######## block 1 ########
==> block_1/congestion_map.png <==
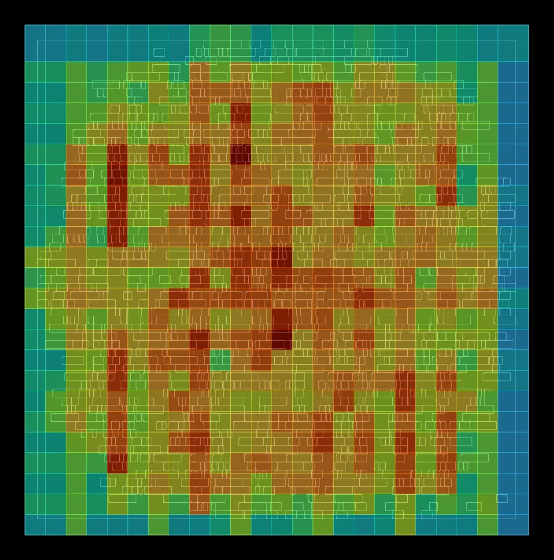

==> src/rtl/perf_counter_ctrl_if.sv <==
// Register-access handshake between the core and the performance counter bank.
interface perf_counter_ctrl_if;
  logic        mem_read;
  logic        mem_write;
  logic [15:0] mem_address;
  logic [15:0] mem_wdata;
  logic [15:0] mem_rdata;
  logic        mem_resp;

  modport master (
    output mem_read, mem_write, mem_address, mem_wdata,
    input  mem_rdata, mem_resp
  );

  modport slave (
    input  mem_read, mem_write, mem_address, mem_wdata,
    output mem_rdata, mem_resp
  );
endinterface

==> src/rtl/perf_counter_ctrl.sv <==
// Filtered, saturating event counter bank with memory-mapped counter/CTRL/MODE/OVF
// registers behind a one-shot mem_read/mem_write/mem_resp handshake.
module perf_counter_ctrl #(
  parameter int NUM_CTRS    = 8,
  parameter int width       = 16,
  parameter int HOLD_CYCLES = 2
) (
  input  logic                clk,
  input  logic                reset,
  input  logic [NUM_CTRS-1:0] events,
  perf_counter_ctrl_if.slave  bus,
  output logic [NUM_CTRS-1:0] overflow
);

  localparam int RW = $clog2(HOLD_CYCLES + 2);
  localparam logic [RW-1:0] RUN_ARM  = RW'(HOLD_CYCLES);
  localparam logic [RW-1:0] RUN_SAT  = RW'(HOLD_CYCLES + 1);
  localparam logic [3:0]    IDX_CTRL = 4'(NUM_CTRS);
  localparam logic [3:0]    IDX_MODE = 4'(NUM_CTRS + 1);
  localparam logic [3:0]    IDX_OVF  = 4'(NUM_CTRS + 2);

  typedef enum logic [1:0] {IDLE, RESP, WAIT_DROP} state_t;

  state_t              r_state;
  state_t              w_state_nxt;
  logic [width-1:0]    r_cnt     [NUM_CTRS];
  logic [width-1:0]    w_cnt_nxt [NUM_CTRS];
  logic [RW-1:0]       r_run     [NUM_CTRS];
  logic [RW-1:0]       w_run_nxt [NUM_CTRS];
  logic [NUM_CTRS-1:0] r_ctrl, w_ctrl_nxt;
  logic [NUM_CTRS-1:0] r_mode, w_mode_nxt;
  logic [NUM_CTRS-1:0] r_ovf, w_ovf_nxt;
  logic [NUM_CTRS-1:0] w_fire, w_ovf_set, w_ovf_clr;
  logic [15:0]         r_rdata, w_rdata;
  logic [3:0]          w_idx;
  logic                w_req, w_acc, w_wr, w_rd;
  logic                w_unused;

  assign w_idx    = bus.mem_address[4:1];
  assign w_req    = bus.mem_read | bus.mem_write;
  assign w_acc    = (r_state == IDLE) && w_req;
  assign w_wr     = w_acc && bus.mem_write;
  assign w_rd     = w_acc && !bus.mem_write;
  assign w_unused = ^{bus.mem_address[15:5], bus.mem_address[0], bus.mem_wdata};

  assign bus.mem_resp  = (r_state == RESP);
  assign bus.mem_rdata = r_rdata;
  assign overflow      = r_ovf;

  always_comb begin
    w_state_nxt = r_state;
    case (r_state)
      IDLE:      if (w_req) w_state_nxt = RESP;
      RESP:      w_state_nxt = WAIT_DROP;
      WAIT_DROP: if (!w_req) w_state_nxt = IDLE;
      default:   w_state_nxt = IDLE;
    endcase
  end

  always_comb begin
    w_rdata = '0;
    for (int unsigned i = 0; i < NUM_CTRS; i++) begin
      if (w_idx == 4'(i)) w_rdata = 16'(r_cnt[i]);
    end
    if (w_idx == IDX_CTRL) w_rdata = 16'(r_ctrl);
    if (w_idx == IDX_MODE) w_rdata = 16'(r_mode);
    if (w_idx == IDX_OVF)  w_rdata = 16'(r_ovf);
  end

  // The run filter advances independently of preloads; a preload only
  // suppresses the counter update for that edge.
  always_comb begin
    w_fire     = '0;
    w_ovf_set  = '0;
    w_ovf_clr  = '0;
    w_ctrl_nxt = r_ctrl;
    w_mode_nxt = r_mode;
    for (int unsigned i = 0; i < NUM_CTRS; i++) begin
      w_cnt_nxt[i] = r_cnt[i];
      w_run_nxt[i] = '0;
      if (r_ctrl[i] && events[i]) begin
        w_fire[i]    = r_mode[i] || (r_run[i] == RUN_ARM);
        w_run_nxt[i] = (r_run[i] == RUN_SAT) ? RUN_SAT : r_run[i] + 1'b1;
      end
      if (w_wr && (w_idx == 4'(i))) begin
        w_cnt_nxt[i] = bus.mem_wdata[width-1:0];
      end else if (w_fire[i]) begin
        if (r_cnt[i] == '1) w_ovf_set[i] = 1'b1;
        else                w_cnt_nxt[i] = r_cnt[i] + 1'b1;
      end
    end
    if (w_wr && (w_idx == IDX_CTRL)) w_ctrl_nxt = bus.mem_wdata[NUM_CTRS-1:0];
    if (w_wr && (w_idx == IDX_MODE)) w_mode_nxt = bus.mem_wdata[NUM_CTRS-1:0];
    if (w_wr && (w_idx == IDX_OVF))  w_ovf_clr  = bus.mem_wdata[NUM_CTRS-1:0];
    w_ovf_nxt = (r_ovf & ~w_ovf_clr) | w_ovf_set;
  end

  always_ff @(posedge clk or negedge reset) begin
    if (!reset) begin
      r_state <= IDLE;
      r_rdata <= '0;
      r_ctrl  <= '1;
      r_mode  <= '0;
      r_ovf   <= '0;
      for (int unsigned i = 0; i < NUM_CTRS; i++) begin
        r_cnt[i] <= '0;
        r_run[i] <= '0;
      end
    end else begin
      r_state <= w_state_nxt;
      r_rdata <= w_rd ? w_rdata : '0;
      r_ctrl  <= w_ctrl_nxt;
      r_mode  <= w_mode_nxt;
      r_ovf   <= w_ovf_nxt;
      for (int unsigned i = 0; i < NUM_CTRS; i++) begin
        r_cnt[i] <= w_cnt_nxt[i];
        r_run[i] <= w_run_nxt[i];
      end
    end
  end

endmodule

==> src/flat_wrapper.sv <==
// flat-port wrapper written by rule: the top's interface ports become plain ports
module perf_counter_ctrl_flat 
#(
  parameter int NUM_CTRS    = 8,
  parameter int width       = 16,
  parameter int HOLD_CYCLES = 2
)
  (clk, reset, events, overflow, bus_mem_read, bus_mem_write, bus_mem_address, bus_mem_wdata, bus_mem_rdata, bus_mem_resp);
  perf_counter_ctrl_if bus_i ();
  input  logic clk;
  input  logic reset;
  input  logic [NUM_CTRS-1:0] events;
  output logic [NUM_CTRS-1:0] overflow;
  input wire logic [$bits(bus_i.mem_read)-1:0] bus_mem_read;
  input wire logic [$bits(bus_i.mem_write)-1:0] bus_mem_write;
  input wire logic [$bits(bus_i.mem_address)-1:0] bus_mem_address;
  input wire logic [$bits(bus_i.mem_wdata)-1:0] bus_mem_wdata;
  output wire logic [$bits(bus_i.mem_rdata)-1:0] bus_mem_rdata;
  output wire logic [$bits(bus_i.mem_resp)-1:0] bus_mem_resp;
  assign bus_i.mem_read = bus_mem_read;
  assign bus_i.mem_write = bus_mem_write;
  assign bus_i.mem_address = bus_mem_address;
  assign bus_i.mem_wdata = bus_mem_wdata;
  assign bus_mem_rdata = bus_i.mem_rdata;
  assign bus_mem_resp = bus_i.mem_resp;
  perf_counter_ctrl #(.NUM_CTRS(NUM_CTRS), .width(width), .HOLD_CYCLES(HOLD_CYCLES)) u_core (.clk(clk), .reset(reset), .events(events), .bus(bus_i), .overflow(overflow));
endmodule
==> config.mk <==
export PLATFORM = sky130hd
export DESIGN_NAME = perf_counter_ctrl_flat
export DESIGN_NICKNAME = d
export VERILOG_FILES = /design/src/rtl/perf_counter_ctrl_if.sv /design/src/rtl/perf_counter_ctrl.sv /design/src/flat_wrapper.sv
export SDC_FILE = /design/constraint.sdc
export NUM_CORES = 1
export LEC_CHECK = 0
export CORE_AREA = 4 4 165 167
export DETAILED_ROUTE_END_ITERATION = 8
export DIE_AREA = 0 0 169 171
export SYNTH_ARGS = -nofsm -noshare
export SYNTH_HDL_FRONTEND = slang
export SYNTH_SLANG_ARGS = --single-unit
==> constraint.sdc <==
create_clock -name clk -period 2.42 [get_ports clk]
set_input_delay 0.484 -clock clk [delete_from_list [all_inputs] [get_ports clk]]
set_output_delay 0.484 -clock clk [all_outputs]
set_load 0.03 [all_outputs]
######## block 2 ########
[config.mk]
export PLATFORM = sky130hd
export DESIGN_NAME = select_rr_n_flat
export DESIGN_NICKNAME = d
export VERILOG_FILES = /design/src/rtl/select_rr_n_pkg.sv /design/src/rtl/select_rr_n_if.sv /design/src/rtl/select_rr_n_rr_arbiter.sv /design/src/rtl/select_rr_n.sv /design/src/flat_wrapper.sv
export SDC_FILE = /design/constraint.sdc
export NUM_CORES = 1
export LEC_CHECK = 0
export ABC_AREA = 1
export CAP_MARGIN = 15
export CELL_PAD_IN_SITES_DETAIL_PLACEMENT = 0
export CELL_PAD_IN_SITES_GLOBAL_PLACEMENT = 1
export CORE_MARGIN = 3
export CORE_UTILIZATION = 29
export CTS_BUF_LIST = sky130_fd_sc_hd__clkbuf_8
export CTS_CLUSTER_DIAMETER = 30
export DETAILED_ROUTE_END_ITERATION = 8
export GPL_ROUTABILITY_DRIVEN = 0
export GPL_TIMING_DRIVEN = 0
export HOLD_SLACK_MARGIN = 0.15
export PLACE_DENSITY_LB_ADDON = 0.12
export RECOVER_POWER = 100
export SETUP_SLACK_MARGIN = 0.4
export SLEW_MARGIN = 20
export SYNTH_ARGS = -nofsm -noshare
export SYNTH_HDL_FRONTEND = slang
export SYNTH_SLANG_ARGS = --single-unit
[constraint.sdc]
create_clock -name clk -period 6.1 [get_ports clk]
set_input_delay 1.525 -clock clk [delete_from_list [all_inputs] [get_ports clk]]
set_output_delay 1.525 -clock clk [all_outputs]
set_load 0.02 [all_outputs]
[src/rtl/select_rr_n_pkg.sv]
// select_rr_n shared types: default sizes and mode encodings.
// Imported by the interface, the arbiter and the select stage.
package select_pkg;

  localparam int WIDTH_DEF  = 32;
  localparam int NUM_CH_DEF = 4;

  localparam logic MODE_FIXED = 1'b0;
  localparam logic MODE_RR    = 1'b1;

endpackage

[src/rtl/select_rr_n_if.sv]
// select_rr_n bus: per-channel valid/ready/data in, one registered word out.
// master = producers+consumer side, slave = the select stage.
interface select_rr_n_if
  import select_pkg::*;
#(
  parameter int WIDTH  = WIDTH_DEF,
  parameter int NUM_CH = NUM_CH_DEF,
  parameter int SEL_W  = $clog2(NUM_CH)
) ();

  logic                    mode;
  logic [SEL_W-1:0]        sel;
  logic [NUM_CH-1:0]       in_valid;
  logic [NUM_CH*WIDTH-1:0] in_data;
  logic [NUM_CH-1:0]       in_ready;
  logic                    out_valid;
  logic [WIDTH-1:0]        out_data;
  logic [SEL_W-1:0]        out_ch;
  logic                    out_ready;

  modport master (
    output mode, sel, in_valid, in_data, out_ready,
    input  in_ready, out_valid, out_data, out_ch
  );

  modport slave (
    input  mode, sel, in_valid, in_data, out_ready,
    output in_ready, out_valid, out_data, out_ch
  );

endinterface

[src/rtl/select_rr_n_rr_arbiter.sv]
// rr_arbiter: combinational round-robin pick starting at ptr.
// In: req, ptr. Out: one-hot gnt and its encoded idx.
module rr_arbiter #(
  parameter int NUM_CH = 4,
  parameter int SEL_W  = $clog2(NUM_CH)
) (
  input  logic [NUM_CH-1:0] req,
  input  logic [SEL_W-1:0]  ptr,
  output logic [NUM_CH-1:0] gnt,
  output logic [SEL_W-1:0]  idx
);

  logic             found;
  logic [SEL_W-1:0] cand;

  // Scan ptr, ptr+1, ... with explicit modulo so any NUM_CH works.
  always_comb begin
    gnt   = '0;
    idx   = '0;
    found = 1'b0;
    cand  = '0;
    for (int k = 0; k < NUM_CH; k++) begin
      cand = SEL_W'((int'(ptr) + k) % NUM_CH);
      if (!found && req[cand]) begin
        found     = 1'b1;
        gnt[cand] = 1'b1;
        idx       = cand;
      end
    end
  end

endmodule

[src/rtl/select_rr_n.sv]
// select_rr_n: N-channel fixed/round-robin select into a one-word register.
// Ports: clk, rst (async high), bus (select_rr_n_if.slave).
module select_rr_n
  import select_pkg::*;
#(
  parameter int WIDTH  = WIDTH_DEF,
  parameter int NUM_CH = NUM_CH_DEF,
  parameter int SEL_W  = $clog2(NUM_CH)
) (
  input  logic         clk,
  input  logic         rst,
  select_rr_n_if.slave bus
);

  logic [SEL_W-1:0]  ptr;
  logic              load;
  logic              any;
  logic [NUM_CH-1:0] fgnt;
  logic [NUM_CH-1:0] rgnt;
  logic [NUM_CH-1:0] gnt;
  logic [SEL_W-1:0]  ridx;
  logic [SEL_W-1:0]  gidx;
  logic [WIDTH-1:0]  gdata;

  rr_arbiter #(
    .NUM_CH (NUM_CH),
    .SEL_W  (SEL_W)
  ) u_arb (
    .req (bus.in_valid),
    .ptr (ptr),
    .gnt (rgnt),
    .idx (ridx)
  );

  // Out-of-range sel grants nothing.
  always_comb begin
    fgnt = '0;
    if (int'(bus.sel) < NUM_CH)
      fgnt[bus.sel] = bus.in_valid[bus.sel];
  end

  always_comb begin
    gnt  = fgnt;
    gidx = bus.sel;
    if (bus.mode == MODE_RR) begin
      gnt  = rgnt;
      gidx = ridx;
    end
  end

  assign load  = !bus.out_valid || bus.out_ready;
  assign any   = |gnt;
  assign gdata = bus.in_data[gidx*WIDTH +: WIDTH];

  // Gated by rst so nothing is accepted while reset is held.
  assign bus.in_ready = (load && !rst) ? gnt : '0;

  always_ff @(posedge clk or posedge rst) begin
    if (rst) begin
      bus.out_valid <= 1'b0;
      bus.out_data  <= '0;
      bus.out_ch    <= '0;
      ptr           <= '0;
    end else if (load) begin
      if (any) begin
        bus.out_valid <= 1'b1;
        bus.out_data  <= gdata;
        bus.out_ch    <= gidx;
        if (bus.mode == MODE_RR) begin
          if (gidx == SEL_W'(NUM_CH - 1))
            ptr <= '0;
          else
            ptr <= gidx + 1'b1;
        end
      end else begin
        bus.out_valid <= 1'b0;
      end
    end
  end

endmodule
[src/flat_wrapper.sv]
// flat-port wrapper written by rule: the top's interface ports become plain ports
module select_rr_n_flat import select_pkg::*;
#(
  parameter int WIDTH  = WIDTH_DEF,
  parameter int NUM_CH = NUM_CH_DEF,
  parameter int SEL_W  = $clog2(NUM_CH)
)
  (clk, rst, bus_mode, bus_sel, bus_in_valid, bus_in_data, bus_out_ready, bus_in_ready, bus_out_valid, bus_out_data, bus_out_ch);
  select_rr_n_if #(.WIDTH(WIDTH), .NUM_CH(NUM_CH), .SEL_W(SEL_W)) bus_i ();
  input  logic clk;
  input  logic rst;
  input wire logic [$bits(bus_i.mode)-1:0] bus_mode;
  input wire logic [$bits(bus_i.sel)-1:0] bus_sel;
  input wire logic [$bits(bus_i.in_valid)-1:0] bus_in_valid;
  input wire logic [$bits(bus_i.in_data)-1:0] bus_in_data;
  input wire logic [$bits(bus_i.out_ready)-1:0] bus_out_ready;
  output wire logic [$bits(bus_i.in_ready)-1:0] bus_in_ready;
  output wire logic [$bits(bus_i.out_valid)-1:0] bus_out_valid;
  output wire logic [$bits(bus_i.out_data)-1:0] bus_out_data;
  output wire logic [$bits(bus_i.out_ch)-1:0] bus_out_ch;
  assign bus_i.mode = bus_mode;
  assign bus_i.sel = bus_sel;
  assign bus_i.in_valid = bus_in_valid;
  assign bus_i.in_data = bus_in_data;
  assign bus_i.out_ready = bus_out_ready;
  assign bus_in_ready = bus_i.in_ready;
  assign bus_out_valid = bus_i.out_valid;
  assign bus_out_data = bus_i.out_data;
  assign bus_out_ch = bus_i.out_ch;
  select_rr_n #(.WIDTH(WIDTH), .NUM_CH(NUM_CH), .SEL_W(SEL_W)) u_core (.clk(clk), .rst(rst), .bus(bus_i));
endmodule
######## block 3 ########
--- src/rtl/analog_capture_pkg.sv ---
// Shared state encoding and default parameters for the analog capture block.
package analog_capture_pkg;

    typedef enum logic [1:0] {
        ST_IDLE   = 2'd0,
        ST_WAIT   = 2'd1,
        ST_SAMPLE = 2'd2,
        ST_HOLD   = 2'd3
    } state_t;

    localparam int DEF_WIDTH      = 6;
    localparam int DEF_FILTER_LEN = 4;
    localparam int DEF_SAMPLE_DIV = 16;

    localparam int CNT_W  = 9;   // holds 256 without wrapping
    localparam int DIV_W  = 16;
    localparam int FCNT_W = 4;

endpackage

--- src/rtl/sync_filter.sv ---
// One analog line: two-flop synchronizer followed by a stability filter that
// only follows the raw value after FILTER_LEN consecutive disagreeing cycles.
module sync_filter
    import analog_capture_pkg::*;
#(
    parameter int FILTER_LEN = DEF_FILTER_LEN
) (
    input  logic clk,
    input  logic rst,
    input  logic din,
    output logic dout
);

    localparam logic [FCNT_W-1:0] LAST = FCNT_W'(FILTER_LEN - 1);

    logic              s1;
    logic              s2;
    logic [FCNT_W-1:0] cnt;

    always_ff @(posedge clk or posedge rst) begin
        if (rst) begin
            s1   <= 1'b0;
            s2   <= 1'b0;
            cnt  <= '0;
            dout <= 1'b0;
        end else begin
            s1 <= din;
            s2 <= s1;
            if (s2 == dout) begin
                cnt <= '0;
            end else if (cnt == LAST) begin
                dout <= s2;
                cnt  <= '0;
            end else begin
                cnt <= cnt + 1'b1;
            end
        end
    end

endmodule

--- src/rtl/analog_capture.sv ---
// Burst sampler for the filtered analog lines: a fixed-cadence FSM captures
// the filtered word into a valid/ready output register.
module analog_capture
    import analog_capture_pkg::*;
#(
    parameter int WIDTH      = DEF_WIDTH,
    parameter int FILTER_LEN = DEF_FILTER_LEN,
    parameter int SAMPLE_DIV = DEF_SAMPLE_DIV
) (
    input  logic             clk,
    input  logic             rst,
    input  logic [WIDTH-1:0] analog_in,
    input  logic             start,
    input  logic [7:0]       burst_len,
    output logic [WIDTH-1:0] out_data,
    output logic             out_valid,
    input  logic             out_ready,
    output logic             busy,
    output logic             done,
    output logic             overrun,
    output state_t           dbg_state
);

    localparam logic [DIV_W-1:0] DIV_LOAD = DIV_W'(SAMPLE_DIV - 1);

    state_t            state;
    state_t            state_nx;
    logic [DIV_W-1:0]  div;
    logic [CNT_W-1:0]  cnt;
    logic [CNT_W-1:0]  len;
    logic [WIDTH-1:0]  filt;
    logic              start_ok;
    logic              sample_pt;
    logic              reload;
    logic              last;

    for (genvar i = 0; i < WIDTH; i++) begin : g_bit
        sync_filter #(.FILTER_LEN(FILTER_LEN)) u_filt (
            .clk  (clk),
            .rst  (rst),
            .din  (analog_in[i]),
            .dout (filt[i])
        );
    end

    always_ff @(posedge clk or posedge rst) begin
        if (rst) state <= ST_IDLE;
        else     state <= state_nx;
    end

    always_comb begin
        state_nx = state;
        case (state)
            ST_IDLE:   if (start) state_nx = ST_WAIT;
            ST_WAIT:   if (div == '0) state_nx = ST_SAMPLE;
            ST_SAMPLE: state_nx = ST_HOLD;
            ST_HOLD: begin
                if (!last)           state_nx = ST_WAIT;
                else if (!out_valid) state_nx = ST_IDLE;
            end
            default:   state_nx = ST_IDLE;
        endcase
    end

    // The sample point is the edge entering SAMPLE, so the captured word is
    // already presented while the FSM sits in SAMPLE.
    always_comb begin
        last      = (cnt == len);
        busy      = (state != ST_IDLE);
        start_ok  = (state == ST_IDLE) && start;
        sample_pt = (state == ST_WAIT) && (div == '0);
        reload    = (state == ST_HOLD) && !last;
        done      = (state == ST_HOLD) && last && !out_valid;
        dbg_state = state;
    end

    // Handshake: a word moves on every edge where out_valid && out_ready;
    // out_data is frozen while out_valid is high, and a sample point that
    // coincides with acceptance reloads the register instead of overrunning.
    always_ff @(posedge clk or posedge rst) begin
        if (rst) begin
            div       <= '0;
            cnt       <= '0;
            len       <= '0;
            out_data  <= '0;
            out_valid <= 1'b0;
            overrun   <= 1'b0;
        end else begin
            if (start_ok) begin
                len     <= (burst_len == 8'd0) ? 9'd256 : {1'b0, burst_len};
                cnt     <= '0;
                div     <= DIV_LOAD;
                overrun <= 1'b0;
            end else if (reload) begin
                div <= DIV_LOAD;
            end else if (state == ST_WAIT && div != '0) begin
                div <= div - 1'b1;
            end

            if (sample_pt) cnt <= cnt + 1'b1;

            if (sample_pt && (!out_valid || out_ready)) begin
                out_data  <= filt;
                out_valid <= 1'b1;
            end else begin
                if (sample_pt)              overrun   <= 1'b1;
                if (out_valid && out_ready) out_valid <= 1'b0;
            end
        end
    end

endmodule

--- config.mk ---
export PLATFORM = sky130hd
export DESIGN_NAME = analog_capture
export DESIGN_NICKNAME = d
export VERILOG_FILES = /design/src/rtl/analog_capture_pkg.sv /design/src/rtl/sync_filter.sv /design/src/rtl/analog_capture.sv
export SDC_FILE = /design/constraint.sdc
export NUM_CORES = 1
export LEC_CHECK = 0
export ABC_AREA = 0
export CAP_MARGIN = 40
export CORE_ASPECT_RATIO = 0.7
export CORE_MARGIN = 8
export CORE_UTILIZATION = 60
export CTS_BUF_LIST = sky130_fd_sc_hd__clkbuf_4 sky130_fd_sc_hd__clkbuf_8
export CTS_CLUSTER_SIZE = 14
export DETAILED_ROUTE_END_ITERATION = 10
export HOLD_SLACK_MARGIN = 0.12
export PLACE_DENSITY = 0.82
export SETUP_SLACK_MARGIN = 0.4
export SYNTH_ARGS = -nofsm -noshare
export SYNTH_HDL_FRONTEND = slang
export SYNTH_SLANG_ARGS = --single-unit
--- constraint.sdc ---
create_clock -name clk -period 3.71 [get_ports clk]
set_clock_uncertainty 0.05 [all_clocks]
set_input_delay 1.113 -clock clk [delete_from_list [all_inputs] [get_ports clk]]
set_output_delay 1.113 -clock clk [all_outputs]
set_load 0.05 [all_outputs]
==> block_3/floorplan.png <==
Scale bar: 20 um. Pins as bars on the die edge.
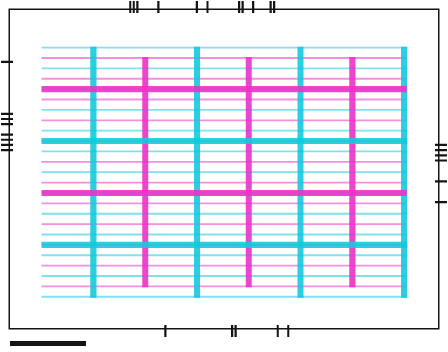
- magenta: VDD
- cyan: VSS
- met1 rails: 25
- rows: 24
- signal pins: 30
total core area: 6246 sq um
DIE HEIGHT: 83.30 um

==> flow.log, block 3 <==
[flow] summary of implementation run
[metrics] slowest stage cell, crit path: dfrtp_1
[metrics] Setup crit end kind: primary output
[metrics] sequential area share after synthesis: 0.5543
[metrics] Top-Level Pins: 30
[metrics] fraction of the mapped netlist area in compound gates: 0.06026
[metrics] Std-Cell Rows: 24
[metrics] delay contributed by the slowest stage of the critical path: between 0.4 and 0.5 ns
[metrics] total of cells resized after clock tree synthesis: 3
[metrics] setup slack of the critical path after layout: 0.5272 ns
[metrics] Met3 Wirelength: 294 um
[metrics] NetSw: 0.5134 mW
[metrics] Setup Viol. Count Final: 0
[metrics] peak-usage layer in the global routing report: met2
[metrics] start point of the worst min-delay path: g_bit[0].u_filt.s1
[metrics] cell count after synthesis: 331
[metrics] cell count after placement: 434
[metrics] biggest area consumer among synthesized cells: dfrtp_1
[metrics] EDFF count, synth: 0
[metrics] Adder Area Share: 0.04189
[metrics] post-synth net total: roughly 360
[metrics] final worst hold slack: 0.3020 ns
[metrics] maxcap violations: 0
[metrics] Yosys warning total: 0
[metrics] routed wl met2: ~3500 um
[metrics] Relative slew margins: 0.5996
[metrics] Stages on worst setup path: 5
[metrics] most frequent standard cell in the layout excluding fill and tap cells: dfrtp_1
[metrics] antenna-violating nets left: 0
[metrics] global routing met1 resource utilization: 0.2146
[metrics] number of clock-tree buffers in the layout: 11
[metrics] Placement Setup Slack: 0.3151 ns
[metrics] RSZ-0062 raised after global routing: no
[metrics] top post-synthesis cells by count: dfrtp_1, nor2_1, mux2_2
[metrics] endpoint arrival time on the critical path: slightly above 2 ns
[metrics] buffering stage count on the worst path with inverters included: 1
[metrics] buffer count from post-CTS setup fixing: 1
[metrics] warning total across the stage logs: 30
[metrics] kind of start point of the critical path: flop
[metrics] Layout Cell Area excl Fill: ~4500 sq um
[metrics] AND/OR/NAND/NOR Cells, Area Fraction: 0.1766
[metrics] Chip Footprint: 9342 sq um
[metrics] residual overflow from global routing: 0
[metrics] TritonCTS buffer count: 9
[metrics] synth-to-layout area growth: 16.76%
[metrics] Post-Route WL: a little over 7000 um
[metrics] via count of the first global-routing pass: 2,618
[metrics] Avg Vias per Cell: 5.707
[metrics] most instantiated library cell after synthesis: dfrtp_1
[metrics] register name with the most flops: g_bit.u_filt.cnt
[metrics] outcome: complete, no violations
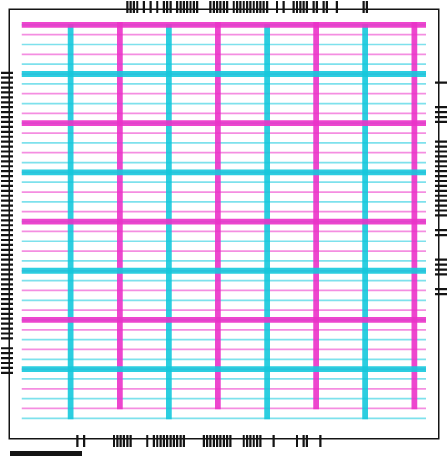
(block_2/floorplan.png)
Scale bar: 20 um. Pins as bars on the die edge.
- cyan: VSS
- magenta: VDD
- met5 straps: 8
- met1 rails: 41
- signal pins: 177
- met4 straps: 8

==> block_2/class_map.png <==
Scale bar: 20 um.
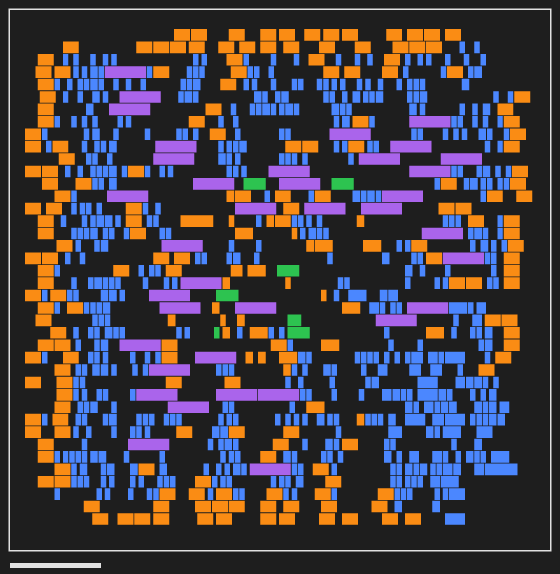
- green: clock drivers and dummy loads (cells 7; share of their area 1.5%)
- orange: remaining buffers and delay cells (cells 206; share of their area 36%)
- blue: remaining logic cells (cells 587; share of their area 45%)
- purple: registers (cells 37; share of their area 17%)

==> flow.log, block 2 <==
[flow] summary of implementation run
[metrics] outcome: complete, no violations
[metrics] number of clock-tree buffers in the layout: 5
[metrics] nets@finish: about 980
[metrics] Std-Cell Rows: 40
[metrics] GRT met3 Usage: 0.04737
[metrics] Final HPWL DP: 9880 um
[metrics] slack of the worst reg-to-reg path: about 2.6 ns
[metrics] warning total across the stage logs: 31
[metrics] number of DRC violations after detailed routing: 0
[metrics] endpoint arrival time on the critical path: 4.00 ns
[metrics] Met3 Wirelength: roughly 880 um
[metrics] global routing met1 resource utilization: 0.2205
[metrics] classification of the worst setup path: input port to primary output
[metrics] NetSw: about 1.2 mW
[metrics] non-clock buffer area fraction after layout: 0.3485
[metrics] fmax: roughly 0.18 GHz
[metrics] sequential area share after synthesis: 0.2530
[metrics] routed wl met2: 5924 um
[metrics] clock tree from TritonCTS: yes
[metrics] clock tree buffer depth: 2
[metrics] most frequently placed logic cells in the final layout: nand2_1, inv_1, clkdlybuf4s50_1
[metrics] PD cells: 414.8 nW/um^2
[metrics] Adder Area Share: 0.02051
[metrics] Reg clk slew, reported paths: 0.07 ns
[metrics] Worst VDD drop: between 0.0001 and 0.00015 V
[metrics] Yosys warning total: 0
[metrics] hold_buf cts: 0
[metrics] peak-usage layer in the global routing report: met2
[metrics] number of buffers inserted by port buffering: 176
[metrics] xor and xnor area share after synthesis: 0
[metrics] Final Skew: 0.007300 ns
[metrics] Layout Cell Area excl Fill: ~5700 sq um
[metrics] list of cells traversed by the critical path: dlygate4sd3_1 -> inv_1 -> nand2_1 -> nand3_1 -> nand2_4 -> nor2_1 -> a21oi_1 -> nand3_1 -> nand2_1 -> a21oi_1 -> dlygate4sd3_1
==> block_1/layers.png <==
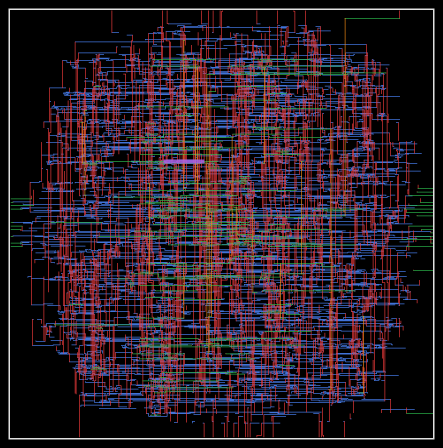
- orange: M4 (wire length 932 um)
- red: M2 (wire length 15,800 um)
- purple: M5 (wire length 14.7 um)
- blue: M1 (wire length 17,400 um)
- green: M3 (wire length 2,630 um)

About block_1/congestion_map.png:
peak-usage layer in the global routing report: met1
global router's overall resource usage: 0.2583
average wire length per cell after detail routing: 21.48 um
GRT met3 Usage: 0.03928

==> flow.log, block 1 <==
[flow] summary of implementation run
[metrics] Top logic family: simple AND/OR/NAND/NOR gates
[metrics] level count of the clock H-tree: 4
[metrics] xor and xnor area share after synthesis: 0.07150
[metrics] clk sink count: approximately 190
[metrics] Synthesized registers: 186
[metrics] EDFF count, synth: 0
[metrics] Area leader share: 0.3910
[metrics] AND/OR/NAND/NOR Cells, Area Fraction: 0.2358
[metrics] number of antenna violations at the first check in global routing: 1
[metrics] delay contributed by the slowest stage of the critical path: 0.69 ns
[metrics] GRT met2 Usage: 0.3814
[metrics] RSZ-0062 raised after global routing: no
[metrics] sequential area share after synthesis: 0.4094
[metrics] Top pwr grp: registers
[metrics] number of clock-tree buffers in the layout: 23
[metrics] CTS Root Buffer Type: clkbuf_16
[metrics] total core area: 25,760 sq um
[metrics] seq pwr: 6.42 mW
[metrics] Std-Cell Rows: 59
[metrics] Reg clk slew, reported paths: 0.07 ns
[metrics] endpoint arrival time on the critical path: 1.79 ns
[metrics] GPL Wtd Cong: 0.9740
[metrics] setup slack of the critical path after layout: 0.1454 ns
[metrics] register name with the most flops: u_core.r_cnt
[metrics] biggest area consumer among synthesized cells: dfrtp_1
[metrics] fin crit share: 0.9399
[metrics] Slew @ Worst Pin: 0.7236 ns
[metrics] Relative slew margins: 0.5161
[metrics] NetSw: ~5 mW
[metrics] largest contributor to cell area by class: logic gates
[metrics] Setup TNS Final: 0 ns
[metrics] Yosys warning total: 0
[metrics] outcome: complete, no violations
[metrics] iteration count of the initial detailed-routing pass: 5
[metrics] share of flip-flops with an asynchronous set or reset after synthesis: 1.000
[metrics] Worst VDD drop: 0.0004418 V
[metrics] list of cells traversed by the critical path: nor2b_1 -> clkdlybuf4s50_1
[metrics] proportion of cell area occupied by multi-input gates: 0.4715
[metrics] Adder Area Share: 0.008786
[metrics] number of DRC violations after detailed routing: 0
[metrics] tap cell count: 335
[metrics] most frequently placed logic cells in the final layout: nand2_1, dfrtp_1, o21ai_0
[metrics] Power Internal: between 7 and 8 mW
[metrics] pin count of the biggest net entering global routing: 55
[metrics] Multiplexer share: 0.09775

######## block 4 ########
**src/rtl/bus_if_pkg.sv**
```systemverilog
`default_nettype none
// +----------------------------------------------------------------------------+
// | Module      : bus_if_pkg                                                   |
// | Description : Shared types and default constants for the bus interface     |
// |               unit: transfer state encoding and default widths/timeout.    |
// | Revision    : 1.0 - initial release                                        |
// +----------------------------------------------------------------------------+
package bus_if_pkg;

  localparam int c_def_addr_w  = 32;
  localparam int c_def_data_w  = 32;
  localparam int c_def_timeout = 16;

  // Transfer sequencer states.
  typedef enum logic [1:0] {
    ST_IDLE = 2'd0,
    ST_REQ  = 2'd1,
    ST_DONE = 2'd2,
    ST_ERR  = 2'd3
  } state_e;

endpackage
`default_nettype wire

```
**src/rtl/bus_if_unit_wait_timer.sv**
```systemverilog
`default_nettype none
// +----------------------------------------------------------------------------+
// | Module      : wait_timer                                                   |
// | Description : Clear/enable wait-cycle counter with a terminal-count flag   |
// |               raised when the count equals TIMEOUT-1.                      |
// | Ports       : clk  - clock                                                 |
// |               rst  - asynchronous active-low reset                         |
// |               clr  - synchronous clear (wins over en)                      |
// |               en   - increment enable                                      |
// |               tc   - count == TIMEOUT-1                                    |
// | Revision    : 1.0 - initial release                                        |
// +----------------------------------------------------------------------------+
module wait_timer
  import bus_if_pkg::*;
#(
  parameter int TIMEOUT = c_def_timeout
) (
  input  logic clk,
  input  logic rst,
  input  logic clr,
  input  logic en,
  output logic tc
);

  // ceil(log2(TIMEOUT)) bits hold 0..TIMEOUT-1; the owner stops enabling at
  // terminal count, so the counter never wraps.
  localparam int CW = $clog2(TIMEOUT);

  logic [CW-1:0] cnt_q, cnt_d;

  always_comb begin
    cnt_d = cnt_q;
    if (clr) begin
      cnt_d = '0;
    end else if (en) begin
      cnt_d = cnt_q + CW'(1);
    end
  end

  always_ff @(posedge clk or negedge rst) begin
    if (!rst) begin
      cnt_q <= '0;
    end else begin
      cnt_q <= cnt_d;
    end
  end

  assign tc = (cnt_q == CW'(TIMEOUT - 1));

endmodule
`default_nettype wire

```
**src/rtl/bus_if_unit.sv**
```systemverilog
`default_nettype none
// +----------------------------------------------------------------------------+
// | Module      : bus_if_unit                                                  |
// | Description : Converts a held CPU read/write request into a single         |
// |               req/ack bus transfer with alignment checking, error          |
// |               response handling and a wait-cycle timeout.                  |
// | Ports       : clk, rst (async active-low)                                  |
// |               cpu_rd/cpu_wr/cpu_addr/cpu_wdata/cpu_be - CPU request        |
// |               cpu_rdata (registered), cpu_stall (comb), cpu_err (pulse)    |
// |               bus_req/bus_we/bus_addr/bus_wdata/bus_be - registered bus    |
// |               bus_ack/bus_err/bus_rdata - bus response                     |
// | Revision    : 1.0 - initial release                                        |
// +----------------------------------------------------------------------------+
module bus_if_unit
  import bus_if_pkg::*;
#(
  parameter int ADDR_W  = c_def_addr_w,
  parameter int DATA_W  = c_def_data_w,
  parameter int TIMEOUT = c_def_timeout
) (
  input  logic                 clk,
  input  logic                rst,
  input  logic                cpu_rd,
  input  logic                cpu_wr,
  input  logic [ADDR_W-1:0]   cpu_addr,
  input  logic [DATA_W-1:0]   cpu_wdata,
  input  logic [DATA_W/8-1:0] cpu_be,
  output logic [DATA_W-1:0]   cpu_rdata,
  output logic                cpu_stall,
  output logic                cpu_err,
  output logic                bus_req,
  output logic                bus_we,
  output logic [ADDR_W-1:0]   bus_addr,
  output logic [DATA_W-1:0]   bus_wdata,
  output logic [DATA_W/8-1:0] bus_be,
  input  logic                bus_ack,
  input  logic                bus_err,
  input  logic [DATA_W-1:0]   bus_rdata
);

  localparam int LN = DATA_W / 8;
  localparam int AL = $clog2(LN);   // address bits that must be zero

  state_e              state_q, state_d;
  logic                bus_req_q, bus_req_d;
  logic                bus_we_q, bus_we_d;
  logic [ADDR_W-1:0]   bus_addr_q, bus_addr_d;
  logic [DATA_W-1:0]   bus_wdata_q, bus_wdata_d;
  logic [LN-1:0]       bus_be_q, bus_be_d;
  logic [DATA_W-1:0]   cpu_rdata_q, cpu_rdata_d;
  logic                cpu_err_q, cpu_err_d;

  logic                tmr_clr, tmr_en, tmr_tc;
  logic                req_any, req_bad;

  assign req_any = cpu_rd | cpu_wr;
  assign req_bad = (cpu_rd & cpu_wr) | (|cpu_addr[AL-1:0]) | ~(|cpu_be);

  wait_timer #(
    .TIMEOUT (TIMEOUT)
  ) u_wait_timer (
    .clk (clk),
    .rst (rst),
    .clr (tmr_clr),
    .en  (tmr_en),
    .tc  (tmr_tc)
  );

  always_comb begin
    state_d     = state_q;
    bus_req_d   = bus_req_q;
    bus_we_d    = bus_we_q;
    bus_addr_d  = bus_addr_q;
    bus_wdata_d = bus_wdata_q;
    bus_be_d    = bus_be_q;
    cpu_rdata_d = cpu_rdata_q;
    cpu_err_d   = 1'b0;          // pulse: only the cycle spent in ERR
    tmr_clr     = 1'b0;
    tmr_en      = 1'b0;

    case (state_q)
      ST_IDLE: begin
        if (req_any) begin
          if (req_bad) begin
            state_d   = ST_ERR;
            cpu_err_d = 1'b1;
          end else begin
            state_d     = ST_REQ;
            bus_req_d   = 1'b1;
            bus_we_d    = cpu_wr;
            bus_addr_d  = cpu_addr;
            bus_wdata_d = cpu_wdata;
            bus_be_d    = cpu_be;
            tmr_clr     = 1'b1;
          end
        end
      end

      ST_REQ: begin
        // An ack in the terminal-count cycle still completes the transfer.
        if (bus_ack) begin
          bus_req_d = 1'b0;
          if (bus_err) begin
            state_d   = ST_ERR;
            cpu_err_d = 1'b1;
          end else begin
            state_d = ST_DONE;
            if (!bus_we_q) begin
              cpu_rdata_d = bus_rdata;
            end
          end
        end else if (tmr_tc) begin
          bus_req_d = 1'b0;
          state_d   = ST_ERR;
          cpu_err_d = 1'b1;
        end else begin
          tmr_en = 1'b1;
        end
      end

      ST_DONE, ST_ERR: begin
        state_d = ST_IDLE;
      end

      default: begin
        state_d   = ST_IDLE;
        bus_req_d = 1'b0;
      end
    endcase
  end

  always_ff @(posedge clk or negedge rst) begin
    if (!rst) begin
      state_q     <= ST_IDLE;
      bus_req_q   <= 1'b0;
      bus_we_q    <= 1'b0;
      bus_addr_q  <= '0;
      bus_wdata_q <= '0;
      bus_be_q    <= '0;
      cpu_rdata_q <= '0;
      cpu_err_q   <= 1'b0;
    end else begin
      state_q     <= state_d;
      bus_req_q   <= bus_req_d;
      bus_we_q    <= bus_we_d;
      bus_addr_q  <= bus_addr_d;
      bus_wdata_q <= bus_wdata_d;
      bus_be_q    <= bus_be_d;
      cpu_rdata_q <= cpu_rdata_d;
      cpu_err_q   <= cpu_err_d;
    end
  end

  // Stall is combinational so a new request is held off in its first cycle.
  assign cpu_stall = (state_q == ST_REQ) | ((state_q == ST_IDLE) & req_any);

  assign cpu_rdata = cpu_rdata_q;
  assign cpu_err   = cpu_err_q;
  assign bus_req   = bus_req_q;
  assign bus_we    = bus_we_q;
  assign bus_addr  = bus_addr_q;
  assign bus_wdata = bus_wdata_q;
  assign bus_be    = bus_be_q;

endmodule
`default_nettype wire

```
**config.mk**
```make
export PLATFORM = sky130hd
export DESIGN_NAME = bus_if_unit
export DESIGN_NICKNAME = d
export VERILOG_FILES = /design/src/rtl/bus_if_pkg.sv /design/src/rtl/bus_if_unit_wait_timer.sv /design/src/rtl/bus_if_unit.sv
export SDC_FILE = /design/constraint.sdc
export NUM_CORES = 1
export LEC_CHECK = 0
export ABC_AREA = 1
export CAP_MARGIN = 10
export CORE_ASPECT_RATIO = 2
export CORE_MARGIN = 1
export CORE_UTILIZATION = 44
export CTS_CLUSTER_SIZE = 14
export DETAILED_ROUTE_END_ITERATION = 10
export GPL_TIMING_DRIVEN = 0
export PLACE_DENSITY = 0.9
export SETUP_SLACK_MARGIN = 0.15
export SYNTH_ARGS = -nofsm -noshare
export SYNTH_HDL_FRONTEND = slang
export SYNTH_SLANG_ARGS = --single-unit
```
**constraint.sdc**
```tcl
create_clock -name clk -period 2.05 [get_ports clk]
set_input_delay 0.41 -clock clk [delete_from_list [all_inputs] [get_ports clk]]
set_output_delay 0.41 -clock clk [all_outputs]
set_load 0.02 [all_outputs]
```
######## block 5 ########
$ cat src/rtl/pc_fetch_unit.sv
// Fetch unit: owns the architectural PC, reads the instruction at PC over a
// req/ack handshake and holds it in IR until the core reports completion.
module pc_fetch_unit #(
  parameter logic [31:0] RESET_PC = 32'h0000_0000
) (
  input  logic        clk,
  input  logic        rst_n,
  output logic [31:0] PC,
  output logic        imem_req,
  output logic [31:0] imem_addr,
  input  logic        imem_ack,
  input  logic [31:0] imem_rdata,
  output logic [31:0] IR,
  output logic        IR_valid,
  input  logic        instr_done,
  input  logic [31:0] PC_next_in,
  input  logic        halt,
  input  logic        resume,
  output logic        halted,
  output logic        misalign,
  output logic [31:0] instr_count
);

  localparam logic [1:0] IDLE  = 2'd0;
  localparam logic [1:0] FETCH = 2'd1;
  localparam logic [1:0] ISSUE = 2'd2;
  localparam logic [1:0] HALT  = 2'd3;

  logic [1:0]  state_q, state_d;
  logic [31:0] pc_q, pc_d;
  logic [31:0] ir_q, ir_d;
  logic        misalign_q, misalign_d;
  logic [31:0] count_q, count_d;

  always_comb begin
    state_d    = state_q;
    pc_d       = pc_q;
    ir_d       = ir_q;
    misalign_d = 1'b0;
    count_d    = count_q;
    case (state_q)
      IDLE: state_d = FETCH;
      FETCH: begin
        if (imem_ack) begin
          ir_d    = imem_rdata;
          state_d = ISSUE;
        end
      end
      ISSUE: begin
        if (instr_done) begin
          // Misalignment is flagged but never stalls: fetch continues word-aligned.
          pc_d       = {PC_next_in[31:2], 2'b00};
          count_d    = count_q + 32'd1;
          misalign_d = |PC_next_in[1:0];
          state_d    = halt ? HALT : FETCH;
        end
      end
      HALT: begin
        if (resume) state_d = FETCH;
      end
      default: state_d = IDLE;
    endcase
  end

  always_ff @(posedge clk or negedge rst_n) begin
    if (!rst_n) begin
      state_q    <= IDLE;
      pc_q       <= RESET_PC;
      ir_q       <= 32'h0;
      misalign_q <= 1'b0;
      count_q    <= 32'h0;
    end else begin
      state_q    <= state_d;
      pc_q       <= pc_d;
      ir_q       <= ir_d;
      misalign_q <= misalign_d;
      count_q    <= count_d;
    end
  end

  // Handshake outputs decode registered state only.
  assign imem_req    = (state_q == FETCH);
  assign IR_valid    = (state_q == ISSUE);
  assign halted      = (state_q == HALT);
  assign PC          = pc_q;
  assign imem_addr   = pc_q;
  assign IR          = ir_q;
  assign misalign    = misalign_q;
  assign instr_count = count_q;

endmodule

$ cat config.mk
export PLATFORM = sky130hd
export DESIGN_NAME = pc_fetch_unit
export DESIGN_NICKNAME = d
export VERILOG_FILES = /design/src/rtl/pc_fetch_unit.sv
export SDC_FILE = /design/constraint.sdc
export NUM_CORES = 1
export LEC_CHECK = 0
export CAP_MARGIN = 10
export CORE_MARGIN = 4
export CORE_UTILIZATION = 50
export DETAILED_ROUTE_END_ITERATION = 10
export DONT_BUFFER_PORTS = 1
export PLACE_DENSITY = 0.67
export SYNTH_ARGS = -nofsm -noshare
export SYNTH_HDL_FRONTEND = slang
export SYNTH_SLANG_ARGS = --single-unit
$ cat constraint.sdc
create_clock -name clk -period 2.46 [get_ports clk]
set_input_delay 0.369 -clock clk [delete_from_list [all_inputs] [get_ports clk]]
set_output_delay 0.369 -clock clk [all_outputs]
set_load 0.01 [all_outputs]
######## block 6 ########
==> config.mk <==
export PLATFORM = sky130hd
export DESIGN_NAME = featuremap_streamer_flat
export DESIGN_NICKNAME = d
export VERILOG_FILES = /design/src/rtl/featuremap_streamer_if.sv /design/src/rtl/featuremap_streamer.sv /design/src/flat_wrapper.sv
export SDC_FILE = /design/constraint.sdc
export NUM_CORES = 2
export LEC_CHECK = 0
export CELL_PAD_IN_SITES_DETAIL_PLACEMENT = 0
export CELL_PAD_IN_SITES_GLOBAL_PLACEMENT = 1
export CORE_UTILIZATION = 60
export DETAILED_ROUTE_END_ITERATION = 8
export PLACE_DENSITY_LB_ADDON = 0.1
export SYNTH_ARGS = -nofsm -noshare
export SYNTH_HDL_FRONTEND = slang
export SYNTH_SLANG_ARGS = --single-unit
==> constraint.sdc <==
create_clock -name clk -period 6.5 [get_ports clk]
set_input_delay 0.65 -clock clk [delete_from_list [all_inputs] [get_ports clk]]
set_output_delay 0.65 -clock clk [all_outputs]
set_load 0.01 [all_outputs]
==> src/rtl/featuremap_streamer_if.sv <==
// Pixel-write and replay-stream bundle for featuremap_streamer.
// master = frame producer / stream consumer side, slave = the streamer itself.
interface featuremap_streamer_if #(
  parameter int DATA_WIDTH = 24
);
  logic                  wr_en;
  logic [DATA_WIDTH-1:0] wr_data;
  logic                  clr;
  logic                  start;
  logic [DATA_WIDTH-1:0] data_out;
  logic                  valid_out;
  logic                  done;
  logic                  busy;
  logic                  frame_ready;
  logic                  err;

  modport master (
    output wr_en, wr_data, clr, start,
    input  data_out, valid_out, done, busy, frame_ready, err
  );

  modport slave (
    input  wr_en, wr_data, clr, start,
    output data_out, valid_out, done, busy, frame_ready, err
  );
endinterface

==> src/rtl/featuremap_streamer.sv <==
// Frame buffer that stores one IMG_W x IMG_H feature map and replays it as a gap-free raster stream.
// Define FM_STREAM_PAD_EN to wrap every replay in a 2-pixel zero border.
module featuremap_streamer #(
  parameter int DATA_WIDTH = 24,
  parameter int IMG_W      = 12,
  parameter int IMG_H      = 12
) (
  input  logic                 clk,
  input  logic                 rst,
  featuremap_streamer_if.slave bus
);
  localparam int N   = IMG_W * IMG_H;
  localparam int AW  = (N > 1) ? $clog2(N) : 1;
  localparam int WPW = $clog2(N + 1);

  typedef enum logic [1:0] {IDLE, STREAM, DRAIN} state_t;

  state_t                state_q, state_d;
  logic [WPW-1:0]        wp_q, wp_d;
  logic [AW-1:0]         rp_q, rp_d;
  logic                  frame_ready_q, frame_ready_d;
  logic                  err_q, err_d;
  logic                  rd_valid_q, rd_valid_d;
  logic                  rd_last_q, rd_last_d;
  logic [DATA_WIDTH-1:0] data_out_q, data_out_d;
  logic                  valid_out_q, valid_out_d;
  logic                  done_q, done_d;
  logic                  idle;
  logic                  mem_we;
  logic                  mem_re;

  logic [DATA_WIDTH-1:0] mem [N];
  logic [DATA_WIDTH-1:0] rd_data_q;

`ifdef FM_STREAM_PAD_EN
  localparam int PW = IMG_W + 4;
  localparam int PH = IMG_H + 4;
  localparam int CW = $clog2(PW);
  localparam int RW = $clog2(PH);
  logic [CW-1:0] col_q, col_d;
  logic [RW-1:0] row_q, row_d;
  logic          rd_zero_q, rd_zero_d;
  logic          interior;
`endif

  // The final beat is still on the output after the FSM returns to IDLE, so
  // the block only counts as idle once that beat has left.
  assign idle = (state_q == IDLE) && !valid_out_q;

  always_comb begin
    state_d       = state_q;
    wp_d          = wp_q;
    rp_d          = rp_q;
    frame_ready_d = frame_ready_q;
    err_d         = err_q;
    rd_valid_d    = 1'b0;
    rd_last_d     = 1'b0;
    valid_out_d   = rd_valid_q;
    done_d        = rd_last_q;
    mem_we        = 1'b0;
    mem_re        = 1'b0;
`ifdef FM_STREAM_PAD_EN
    col_d         = col_q;
    row_d         = row_q;
    rd_zero_d     = 1'b0;
    interior      = 1'b0;
    data_out_d    = rd_valid_q ? (rd_zero_q ? '0 : rd_data_q) : data_out_q;
`else
    data_out_d    = rd_valid_q ? rd_data_q : data_out_q;
`endif

    if (idle) begin
      if (bus.clr) begin
        wp_d          = '0;
        frame_ready_d = 1'b0;
        err_d         = 1'b0;
      end else if (bus.wr_en) begin
        if (wp_q < WPW'(N)) begin
          mem_we = 1'b1;
          wp_d   = wp_q + WPW'(1);
          if (wp_q == WPW'(N - 1)) frame_ready_d = 1'b1;
        end else begin
          err_d = 1'b1;
        end
      end
    end else if (bus.wr_en) begin
      err_d = 1'b1;
    end

    case (state_q)
      IDLE: begin
        if (idle && bus.start && frame_ready_q && !bus.clr) begin
          state_d = STREAM;
          rp_d    = '0;
`ifdef FM_STREAM_PAD_EN
          col_d   = '0;
          row_d   = '0;
`endif
        end
      end
      STREAM: begin
        rd_valid_d = 1'b1;
`ifdef FM_STREAM_PAD_EN
        interior  = (int'(row_q) >= 2) && (int'(row_q) < IMG_H + 2) &&
                    (int'(col_q) >= 2) && (int'(col_q) < IMG_W + 2);
        mem_re    = interior;
        rd_zero_d = !interior;
        // Interior beats visit the RAM in raster order, so a running address suffices.
        if (interior) rp_d = rp_q + AW'(1);
        if (col_q == CW'(PW - 1)) begin
          col_d = '0;
          if (row_q == RW'(PH - 1)) begin
            row_d     = '0;
            rd_last_d = 1'b1;
            state_d   = DRAIN;
          end else begin
            row_d = row_q + RW'(1);
          end
        end else begin
          col_d = col_q + CW'(1);
        end
`else
        mem_re = 1'b1;
        if (rp_q == AW'(N - 1)) begin
          rp_d      = '0;
          rd_last_d = 1'b1;
          state_d   = DRAIN;
        end else begin
          rp_d = rp_q + AW'(1);
        end
`endif
      end
      DRAIN:   state_d = IDLE;
      default: state_d = IDLE;
    endcase
  end

  always_ff @(posedge clk) begin
    if (mem_we) mem[wp_q[AW-1:0]] <= bus.wr_data;
    if (mem_re) rd_data_q <= mem[rp_q];
  end

  always_ff @(posedge clk or posedge rst) begin
    if (rst) begin
      state_q       <= IDLE;
      wp_q          <= '0;
      rp_q          <= '0;
      frame_ready_q <= 1'b0;
      err_q         <= 1'b0;
      rd_valid_q    <= 1'b0;
      rd_last_q     <= 1'b0;
      data_out_q    <= '0;
      valid_out_q   <= 1'b0;
      done_q        <= 1'b0;
`ifdef FM_STREAM_PAD_EN
      col_q         <= '0;
      row_q         <= '0;
      rd_zero_q     <= 1'b0;
`endif
    end else begin
      state_q       <= state_d;
      wp_q          <= wp_d;
      rp_q          <= rp_d;
      frame_ready_q <= frame_ready_d;
      err_q         <= err_d;
      rd_valid_q    <= rd_valid_d;
      rd_last_q     <= rd_last_d;
      data_out_q    <= data_out_d;
      valid_out_q   <= valid_out_d;
      done_q        <= done_d;
`ifdef FM_STREAM_PAD_EN
      col_q         <= col_d;
      row_q         <= row_d;
      rd_zero_q     <= rd_zero_d;
`endif
    end
  end

  assign bus.data_out    = data_out_q;
  assign bus.valid_out   = valid_out_q;
  assign bus.done        = done_q;
  assign bus.busy        = (state_q != IDLE) || valid_out_q;
  assign bus.frame_ready = frame_ready_q;
  assign bus.err         = err_q;
endmodule

==> src/flat_wrapper.sv <==
// flat-port wrapper written by rule: the top's interface ports become plain ports
module featuremap_streamer_flat 
#(
  parameter int DATA_WIDTH = 24,
  parameter int IMG_W      = 12,
  parameter int IMG_H      = 12
)
  (clk, rst, bus_wr_en, bus_wr_data, bus_clr, bus_start, bus_data_out, bus_valid_out, bus_done, bus_busy, bus_frame_ready, bus_err);
  featuremap_streamer_if #(.DATA_WIDTH(DATA_WIDTH)) bus_i ();
  input  logic clk;
  input  logic rst;
  input wire logic [$bits(bus_i.wr_en)-1:0] bus_wr_en;
  input wire logic [$bits(bus_i.wr_data)-1:0] bus_wr_data;
  input wire logic [$bits(bus_i.clr)-1:0] bus_clr;
  input wire logic [$bits(bus_i.start)-1:0] bus_start;
  output wire logic [$bits(bus_i.data_out)-1:0] bus_data_out;
  output wire logic [$bits(bus_i.valid_out)-1:0] bus_valid_out;
  output wire logic [$bits(bus_i.done)-1:0] bus_done;
  output wire logic [$bits(bus_i.busy)-1:0] bus_busy;
  output wire logic [$bits(bus_i.frame_ready)-1:0] bus_frame_ready;
  output wire logic [$bits(bus_i.err)-1:0] bus_err;
  assign bus_i.wr_en = bus_wr_en;
  assign bus_i.wr_data = bus_wr_data;
  assign bus_i.clr = bus_clr;
  assign bus_i.start = bus_start;
  assign bus_data_out = bus_i.data_out;
  assign bus_valid_out = bus_i.valid_out;
  assign bus_done = bus_i.done;
  assign bus_busy = bus_i.busy;
  assign bus_frame_ready = bus_i.frame_ready;
  assign bus_err = bus_i.err;
  featuremap_streamer #(.DATA_WIDTH(DATA_WIDTH), .IMG_W(IMG_W), .IMG_H(IMG_H)) u_core (.clk(clk), .rst(rst), .bus(bus_i));
endmodule
==> block_4/class_map.png <==
Scale bar: 20 um.
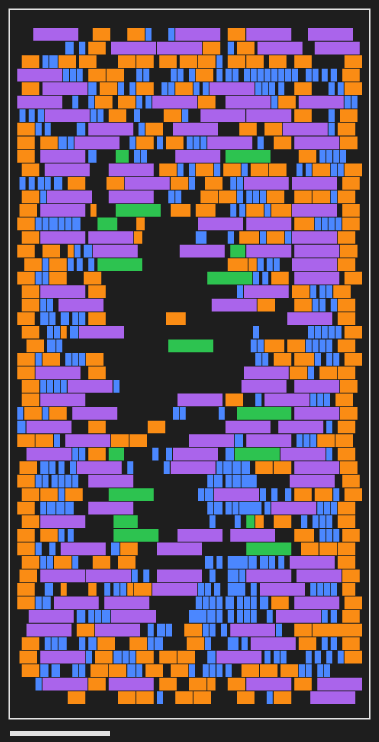
- orange: remaining buffers and delay cells (cells 230; share of their area 34%)
- blue: remaining logic cells (cells 358; share of their area 21%)
- purple: registers (cells 109; share of their area 40%)
- green: clock drivers and dummy loads (cells 16; share of their area 4.6%)
total core area: 9447 sq um
Layout Cell Area excl Fill: 6914 sq um
Std-Cell Rows: 50
share of cell area taken by flip-flops and latches: 0.3945

==> flow.log, block 4 <==
[flow] summary of implementation run
[metrics] required time at the worst-slack endpoint: 1.64 ns
[metrics] most instantiated library cell after synthesis: nand2_1
[metrics] outcome: complete, no violations
[metrics] largest driver fanout on the critical path: 3
[metrics] Non-Clock Buffer Count: 230
[metrics] most frequently placed logic cells in the final layout: nand2_1, clkdlybuf4s50_1, dfrtp_1
[metrics] CTS Root Buffer Type: clkbuf_16
[metrics] number of antenna violations at the first check in global routing: 0
[metrics] Hold Vio Cnt, Final: 0
[metrics] fraction of the mapped netlist area in compound gates: 0.04884
[metrics] average wire length per cell after detail routing: 14.48 um
[metrics] non-clock buffer area fraction after layout: 0.3281
[metrics] cell count after synthesis: 487
[metrics] Met3 Wirelength: 784 um
[metrics] buffering stage count on the worst path with inverters included: 3
[metrics] tap cell count: 130
[metrics] buffer count from post-CTS setup fixing: 0
[metrics] kind of start point of the critical path: input port
[metrics] most frequent standard cell in the layout excluding fill and tap cells: nand2_1
[metrics] maxcap violations: 0
[metrics] most area-consuming cells after synthesis: dfrtp_1, nand2_1, o21ai_0
[metrics] kind of cell adding the most delay to the critical path: buffers and inverters
[metrics] top post-synthesis cells by count: nand2_1, dfrtp_1, inv_1
[metrics] total chip power: between 10 and 15 mW
[metrics] proportion of power drawn by the clock network: 0.166
[metrics] RSZ-0062 raised after global routing: no
[metrics] clock tree buffer depth: 2
[metrics] Adder Area Share: 0.002890
[metrics] final period demand of the worst path: 1.831 ns
[metrics] iteration count of the initial detailed-routing pass: 4
[metrics] Setup TNS Final: 0 ns
[metrics] total of cells resized after clock tree synthesis: 3
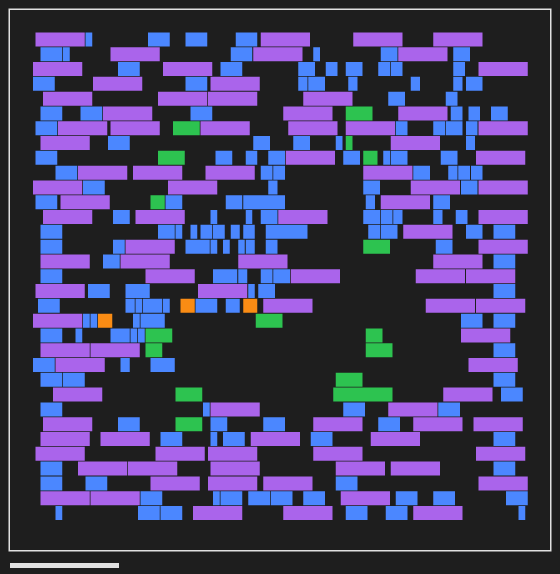
(block_5/class_map.png)
Scale bar: 20 um.
- blue: remaining logic cells (cells 171; share of their area 35%)
- orange: remaining buffers and delay cells (cells 3; share of their area 0.55%)
- green: clock drivers and dummy loads (cells 16; share of their area 5.0%)
- purple: registers (cells 97; share of their area 59%)
Std-Cell Rows: 33
total core area: 8175 sq um

==> block_5/congestion_map.png <==
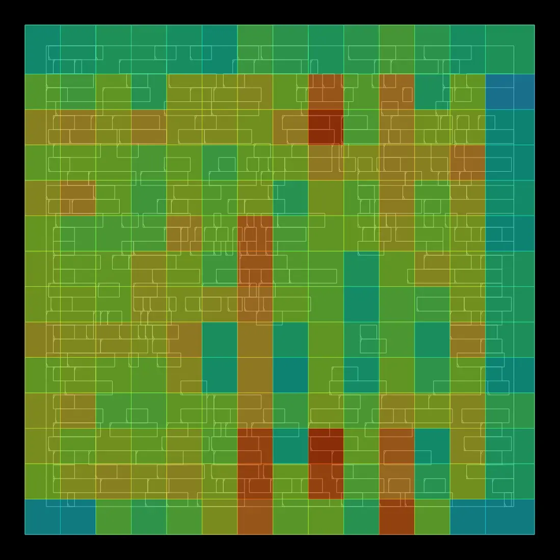
utilization of the core after routing: 0.5185
global routing met1 resource utilization: 0.1844
global router's overall resource usage: 0.1596

==> flow.log, block 5 <==
[flow] summary of implementation run
[metrics] outcome: complete, but fails checks
[metrics] violations in the final reports: hold timing
[metrics] Layout Cell Area excl Fill: roughly 4200 sq um
[metrics] Chip Footprint: just under 10,000 sq um
[metrics] number of DRC violations after detailed routing: 0
[metrics] PD cells: roughly 1200 nW/um^2
[metrics] chip area line of the yosys report: between 4000 and 5000 sq um
[metrics] Post-Synthesis Cell Area: 4164 sq um
[metrics] share of cell area taken by flip-flops and latches: 0.5726
[metrics] TritonCTS buffer count: 9
[metrics] Reg clk slew, reported paths: 0.10 ns
[metrics] cell count after synthesis: slightly above 300
[metrics] list of cells traversed by the critical path: inv_1 -> ha_1 -> nand4_1 -> nor4_4 -> nand3_1 -> xnor2_1
[metrics] CTS Root Buffer Type: clkbuf_8
[metrics] Post-Route WL: between 7000 and 8000 um
[metrics] vias after detailed routing: about 2,200
[metrics] Avg Vias per Cell: 5.538
[metrics] proportion of power drawn by the clock network: 0.212
[metrics] fraction of final layout cells sized beyond drive strength 1: 0.2927
[metrics] Area leader share: 0.5829
[metrics] fraction of the mapped netlist area in compound gates: 0.004808
[metrics] Slew @ Worst Pin: around 0.64 ns
[metrics] Clk Latency, worst-skew pair: 0.36 ns
[metrics] sw frac: 0.3514
[metrics] total of cells resized after clock tree synthesis: 0
[metrics] final worst hold slack: -0.3067 ns
[metrics] highest routing layer actually used: met4
[metrics] most area-consuming cells after synthesis: dfrtp_1, mux2_2, buf_4
[metrics] setup slack of the critical path after layout: 0.3964 ns
[metrics] fraction of area in clock buffers and inverters: 0.04811
[metrics] non-clock buffer area fraction after layout: 0.005313
[metrics] area occupied by multi-input gates: 1435 sq um
[metrics] Hold Vio Cnt, Final: 97
[metrics] Met3 Wirelength: about 930 um
[metrics] count of sequential standard cells: 97
[metrics] most frequent standard cell in the layout excluding fill and tap cells: dfrtp_1
[metrics] sequential area share after synthesis: 0.5829
[metrics] terminus of the critical flop-to-flop path: instr_count[23]
[metrics] Multi-Input Combinational: 166
[metrics] GRT met3 Usage: 0.08766
[metrics] EDFF count, synth: 0
==> block_6/congestion_map.png <==
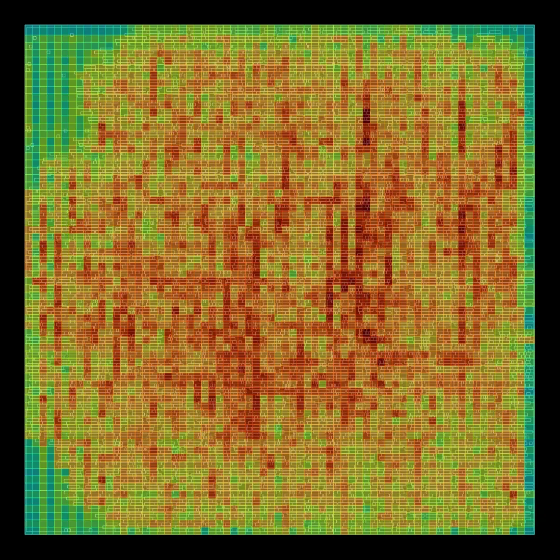
utilization of the core after routing: 0.6761
average wire length per cell after detail routing: 38.14 um

==> block_6/class_map.png <==
Scale bar: 100 um.
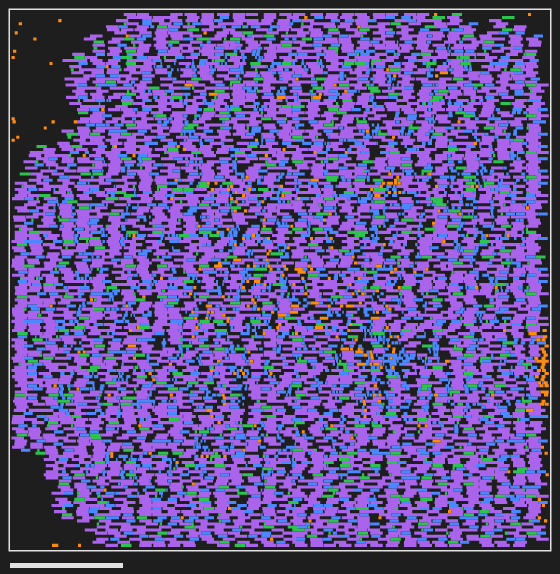
- purple: registers (cells 3,528; share of their area 71%)
- blue: remaining logic cells (cells 2,491; share of their area 20%)
- green: clock drivers and dummy loads (cells 628; share of their area 7.4%)
- orange: remaining buffers and delay cells (cells 336; share of their area 1.9%)
total core area: 225,300 sq um
Layout Cell Area excl Fill: 152,300 sq um
Std-Cell Rows: 174
share of cell area taken by flip-flops and latches: 0.6940

==> flow.log, block 6 <==
[flow] summary of implementation run
[metrics] outcome: complete, but fails checks
[metrics] yosys cell count: 6,386
[metrics] highest routing layer actually used: met5
[metrics] Setup crit end kind: flop
[metrics] first element of the critical path: u_core.rp_q[2]
[metrics] tap cell count: 2,992
[metrics] Stages on worst setup path: 8
[metrics] EDFF count, synth: roughly 3,500
[metrics] maxcap violations: 1
[metrics] Reg power frac: 0.556
[metrics] Adder Area Share: 0.0004590
[metrics] Clk Latency, worst-skew pair: 0.97 ns
[metrics] fraction of the mapped netlist area in compound gates: 0.03175
[metrics] area occupied by multi-input gates: just under 30,000 sq um
[metrics] GPL Wtd Cong: 0.8879
[metrics] violations in the final reports: capacitance limit, slew limit
[metrics] fin. max-slew vios: 11
[metrics] fmax: between 0.15 and 0.2 GHz
[metrics] Final Skew: 0.05604 ns
[metrics] most frequent cell on the critical path: buf_4
[metrics] list of cells traversed by the critical path: buf_4 -> and2_1 -> buf_4 -> a221oi_1 -> o21ai_0 -> mux4_2 -> nand2_1 -> nand3_1
[metrics] largest driver fanout on the critical path: 36
[metrics] via count of the first global-routing pass: 67,150
[metrics] Multi-Input Combinational: approximately 2,500
[metrics] most frequently placed logic cells in the final layout: edfxtp_1, mux4_2, mux2i_1
[metrics] worst reg2reg path depth: 8
[metrics] clock distribution power: ~20 mW
[metrics] setup slack of the critical path after layout: 1.491 ns
[metrics] Setup Viol. Count Final: 0
[metrics] Setup TNS Final: 0 ns
[metrics] endpoint arrival time on the critical path: roughly 5.8 ns
[metrics] peak-usage layer in the global routing report: met2
[metrics] number of clock-tree buffers in the layout: 435
[metrics] xor and xnor area share after synthesis: 0.0006426
[metrics] Avg Vias per Cell: about 7.0
[metrics] final-layout fill cell count: ~14,000
[metrics] Post-Synthesis Cell Area: 136,300 sq um
[metrics] slowest stage cell, crit path: o21ai_0
[metrics] most frequent standard cell in the layout excluding fill and tap cells: edfxtp_1
[metrics] vias after detailed routing: between 60,000 and 70,000
[metrics] pin count of the biggest net entering global routing: 112
[metrics] delay contributed by the slowest stage of the critical path: about 1.1 ns
[metrics] start point of the worst min-delay path: bus_wr_data[9]
[metrics] number of buffers inserted by port buffering: around 57
[metrics] Power Internal: 36.21 mW
[metrics] non-clock buffer area fraction after layout: 0.01899

## Gallery

Routed clock nets over the placement.
(a)
Scale bar: 20 um.
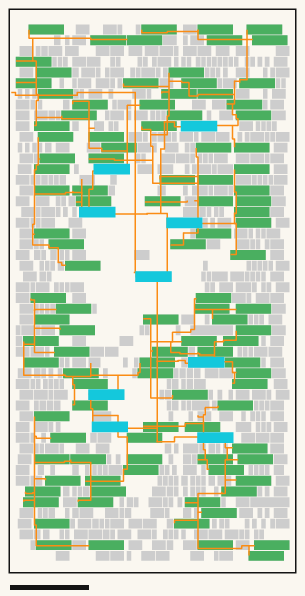
(b)
Scale bar: 20 um.
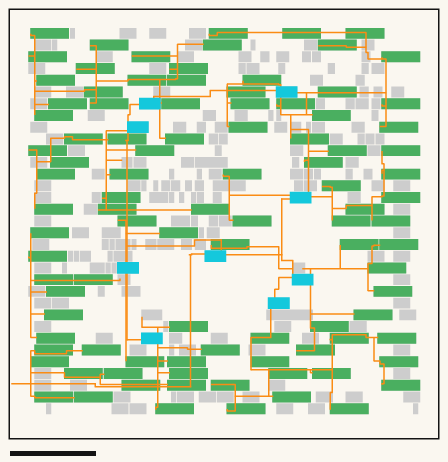
(c)
Scale bar: 100 um.
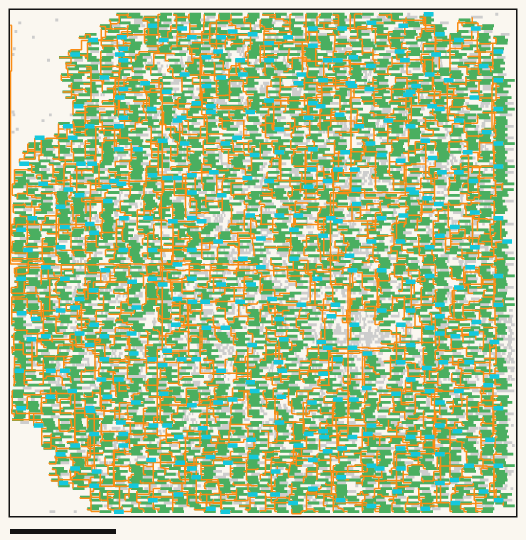
The one with the largest die is (c).
The one with the most sequential cells is (c).
(c) comes from block 6.
(a) comes from block 4.
(b) comes from block 5.


######## block 7 ########
===== config.mk =====
export PLATFORM = sky130hd
export DESIGN_NAME = fase2_multiciclo
export DESIGN_NICKNAME = d
export VERILOG_FILES = /design/src/rtl/fase2_pkg.sv /design/src/rtl/fase2_multiciclo_control_unit.sv /design/src/rtl/fase2_multiciclo.sv
export SDC_FILE = /design/constraint.sdc
export NUM_CORES = 2
export LEC_CHECK = 0
export ABC_AREA = 1
export ABC_CLOCK_PERIOD_IN_PS = 10250
export CAP_MARGIN = 5
export CORE_ASPECT_RATIO = 0.9
export CORE_UTILIZATION = 25
export CTS_BUF_LIST = sky130_fd_sc_hd__clkbuf_4
export CTS_CLUSTER_DIAMETER = 150
export CTS_CLUSTER_SIZE = 10
export DETAILED_ROUTE_END_ITERATION = 12
export PLACE_DENSITY = 0.36
export SLEW_MARGIN = 20
export SYNTH_ARGS = -nofsm -noshare
export SYNTH_HDL_FRONTEND = slang
export SYNTH_SLANG_ARGS = --single-unit

===== constraint.sdc =====
create_clock -name clk -period 10.25 [get_ports clk]
set_clock_uncertainty 0.15 [all_clocks]
set_input_delay 2.05 -clock clk [delete_from_list [all_inputs] [get_ports clk]]
set_output_delay 2.05 -clock clk [all_outputs]
set_load 0.01 [all_outputs]

===== src/rtl/fase2_pkg.sv =====
// Shared constants and enums for the multicycle RV32I subset core.
// Opcodes, funct fields, FSM states and ALU operations.
package fase2_pkg;

    localparam logic [6:0] OP_R   = 7'h33;
    localparam logic [6:0] OP_I   = 7'h13;
    localparam logic [6:0] OP_LW  = 7'h03;
    localparam logic [6:0] OP_SW  = 7'h23;
    localparam logic [6:0] OP_BR  = 7'h63;
    localparam logic [6:0] OP_SYS = 7'h73;

    localparam logic [2:0] F3_ADD = 3'b000;
    localparam logic [2:0] F3_SLT = 3'b010;
    localparam logic [2:0] F3_XOR = 3'b100;
    localparam logic [2:0] F3_OR  = 3'b110;
    localparam logic [2:0] F3_AND = 3'b111;
    localparam logic [2:0] F3_BEQ = 3'b000;
    localparam logic [2:0] F3_BNE = 3'b001;

    localparam logic [6:0] F7_BASE = 7'h00;
    localparam logic [6:0] F7_SUB  = 7'h20;

    typedef enum logic [2:0] {
        S_FETCH   = 3'd0,
        S_DECODE  = 3'd1,
        S_EXECUTE = 3'd2,
        S_MEM     = 3'd3,
        S_WB      = 3'd4,
        S_HALT    = 3'd5
    } state_t;

    typedef enum logic [2:0] {
        ALU_ADD = 3'd0,
        ALU_SUB = 3'd1,
        ALU_AND = 3'd2,
        ALU_OR  = 3'd3,
        ALU_XOR = 3'd4,
        ALU_SLT = 3'd5
    } alu_op_t;

    typedef enum logic [1:0] {
        IMM_I = 2'd0,
        IMM_S = 2'd1,
        IMM_B = 2'd2
    } imm_sel_t;

endpackage


===== src/rtl/fase2_multiciclo_control_unit.sv =====
// FSM and instruction decode for the multicycle core.
// Drives datapath enables; dmem_we and halted are registered.
module control_unit
    import fase2_pkg::*;
(
    input  logic       clk,
    input  logic       reset,
    input  logic [6:0] opcode,
    input  logic [2:0] funct3,
    input  logic [6:0] funct7,
    input  logic       eq,
    output logic [2:0] state_o,
    output logic       ir_we,
    output logic       ab_we,
    output logic       alu_we,
    output logic       mdr_we,
    output logic       rf_we,
    output logic       wb_mdr,
    output logic       pc_we,
    output logic       pc_br,
    output logic       alu_src_imm,
    output logic [2:0] alu_op,
    output logic [1:0] imm_sel,
    output logic       dmem_we,
    output logic       halted
);

    state_t state;
    logic   is_r, is_i, is_lw, is_sw, is_br, legal, taken;

    always_comb begin
        is_r = (opcode == OP_R) &&
               (((funct7 == F7_BASE) &&
                 ((funct3 == F3_ADD) || (funct3 == F3_SLT) ||
                  (funct3 == F3_XOR) || (funct3 == F3_OR) ||
                  (funct3 == F3_AND))) ||
                ((funct7 == F7_SUB) && (funct3 == F3_ADD)));
        is_i = (opcode == OP_I) &&
               ((funct3 == F3_ADD) || (funct3 == F3_OR) ||
                (funct3 == F3_AND));
        is_lw = (opcode == OP_LW);
        is_sw = (opcode == OP_SW);
        is_br = (opcode == OP_BR) &&
                ((funct3 == F3_BEQ) || (funct3 == F3_BNE));
        legal = is_r | is_i | is_lw | is_sw | is_br;
        taken = (funct3 == F3_BNE) ? !eq : eq;
    end

    always_comb begin
        alu_op = ALU_ADD;
        if (is_r) begin
            case (funct3)
                F3_ADD:  alu_op = funct7[5] ? ALU_SUB : ALU_ADD;
                F3_SLT:  alu_op = ALU_SLT;
                F3_XOR:  alu_op = ALU_XOR;
                F3_OR:   alu_op = ALU_OR;
                F3_AND:  alu_op = ALU_AND;
                default: alu_op = ALU_ADD;
            endcase
        end else if (is_i) begin
            case (funct3)
                F3_OR:   alu_op = ALU_OR;
                F3_AND:  alu_op = ALU_AND;
                default: alu_op = ALU_ADD;
            endcase
        end else if (is_br) begin
            alu_op = ALU_SUB;
        end
    end

    always_comb begin
        imm_sel     = is_sw ? IMM_S : (is_br ? IMM_B : IMM_I);
        alu_src_imm = !(is_r || is_br);
        wb_mdr      = is_lw;
        ir_we       = (state == S_FETCH);
        ab_we       = (state == S_DECODE);
        alu_we      = (state == S_EXECUTE);
        mdr_we      = (state == S_MEM) && is_lw;
        rf_we       = (state == S_WB);
        pc_br       = (state == S_EXECUTE) && is_br && taken;
        pc_we       = ((state == S_EXECUTE) && is_br) ||
                      ((state == S_MEM) && is_sw) ||
                      (state == S_WB);
    end

    assign state_o = state;

    always_ff @(posedge clk or negedge reset) begin
        if (!reset) begin
            state   <= S_FETCH;
            dmem_we <= 1'b0;
            halted  <= 1'b0;
        end else begin
            case (state)
                S_FETCH:  state <= S_DECODE;
                S_DECODE: begin
                    if (!legal) begin
                        state  <= S_HALT;
                        halted <= 1'b1;
                    end else begin
                        state <= S_EXECUTE;
                    end
                end
                S_EXECUTE: begin
                    if (is_br) begin
                        state <= S_FETCH;
                    end else if (is_lw || is_sw) begin
                        state   <= S_MEM;
                        dmem_we <= is_sw;
                    end else begin
                        state <= S_WB;
                    end
                end
                S_MEM: begin
                    dmem_we <= 1'b0;
                    state   <= is_lw ? S_WB : S_FETCH;
                end
                S_WB:    state <= S_FETCH;
                S_HALT:  state <= S_HALT;
                default: state <= S_FETCH;
            endcase
        end
    end

endmodule


===== src/rtl/fase2_multiciclo.sv =====
// Multicycle RV32I subset core: datapath, register file and ALU.
// Sequencing lives in control_unit.
module fase2_multiciclo
    import fase2_pkg::*;
#(
    parameter int XLEN    = 32,
    parameter int IMEM_AW = 6,
    parameter int DMEM_AW = 6
) (
    input  logic               clk,
    input  logic               reset,
    output logic [IMEM_AW-1:0] imem_addr,
    input  logic [31:0]        imem_data,
    output logic [DMEM_AW-1:0] dmem_addr,
    output logic [XLEN-1:0]    dmem_wdata,
    output logic               dmem_we,
    input  logic [XLEN-1:0]    dmem_rdata,
    output logic [XLEN-1:0]    pc_o,
    output logic [2:0]         state_o,
    output logic               halted
);

    logic [XLEN-1:0] pc, a, b, imm, aluout, mdr;
    logic [XLEN-1:0] imm_n, opb, alu_y;
    logic [31:0]     ir;
    logic [XLEN-1:0] rf [32];

    logic       ir_we, ab_we, alu_we, mdr_we, rf_we;
    logic       wb_mdr, pc_we, pc_br, alu_src_imm;
    logic [2:0] alu_op;
    logic [1:0] imm_sel;
    logic [4:0] rs1, rs2, rd;

    assign rs1 = ir[19:15];
    assign rs2 = ir[24:20];
    assign rd  = ir[11:7];

    control_unit u_ctrl (
        .clk         (clk),
        .reset       (reset),
        .opcode      (ir[6:0]),
        .funct3      (ir[14:12]),
        .funct7      (ir[31:25]),
        .eq          (a == b),
        .state_o     (state_o),
        .ir_we       (ir_we),
        .ab_we       (ab_we),
        .alu_we      (alu_we),
        .mdr_we      (mdr_we),
        .rf_we       (rf_we),
        .wb_mdr      (wb_mdr),
        .pc_we       (pc_we),
        .pc_br       (pc_br),
        .alu_src_imm (alu_src_imm),
        .alu_op      (alu_op),
        .imm_sel     (imm_sel),
        .dmem_we     (dmem_we),
        .halted      (halted)
    );

    always_comb begin
        case (imm_sel)
            IMM_S:   imm_n = {{(XLEN-12){ir[31]}}, ir[31:25], ir[11:7]};
            IMM_B:   imm_n = {{(XLEN-13){ir[31]}}, ir[31], ir[7],
                              ir[30:25], ir[11:8], 1'b0};
            default: imm_n = {{(XLEN-12){ir[31]}}, ir[31:20]};
        endcase
    end

    always_comb begin
        opb = alu_src_imm ? imm : b;
        case (alu_op)
            ALU_SUB: alu_y = a - opb;
            ALU_AND: alu_y = a & opb;
            ALU_OR:  alu_y = a | opb;
            ALU_XOR: alu_y = a ^ opb;
            ALU_SLT: alu_y = {{(XLEN-1){1'b0}},
                              ($signed(a) < $signed(opb))};
            default: alu_y = a + opb;
        endcase
    end

    // Word addressing: the low two address bits are dropped on both ports.
    assign imem_addr  = pc[IMEM_AW+1:2];
    assign dmem_addr  = aluout[DMEM_AW+1:2];
    assign dmem_wdata = b;
    assign pc_o       = pc;

    always_ff @(posedge clk or negedge reset) begin
        if (!reset) begin
            pc     <= '0;
            ir     <= '0;
            a      <= '0;
            b      <= '0;
            imm    <= '0;
            aluout <= '0;
            mdr    <= '0;
            for (int i = 0; i < 32; i++) rf[i] <= '0;
        end else begin
            if (ir_we) ir <= imem_data;
            if (ab_we) begin
                a   <= rf[rs1];
                b   <= rf[rs2];
                imm <= imm_n;
            end
            if (alu_we) aluout <= alu_y;
            if (mdr_we) mdr <= dmem_rdata;
            if (rf_we && (rd != 5'd0)) rf[rd] <= wb_mdr ? mdr : aluout;
            if (pc_we) pc <= pc_br ? pc + imm : pc + XLEN'(4);
        end
    end

endmodule


######## block 8 ########
### src/rtl/sp_ram_arb_pkg.sv
// Purpose : shared helpers for the single-port RAM arbiter (pointer width, one-hot decode, saturation value).
// Latency : n/a (package, no logic).
// Backpressure: n/a.
package sp_ram_arb_pkg;

    // Upper bound on requesters; the one-hot decoder is sized for it.
    localparam int MAX_REQ = 8;

    // All-ones reference; counters compare against its low CNT_WIDTH bits to saturate.
    localparam logic [31:0] SAT_ONES = 32'hFFFF_FFFF;

    // Ceiling log2, never less than 1 so a 2-requester pointer still has one bit.
    function automatic int clog2(input int v);
        int r;
        r = 1;
        for (int i = 1; i < 32; i++) begin
            if ((1 << i) < v) begin
                r = i + 1;
            end
        end
        return r;
    endfunction

    // Index of the set bit in a one-hot vector (zero when the vector is empty).
    function automatic logic [2:0] onehot_to_idx(input logic [MAX_REQ-1:0] oh);
        logic [2:0] idx;
        idx = '0;
        for (int i = 0; i < MAX_REQ; i++) begin
            if (oh[i]) begin
                idx = idx | 3'(i);
            end
        end
        return idx;
    endfunction

endpackage

### src/rtl/sp_ram_arbiter_if.sv
// Purpose : requester-side bundle of the RAM arbiter (requests, grants, read return).
// Latency : grant same cycle as request; read data one cycle after grant.
// Backpressure: a requester holds req and its fields stable until it sees its gnt bit.
//   req/req_wr/req_addr/req_w_data : from requesters (flattened, requester i at [i*W +: W])
//   gnt/rd_valid/rd_data           : to requesters
interface sp_ram_arbiter_if
    import sp_ram_arb_pkg::*;
#(
    parameter int DATA_WIDTH = 8,
    parameter int ADDR_WIDTH = 8,
    parameter int NUM_REQ    = 2
);
    logic [NUM_REQ-1:0]            req;
    logic [NUM_REQ-1:0]            req_wr;
    logic [NUM_REQ*ADDR_WIDTH-1:0] req_addr;
    logic [NUM_REQ*DATA_WIDTH-1:0] req_w_data;
    logic [NUM_REQ-1:0]            gnt;
    logic [NUM_REQ-1:0]            rd_valid;
    logic [DATA_WIDTH-1:0]         rd_data;

    modport master (
        output req, req_wr, req_addr, req_w_data,
        input  gnt, rd_valid, rd_data
    );

    modport slave (
        input  req, req_wr, req_addr, req_w_data,
        output gnt, rd_valid, rd_data
    );
endinterface

### src/rtl/rr_arbiter.sv
// Purpose : combinational round-robin picker; first asserted req at or after ptr wins.
// Latency : 0 cycles (pure combinational).
// Backpressure: none; losers simply see no grant and keep requesting.
//   req_i/ptr_i in; gnt_o one-hot, idx_o winner index, any_o = some grant issued.
module rr_arbiter
    import sp_ram_arb_pkg::*;
#(
    parameter int NUM_REQ = 2,
    parameter int PTR_W   = 1
) (
    input  logic [NUM_REQ-1:0] req_i,
    input  logic [PTR_W-1:0]   ptr_i,
    output logic [NUM_REQ-1:0] gnt_o,
    output logic [PTR_W-1:0]   idx_o,
    output logic               any_o
);

    logic [NUM_REQ-1:0] gnt;
    logic               found;
    int                 pos;

    always_comb begin
        gnt   = '0;
        found = 1'b0;
        pos   = 0;
        for (int o = 0; o < NUM_REQ; o++) begin
            // ptr is always < NUM_REQ, so one conditional subtract wraps the scan.
            pos = int'(ptr_i) + o;
            if (pos >= NUM_REQ) begin
                pos = pos - NUM_REQ;
            end
            if (!found && req_i[pos]) begin
                gnt[pos] = 1'b1;
                found    = 1'b1;
            end
        end
    end

    assign gnt_o = gnt;
    assign any_o = found;
    assign idx_o = PTR_W'(onehot_to_idx(MAX_REQ'(gnt)));

endmodule

### src/rtl/sp_ram_arbiter.sv
// Purpose : shares one single-port RAM between NUM_REQ requesters, round-robin, one access per cycle.
// Latency : grant and RAM drive in the request cycle; rd_valid/rd_data one cycle after a read grant.
// Backpressure: ungranted requesters hold their request; no queuing inside the arbiter.
//   clk, rst (sync, active-high); req_bus = requester interface (slave side);
//   ram_wr_rdn/ram_addr/ram_w_data to RAM, ram_r_data from RAM; stat_* statistics counters.
//   Define SP_RAM_ARB_STATS_EN to build the saturating stat_* counters; otherwise they read 0.
module sp_ram_arbiter
    import sp_ram_arb_pkg::*;
#(
    parameter int DATA_WIDTH = 8,
    parameter int ADDR_WIDTH = 8,
    parameter int NUM_REQ    = 2,
    parameter int CNT_WIDTH  = 16
) (
    input  logic                  clk,
    input  logic                  rst,
    sp_ram_arbiter_if.slave       req_bus,
    output logic                  ram_wr_rdn,
    output logic [ADDR_WIDTH-1:0] ram_addr,
    output logic [DATA_WIDTH-1:0] ram_w_data,
    input  logic [DATA_WIDTH-1:0] ram_r_data,
    output logic [CNT_WIDTH-1:0]  stat_wr_cnt,
    output logic [CNT_WIDTH-1:0]  stat_rd_cnt,
    output logic [CNT_WIDTH-1:0]  stat_cfl_cnt
);

    localparam int PTR_W = clog2(NUM_REQ);

    logic [PTR_W-1:0]      ptr_q, ptr_d, arb_idx;
    logic [NUM_REQ-1:0]    arb_gnt, gnt, rd_valid_q, rd_valid_d;
    logic                  arb_any, grant_vld, grant_wr;
    logic [ADDR_WIDTH-1:0] addr_q, addr_d, grant_addr;
    logic [DATA_WIDTH-1:0] grant_wdata;

    rr_arbiter #(
        .NUM_REQ (NUM_REQ),
        .PTR_W   (PTR_W)
    ) u_rr_arbiter (
        .req_i (req_bus.req),
        .ptr_i (ptr_q),
        .gnt_o (arb_gnt),
        .idx_o (arb_idx),
        .any_o (arb_any)
    );

    always_comb begin
        grant_vld   = arb_any & ~rst;
        gnt         = grant_vld ? arb_gnt : '0;
        grant_wr    = req_bus.req_wr[arb_idx];
        grant_addr  = req_bus.req_addr[int'(arb_idx)*ADDR_WIDTH +: ADDR_WIDTH];
        grant_wdata = req_bus.req_w_data[int'(arb_idx)*DATA_WIDTH +: DATA_WIDTH];

        ptr_d = ptr_q;
        if (grant_vld) begin
            ptr_d = (arb_idx == PTR_W'(NUM_REQ - 1)) ? '0 : arb_idx + PTR_W'(1);
        end
        addr_d     = grant_vld ? grant_addr : addr_q;
        rd_valid_d = grant_wr ? '0 : gnt;
    end

    always_ff @(posedge clk) begin
        if (rst) begin
            ptr_q      <= '0;
            addr_q     <= '0;
            rd_valid_q <= '0;
        end else begin
            ptr_q      <= ptr_d;
            addr_q     <= addr_d;
            rd_valid_q <= rd_valid_d;
        end
    end

    // Idle cycles park the address on the last granted one and never write.
    assign ram_wr_rdn = grant_vld & grant_wr;
    assign ram_addr   = grant_vld ? grant_addr : addr_q;
    assign ram_w_data = grant_vld ? grant_wdata : '0;

    assign req_bus.gnt      = gnt;
    // A read granted just before reset must not surface while rst is high.
    assign req_bus.rd_valid = rd_valid_q & ~{NUM_REQ{rst}};
    assign req_bus.rd_data  = ram_r_data;

`ifdef SP_RAM_ARB_STATS_EN
    localparam logic [CNT_WIDTH-1:0] CNT_SAT = SAT_ONES[CNT_WIDTH-1:0];

    logic [CNT_WIDTH-1:0] wr_cnt_q, wr_cnt_d, rd_cnt_q, rd_cnt_d, cfl_cnt_q, cfl_cnt_d;
    logic                 multi_req;

    always_comb begin
        // With several requests only one can win, so every such cycle stalls someone.
        multi_req = ($countones(req_bus.req) > 1) && !rst;
        wr_cnt_d  = wr_cnt_q;
        rd_cnt_d  = rd_cnt_q;
        cfl_cnt_d = cfl_cnt_q;
        if (grant_vld && grant_wr && (wr_cnt_q != CNT_SAT)) begin
            wr_cnt_d = wr_cnt_q + CNT_WIDTH'(1);
        end
        if (grant_vld && !grant_wr && (rd_cnt_q != CNT_SAT)) begin
            rd_cnt_d = rd_cnt_q + CNT_WIDTH'(1);
        end
        if (multi_req && (cfl_cnt_q != CNT_SAT)) begin
            cfl_cnt_d = cfl_cnt_q + CNT_WIDTH'(1);
        end
    end

    always_ff @(posedge clk) begin
        if (rst) begin
            wr_cnt_q  <= '0;
            rd_cnt_q  <= '0;
            cfl_cnt_q <= '0;
        end else begin
            wr_cnt_q  <= wr_cnt_d;
            rd_cnt_q  <= rd_cnt_d;
            cfl_cnt_q <= cfl_cnt_d;
        end
    end

    assign stat_wr_cnt  = wr_cnt_q;
    assign stat_rd_cnt  = rd_cnt_q;
    assign stat_cfl_cnt = cfl_cnt_q;
`else
    assign stat_wr_cnt  = '0;
    assign stat_rd_cnt  = '0;
    assign stat_cfl_cnt = '0;
`endif

endmodule
### src/flat_wrapper.sv
// flat-port wrapper written by rule: the top's interface ports become plain ports
module sp_ram_arbiter_flat import sp_ram_arb_pkg::*;
#(
    parameter int DATA_WIDTH = 8,
    parameter int ADDR_WIDTH = 8,
    parameter int NUM_REQ    = 2,
    parameter int CNT_WIDTH  = 16
)
  (clk, rst, ram_wr_rdn, ram_addr, ram_w_data, ram_r_data, stat_wr_cnt, stat_rd_cnt, stat_cfl_cnt, req_bus_req, req_bus_req_wr, req_bus_req_addr, req_bus_req_w_data, req_bus_gnt, req_bus_rd_valid, req_bus_rd_data);
  sp_ram_arbiter_if #(.DATA_WIDTH(DATA_WIDTH), .ADDR_WIDTH(ADDR_WIDTH), .NUM_REQ(NUM_REQ)) req_bus_i ();
  input  logic clk;
  input  logic rst;
  output logic ram_wr_rdn;
  output logic [ADDR_WIDTH-1:0] ram_addr;
  output logic [DATA_WIDTH-1:0] ram_w_data;
  input  logic [DATA_WIDTH-1:0] ram_r_data;
  output logic [CNT_WIDTH-1:0] stat_wr_cnt;
  output logic [CNT_WIDTH-1:0] stat_rd_cnt;
  output logic [CNT_WIDTH-1:0] stat_cfl_cnt;
  input wire logic [$bits(req_bus_i.req)-1:0] req_bus_req;
  input wire logic [$bits(req_bus_i.req_wr)-1:0] req_bus_req_wr;
  input wire logic [$bits(req_bus_i.req_addr)-1:0] req_bus_req_addr;
  input wire logic [$bits(req_bus_i.req_w_data)-1:0] req_bus_req_w_data;
  output wire logic [$bits(req_bus_i.gnt)-1:0] req_bus_gnt;
  output wire logic [$bits(req_bus_i.rd_valid)-1:0] req_bus_rd_valid;
  output wire logic [$bits(req_bus_i.rd_data)-1:0] req_bus_rd_data;
  assign req_bus_i.req = req_bus_req;
  assign req_bus_i.req_wr = req_bus_req_wr;
  assign req_bus_i.req_addr = req_bus_req_addr;
  assign req_bus_i.req_w_data = req_bus_req_w_data;
  assign req_bus_gnt = req_bus_i.gnt;
  assign req_bus_rd_valid = req_bus_i.rd_valid;
  assign req_bus_rd_data = req_bus_i.rd_data;
  sp_ram_arbiter #(.DATA_WIDTH(DATA_WIDTH), .ADDR_WIDTH(ADDR_WIDTH), .NUM_REQ(NUM_REQ), .CNT_WIDTH(CNT_WIDTH)) u_core (.clk(clk), .rst(rst), .req_bus(req_bus_i), .ram_wr_rdn(ram_wr_rdn), .ram_addr(ram_addr), .ram_w_data(ram_w_data), .ram_r_data(ram_r_data), .stat_wr_cnt(stat_wr_cnt), .stat_rd_cnt(stat_rd_cnt), .stat_cfl_cnt(stat_cfl_cnt));
endmodule
### config.mk
export PLATFORM = sky130hd
export DESIGN_NAME = sp_ram_arbiter_flat
export DESIGN_NICKNAME = d
export VERILOG_FILES = /design/src/rtl/sp_ram_arb_pkg.sv /design/src/rtl/sp_ram_arbiter_if.sv /design/src/rtl/rr_arbiter.sv /design/src/rtl/sp_ram_arbiter.sv /design/src/flat_wrapper.sv
export SDC_FILE = /design/constraint.sdc
export NUM_CORES = 1
export LEC_CHECK = 0
export CORE_MARGIN = 3
export CORE_UTILIZATION = 40
export DETAILED_ROUTE_END_ITERATION = 7
export GPL_ROUTABILITY_DRIVEN = 0
export HOLD_SLACK_MARGIN = 0.03
export PLACE_DENSITY_LB_ADDON = 0.08
export SETUP_SLACK_MARGIN = 0.2
export SKIP_CTS_REPAIR_TIMING = 1
export SYNTH_ARGS = -nofsm -noshare
export SYNTH_HDL_FRONTEND = slang
export SYNTH_HIERARCHICAL = 1
export SYNTH_SLANG_ARGS = --single-unit
### constraint.sdc
create_clock -name clk -period 6.06 [get_ports clk]
set_input_delay 0.909 -clock clk [delete_from_list [all_inputs] [get_ports clk]]
set_output_delay 0.909 -clock clk [all_outputs]
set_load 0.01 [all_outputs]
######## block 9 ########
### config.mk
export PLATFORM = sky130hd
export DESIGN_NAME = pipe_shifter
export DESIGN_NICKNAME = d
export VERILOG_FILES = /design/src/rtl/pipe_shifter_pkg.sv /design/src/rtl/pipe_shifter_shift_stage.sv /design/src/rtl/pipe_shifter.sv
export SDC_FILE = /design/constraint.sdc
export NUM_CORES = 1
export LEC_CHECK = 0
export ABC_AREA = 1
export CAP_MARGIN = 10
export CORE_MARGIN = 10
export CORE_UTILIZATION = 45
export DETAILED_ROUTE_END_ITERATION = 7
export DONT_BUFFER_PORTS = 1
export GPL_TIMING_DRIVEN = 0
export PLACE_DENSITY_LB_ADDON = 0.2
export SYNTH_ARGS = -nofsm -noshare
export SYNTH_HDL_FRONTEND = slang
export SYNTH_SLANG_ARGS = --single-unit
### constraint.sdc
create_clock -name clk -period 1.9 [get_ports clk]
set_input_delay 0.19 -clock clk [delete_from_list [all_inputs] [get_ports clk]]
set_output_delay 0.19 -clock clk [all_outputs]
set_load 0.02 [all_outputs]
### src/rtl/pipe_shifter_pkg.sv
// Shared definitions for the pipelined barrel shifter.
// Holds the shift-mode encoding used by the per-level shift decoder.
package pipe_shifter_pkg;

  localparam int unsigned MODE_W = 3;

  localparam logic [MODE_W-1:0] SH_SLL = 3'b000;  // logical left, zero fill
  localparam logic [MODE_W-1:0] SH_SRL = 3'b001;  // logical right, zero fill
  localparam logic [MODE_W-1:0] SH_SRA = 3'b010;  // arithmetic right, sign fill
  localparam logic [MODE_W-1:0] SH_ROL = 3'b011;  // rotate left
  localparam logic [MODE_W-1:0] SH_ROR = 3'b100;  // rotate right

endpackage

### src/rtl/pipe_shifter_shift_stage.sv
// shift_stage: one combinational level of the barrel shifter.
// Ports:
//   i_data  operand entering this level
//   i_fill  bit shifted in on right shifts (already 0 unless SRA)
//   i_en    amount bit for this level; 0 passes the operand through
//   i_mode  shift mode
//   o_data  operand after this level
module shift_stage
  import pipe_shifter_pkg::*;
#(
  parameter int unsigned WIDTH = 32,
  parameter int unsigned DIST  = 1
) (
  input  logic [WIDTH-1:0]  i_data,
  input  logic              i_fill,
  input  logic              i_en,
  input  logic [MODE_W-1:0] i_mode,
  output logic [WIDTH-1:0]  o_data
);

  // SRL and SRA share one path: the carried fill bit already encodes the difference.
  always_comb begin
    o_data = i_data;
    if (i_en) begin
      case (i_mode)
        SH_SLL:         o_data = i_data << DIST;
        SH_SRL, SH_SRA: o_data = {{DIST{i_fill}}, i_data[WIDTH-1:DIST]};
        SH_ROL:         o_data = (i_data << DIST) | (i_data >> (WIDTH - DIST));
        SH_ROR:         o_data = (i_data >> DIST) | (i_data << (WIDTH - DIST));
        default:        o_data = i_data;
      endcase
    end
  end

endmodule

### src/rtl/pipe_shifter.sv
// pipe_shifter: pipelined barrel shifter, one register per log2 shift level,
// largest distance first, with a valid/ready handshake on both sides.
// Ports:
//   clk, clrn            clock, asynchronous active-low reset
//   flush                synchronous kill of every in-flight operand
//   in_valid/in_ready    input handshake
//   in_d/in_sa/in_mode   operand, shift amount, mode
//   in_tag               pass-through tag
//   out_valid/out_ready  output handshake
//   out_sh/out_tag       result and its tag
module pipe_shifter
  import pipe_shifter_pkg::*;
#(
  parameter int unsigned WIDTH = 32,
  parameter int unsigned TAG_W = 5
) (
  input  logic                     clk,
  input  logic                     clrn,
  input  logic                     flush,
  input  logic                     in_valid,
  output logic                     in_ready,
  input  logic [WIDTH-1:0]         in_d,
  input  logic [$clog2(WIDTH)-1:0] in_sa,
  input  logic [MODE_W-1:0]        in_mode,
  input  logic [TAG_W-1:0]         in_tag,
  output logic                     out_valid,
  input  logic                     out_ready,
  output logic [WIDTH-1:0]         out_sh,
  output logic [TAG_W-1:0]         out_tag
);

  localparam int unsigned SHW = $clog2(WIDTH);

  // Per-stage registers
  logic [SHW-1:0]    r_valid;
  logic [WIDTH-1:0]  r_data [SHW];
  logic [TAG_W-1:0]  r_tag  [SHW];
  logic [MODE_W-1:0] r_mode [SHW];
  logic [SHW-1:0]    r_sa   [SHW];
  logic              r_fill [SHW];

  // Per-stage sources (input port for stage 0, previous register otherwise)
  logic [SHW-1:0]    w_src_valid;
  logic [WIDTH-1:0]  w_src_data [SHW];
  logic [TAG_W-1:0]  w_src_tag  [SHW];
  logic [MODE_W-1:0] w_src_mode [SHW];
  logic [SHW-1:0]    w_src_sa   [SHW];
  logic              w_src_fill [SHW];
  logic [WIDTH-1:0]  w_shift    [SHW];
  logic [SHW-1:0]    w_ready;

  // Ready chain, walked from the output back: a stage can load if empty or draining.
  always_comb begin
    logic v_rdy;
    v_rdy   = out_ready;
    w_ready = '0;
    for (int k = SHW - 1; k >= 0; k--) begin
      v_rdy      = !r_valid[k] | v_rdy;
      w_ready[k] = v_rdy;
    end
  end

  assign in_ready = w_ready[0] & !flush;

  // Stage sources; the fill bit is resolved once here and travels with the operand.
  always_comb begin
    w_src_valid[0] = in_valid & in_ready;
    w_src_data[0]  = in_d;
    w_src_tag[0]   = in_tag;
    w_src_mode[0]  = in_mode;
    w_src_sa[0]    = in_sa;
    w_src_fill[0]  = in_d[WIDTH-1] & (in_mode == SH_SRA);
    for (int k = 1; k < SHW; k++) begin
      w_src_valid[k] = r_valid[k-1];
      w_src_data[k]  = r_data[k-1];
      w_src_tag[k]   = r_tag[k-1];
      w_src_mode[k]  = r_mode[k-1];
      w_src_sa[k]    = r_sa[k-1];
      w_src_fill[k]  = r_fill[k-1];
    end
  end

  // Stage k shifts by 2^(SHW-1-k) under amount bit SHW-1-k.
  for (genvar k = 0; k < SHW; k++) begin : g_stage
    shift_stage #(
      .WIDTH (WIDTH),
      .DIST  (1 << (SHW - 1 - k))
    ) u_stage (
      .i_data (w_src_data[k]),
      .i_fill (w_src_fill[k]),
      .i_en   (w_src_sa[k][SHW-1-k]),
      .i_mode (w_src_mode[k]),
      .o_data (w_shift[k])
    );
  end

  // Pipeline registers; flush kills valids only, payload may go stale.
  always_ff @(posedge clk or negedge clrn) begin
    if (!clrn) begin
      r_valid <= '0;
      for (int k = 0; k < SHW; k++) begin
        r_data[k] <= '0;
        r_tag[k]  <= '0;
        r_mode[k] <= '0;
        r_sa[k]   <= '0;
        r_fill[k] <= 1'b0;
      end
    end else begin
      for (int k = 0; k < SHW; k++) begin
        if (flush) begin
          r_valid[k] <= 1'b0;
        end else if (w_ready[k]) begin
          r_valid[k] <= w_src_valid[k];
        end
        if (w_ready[k]) begin
          r_data[k] <= w_shift[k];
          r_tag[k]  <= w_src_tag[k];
          r_mode[k] <= w_src_mode[k];
          r_sa[k]   <= w_src_sa[k];
          r_fill[k] <= w_src_fill[k];
        end
      end
    end
  end

  assign out_valid = r_valid[SHW-1];
  assign out_sh    = r_data[SHW-1];
  assign out_tag   = r_tag[SHW-1];

endmodule


==> layout pictures side by side <==
Cell classes on the final placement.
shot_01.png
Scale bar: 200 um.
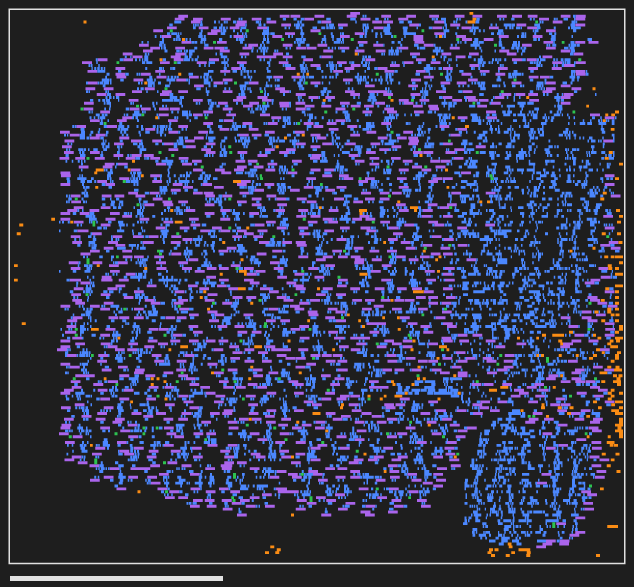
shot_02.png
Scale bar: 50 um.
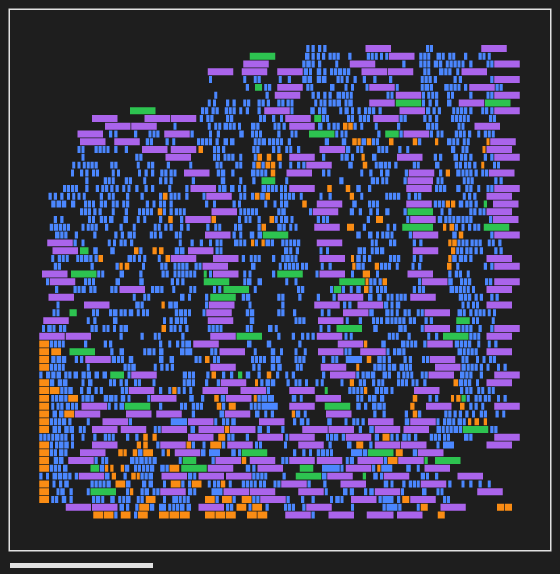
shot_03.png
Scale bar: 20 um.
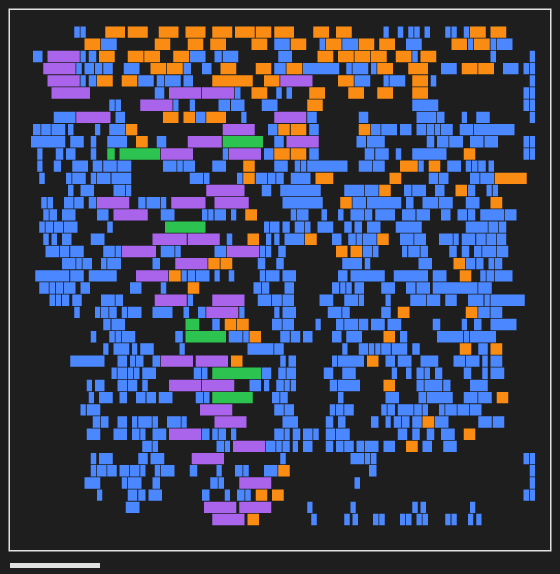
Of these, most cells: shot_01.png
Of these, fewest cells: shot_03.png
block 8 -> shot_03.png
block 7 -> shot_01.png
block 9 -> shot_02.png

Key to shot_01.png:
- blue: remaining logic cells (cells 8,331; share of their area 53%)
- green: clock drivers and dummy loads (cells 164; share of their area 1.6%)
- purple: registers (cells 1,234; share of their area 41%)
- orange: remaining buffers and delay cells (cells 289; share of their area 3.7%)

==> block_9/congestion_map.png <==
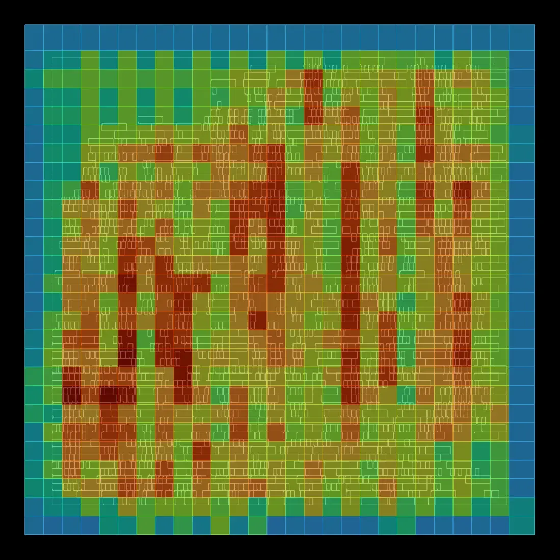
peak-usage layer in the global routing report: met2
utilization of the core after routing: 0.5284
GRT met2 Usage: 0.3692
global router's overall resource usage: 0.2076
average wire length per cell after detail routing: 14.65 um

==> flow.log, block 9 <==
[flow] summary of implementation run
[metrics] RSZ-0062 raised after global routing: yes
[metrics] Yosys warning total: 0
[metrics] Relative slew margins: 0.5744
[metrics] share of cell area taken by flip-flops and latches: 0.3662
[metrics] Chip Footprint: 35,690 sq um
[metrics] combinational-cell power consumption: 1.97 mW
[metrics] non-clock buffer area fraction after layout: 0.07205
[metrics] final worst hold slack: -0.6374 ns
[metrics] clock tree from TritonCTS: yes
[metrics] EDFF count, synth: 0
[metrics] Die Wd: 188.9 um
[metrics] fmax: around 0.53 GHz
[metrics] violations in the final reports: hold timing
[metrics] AND/OR/NAND/NOR Cells, Area Fraction: 0.4325
[metrics] top post-synthesis cells by count: nand2_1, inv_1, dfrtp_1
[metrics] chip area line of the yosys report: 12,840 sq um
[metrics] cell count after placement: 2,433
[metrics] Worst VDD drop: 0.0006364 V
[metrics] xor and xnor area share after synthesis: 0
[metrics] Reg power frac: 0.464
[metrics] Stages on worst setup path: 6
[metrics] fraction of area in clock buffers and inverters: 0.05857
[metrics] classification of the worst setup path: flop to primary output
[metrics] drt initial violations: 892
[metrics] number of clock-tree buffers in the layout: 38
[metrics] terminus of the critical flop-to-flop path: r_data[140]
[metrics] Hold Vio Cnt, Final: 216
[metrics] pin count of the biggest net entering global routing: 217
[metrics] fin crit share: 0.9877
[metrics] residual overflow from global routing: 0
[metrics] slowest stage cell, crit path: dfrtp_2
[metrics] kind of start point of the critical path: flop
[metrics] Non-Clock Buffer Count: 166
[metrics] nets@finish: 2,185
[metrics] antenna-violating nets left: 0
[metrics] outcome: complete, but fails checks
[metrics] routed wl met2: 17,990 um
[metrics] largest driver fanout on the critical path: 10
[metrics] clock tree buffer depth: 3
[metrics] kind of cell adding the most delay to the critical path: simple AND/OR/NAND/NOR gates
[metrics] path category of the worst min-delay check: input port to asynchronous set/reset pin
[metrics] vias after detailed routing: 12,230
[metrics] buffering stage count on the worst path with inverters included: 1
[metrics] slack of the worst reg-to-reg path: 0.11 ns
[metrics] sw frac: 0.3119
[metrics] Layout Cell Area excl Fill: approximately 15,000 sq um
[metrics] global routing met1 resource utilization: 0.2484
[metrics] clock distribution power: 4.94 mW
[metrics] seq pwr: 5.97 mW
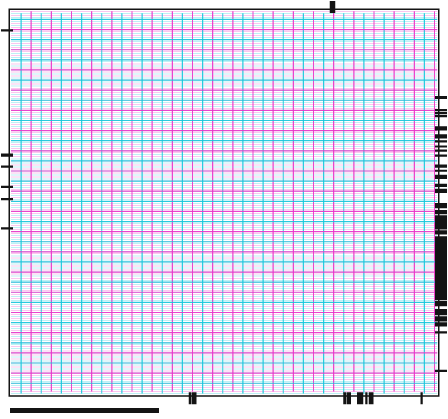
(block_7/floorplan.png)
Scale bar: 200 um. Pins as bars on the die edge.
- cyan: VSS
- magenta: VDD
- signal pins: 147
- met4 straps: 42
- met5 straps: 37
- met1 rails: 190
DIE HEIGHT: 518.6 um
total core area: 294,900 sq um
Die Wd: 576.0 um

==> flow.log, block 7 <==
[flow] summary of implementation run
[metrics] post-synth net total: 10,630
[metrics] number of buffers inserted by port buffering: 146
[metrics] vias after detailed routing: between 70,000 and 80,000
[metrics] sw frac: 0.5504
[metrics] register name with the most flops: rf
[metrics] most frequent standard cell in the layout excluding fill and tap cells: nand2_1
[metrics] Relative slew margins: 0.2067
[metrics] iteration count of the initial detailed-routing pass: 6
[metrics] proportion of cell area occupied by multi-input gates: 0.4732
[metrics] antenna diode instance count: 14
[metrics] GRT met2 Usage: 0.3689
[metrics] buffering stage count on the worst path with inverters included: 1
[metrics] GRT met3 Usage: 0.03136
[metrics] residual overflow from global routing: 0
[metrics] average wire length per cell after detail routing: 26.95 um
[metrics] utilization of the core after routing: 0.2702
[metrics] Yosys warning total: 0
[metrics] average footprint of a synthesized cell: 7.108 sq um
[metrics] Setup Viol. Count Final: 0
[metrics] slack of the worst reg-to-reg path: 5.46 ns
[metrics] outcome: complete, no violations
[metrics] drt initial violations: 8,040
[metrics] Power Internal: approximately 12 mW
[metrics] terminus of the critical flop-to-flop path: aluout[0]
[metrics] antenna-violating nets left: 0
[metrics] via count of the first global-routing pass: 70,690
[metrics] total chip power: ~26 mW
[metrics] NetSw: 14.23 mW
[metrics] Layout Cell Area excl Fill: 79,690 sq um
[metrics] fin. max-slew vios: 0
[metrics] fmax: 0.2037 GHz
[metrics] delay contributed by the slowest stage of the critical path: 0.77 ns
[metrics] clock tree from TritonCTS: yes
[metrics] path category of the worst min-delay check: flop to flop
[metrics] kind of cell adding the most delay to the critical path: flip-flops
[metrics] largest driver fanout on the critical path: 4
[metrics] Non-Clock Buffer Count: approximately 290
[metrics] Placement Setup Slack: between 5 and 6 ns
[metrics] Clk Latency, worst-skew pair: 1.29 ns
[metrics] number of antenna violations at the first check in global routing: 31
[metrics] slowest stage cell, crit path: dfrtp_1
[metrics] hold_buf cts: 0
==> block_8/layers.png <==
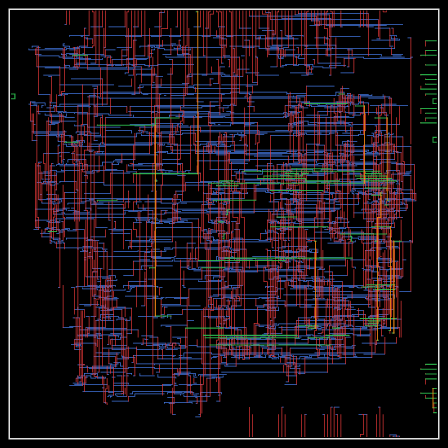
- orange: M4 (wire length 272 um)
- red: M2 (wire length 7,220 um)
- green: M3 (wire length 651 um)
- blue: M1 (wire length 7,160 um)

==> block_8/clock_wires.png <==
Scale bar: 20 um.
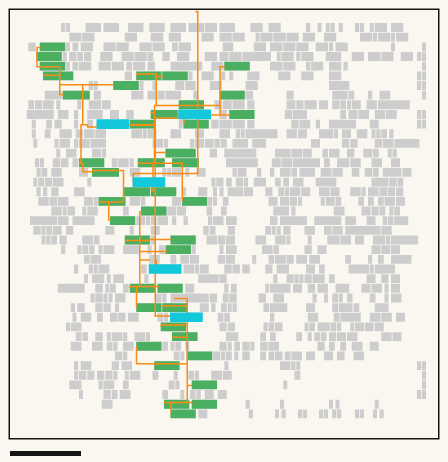
- orange: clock wires (length 540 um)
- green: flip-flops (count 42)
- cyan: clock-net drivers (count 5)
- routed clock nets: 6

==> flow.log, block 8 <==
[flow] summary of implementation run
[metrics] total chip power: 0.9038 mW
[metrics] Met3 Wirelength: 651 um
[metrics] outcome: complete, no violations
[metrics] library cells used by synthesis: 79
[metrics] most instantiated library cell after synthesis: buf_4
[metrics] Worst Hold Path EP: u_core/ptr_q[22]
[metrics] Top logic family: simple AND/OR/NAND/NOR gates
[metrics] final worst hold slack: 0.5284 ns
[metrics] nets@finish: between 800 and 900
[metrics] antenna diode instance count: 0
[metrics] global router's overall resource usage: 0.1999
[metrics] kind of start point of the critical path: flop
[metrics] combinational-cell power consumption: 0.283 mW
[metrics] number of cells on the worst hold path: 2
[metrics] worst reg2reg path depth: 22
[metrics] maxcap violations: 0
[metrics] share of flip-flops with an asynchronous set or reset after synthesis: 0
[metrics] Reg clk slew, reported paths: 0.06 ns
[metrics] slowest stage cell, crit path: or4b_4
[metrics] clock tree buffer depth: 2
[metrics] Yosys warning total: 6
[metrics] delay contributed by the slowest stage of the critical path: between 0.5 and 0.6 ns
[metrics] sw frac: 0.3265
[metrics] Gate power share: 0.313
[metrics] chip area line of the yosys report: between 5000 and 6000 sq um
[metrics] number of DRC violations after detailed routing: 0
[metrics] proportion of cell area occupied by multi-input gates: 0.6333
[metrics] required time at the worst-slack endpoint: 5.15 ns
[metrics] fraction of final layout cells sized beyond drive strength 1: 0.1595
[metrics] clock tree from TritonCTS: yes
[metrics] clk sink count: roughly 42
[metrics] non-clock buffer area fraction after layout: 0.1609
[metrics] area occupied by multi-input gates: 3970 sq um
[metrics] vias after detailed routing: 5,091


==> notes/layouts.md <==
Pictures saved along the way, in no particular order.

Routing congestion map.
image #1
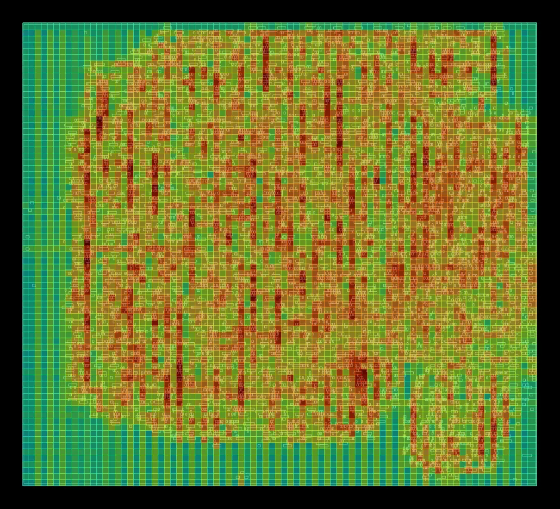
image #2
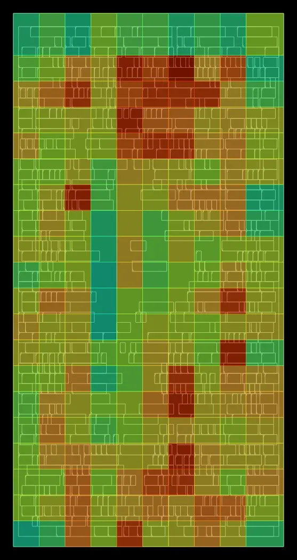
image #3
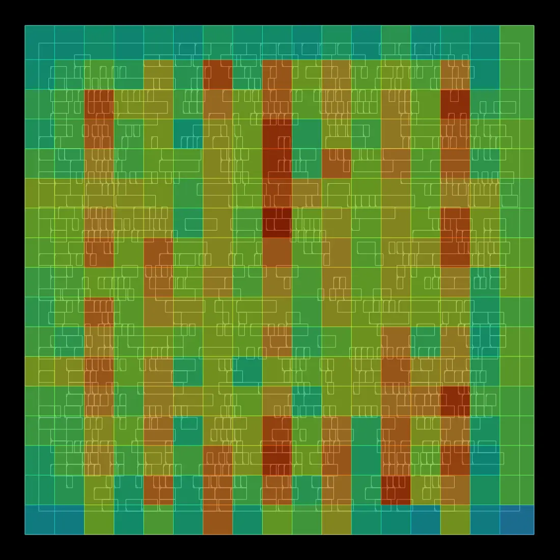
image #4
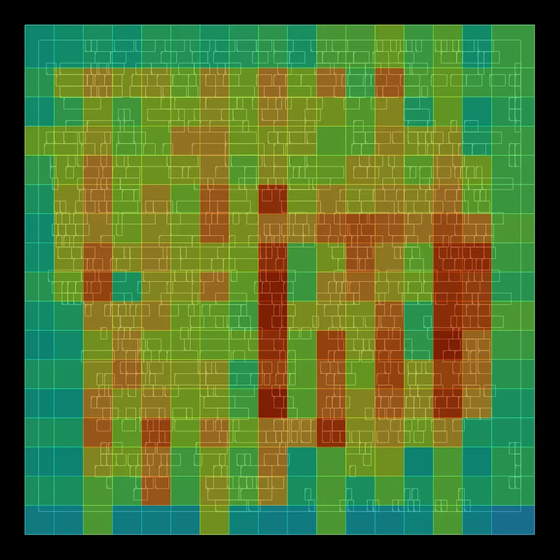
image #5
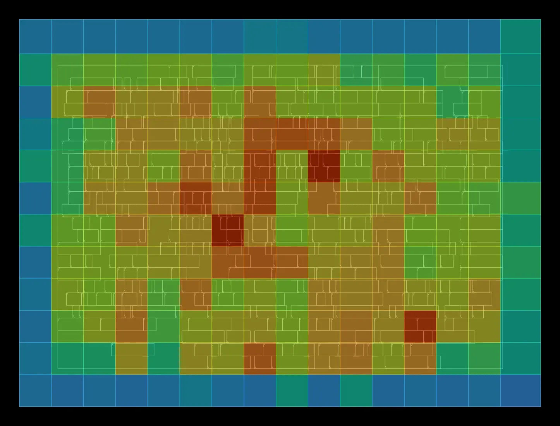
- lowest utilization: image #1
- least wire per cell: image #3
For block 8, see image #4.
For block 4, see image #2.
For block 2, see image #3.
For block 7, see image #1.
For block 3, see image #5.


==> layout pictures side by side <==
PDN straps and rails.
picture 1
Scale bar: 20 um. Pins as bars on the die edge.
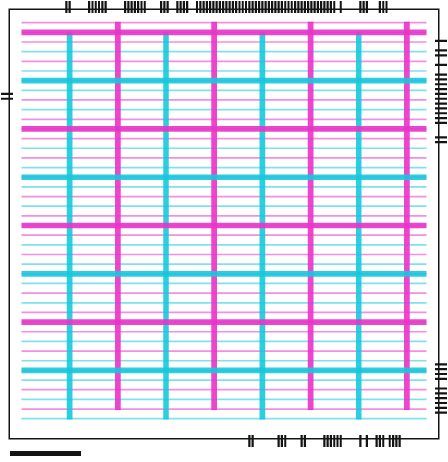
picture 2
Scale bar: 50 um. Pins as bars on the die edge.
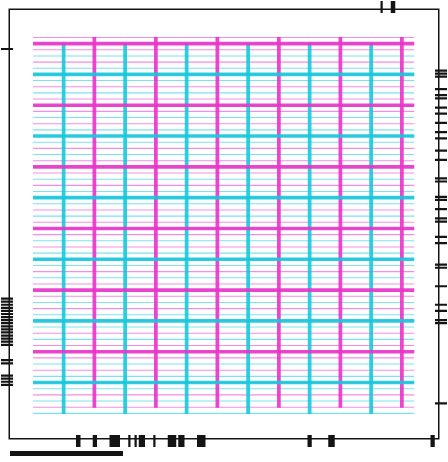
picture 3
Scale bar: 50 um. Pins as bars on the die edge.
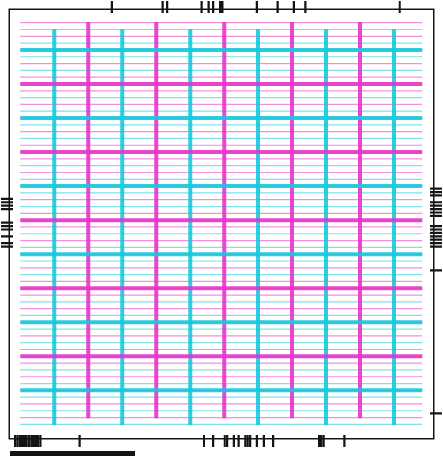
picture 4
Scale bar: 100 um. Pins as bars on the die edge.
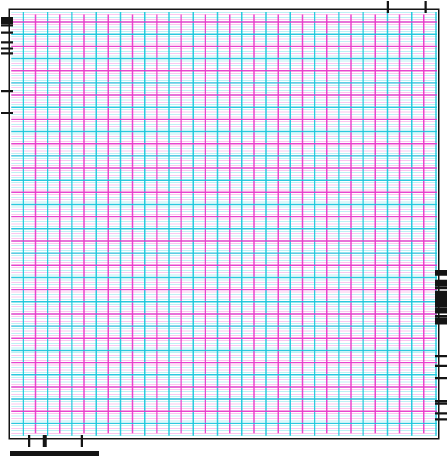
picture 5
Scale bar: 20 um. Pins as bars on the die edge.
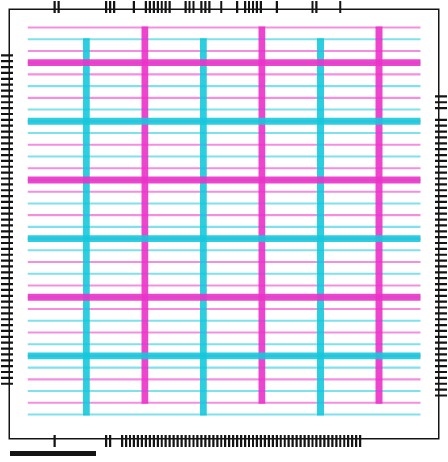
picture 6
Scale bar: 20 um. Pins as bars on the die edge.
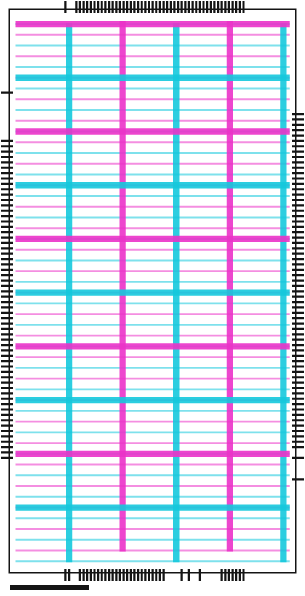
- picture 4 = block 6
- picture 3 = block 1
- picture 5 = block 5
- picture 1 = block 8
- picture 6 = block 4
- picture 2 = block 9
Of these, fewest pins: picture 4
Of these, largest die: picture 4

Power is estimated from default activity; no workload was simulated.
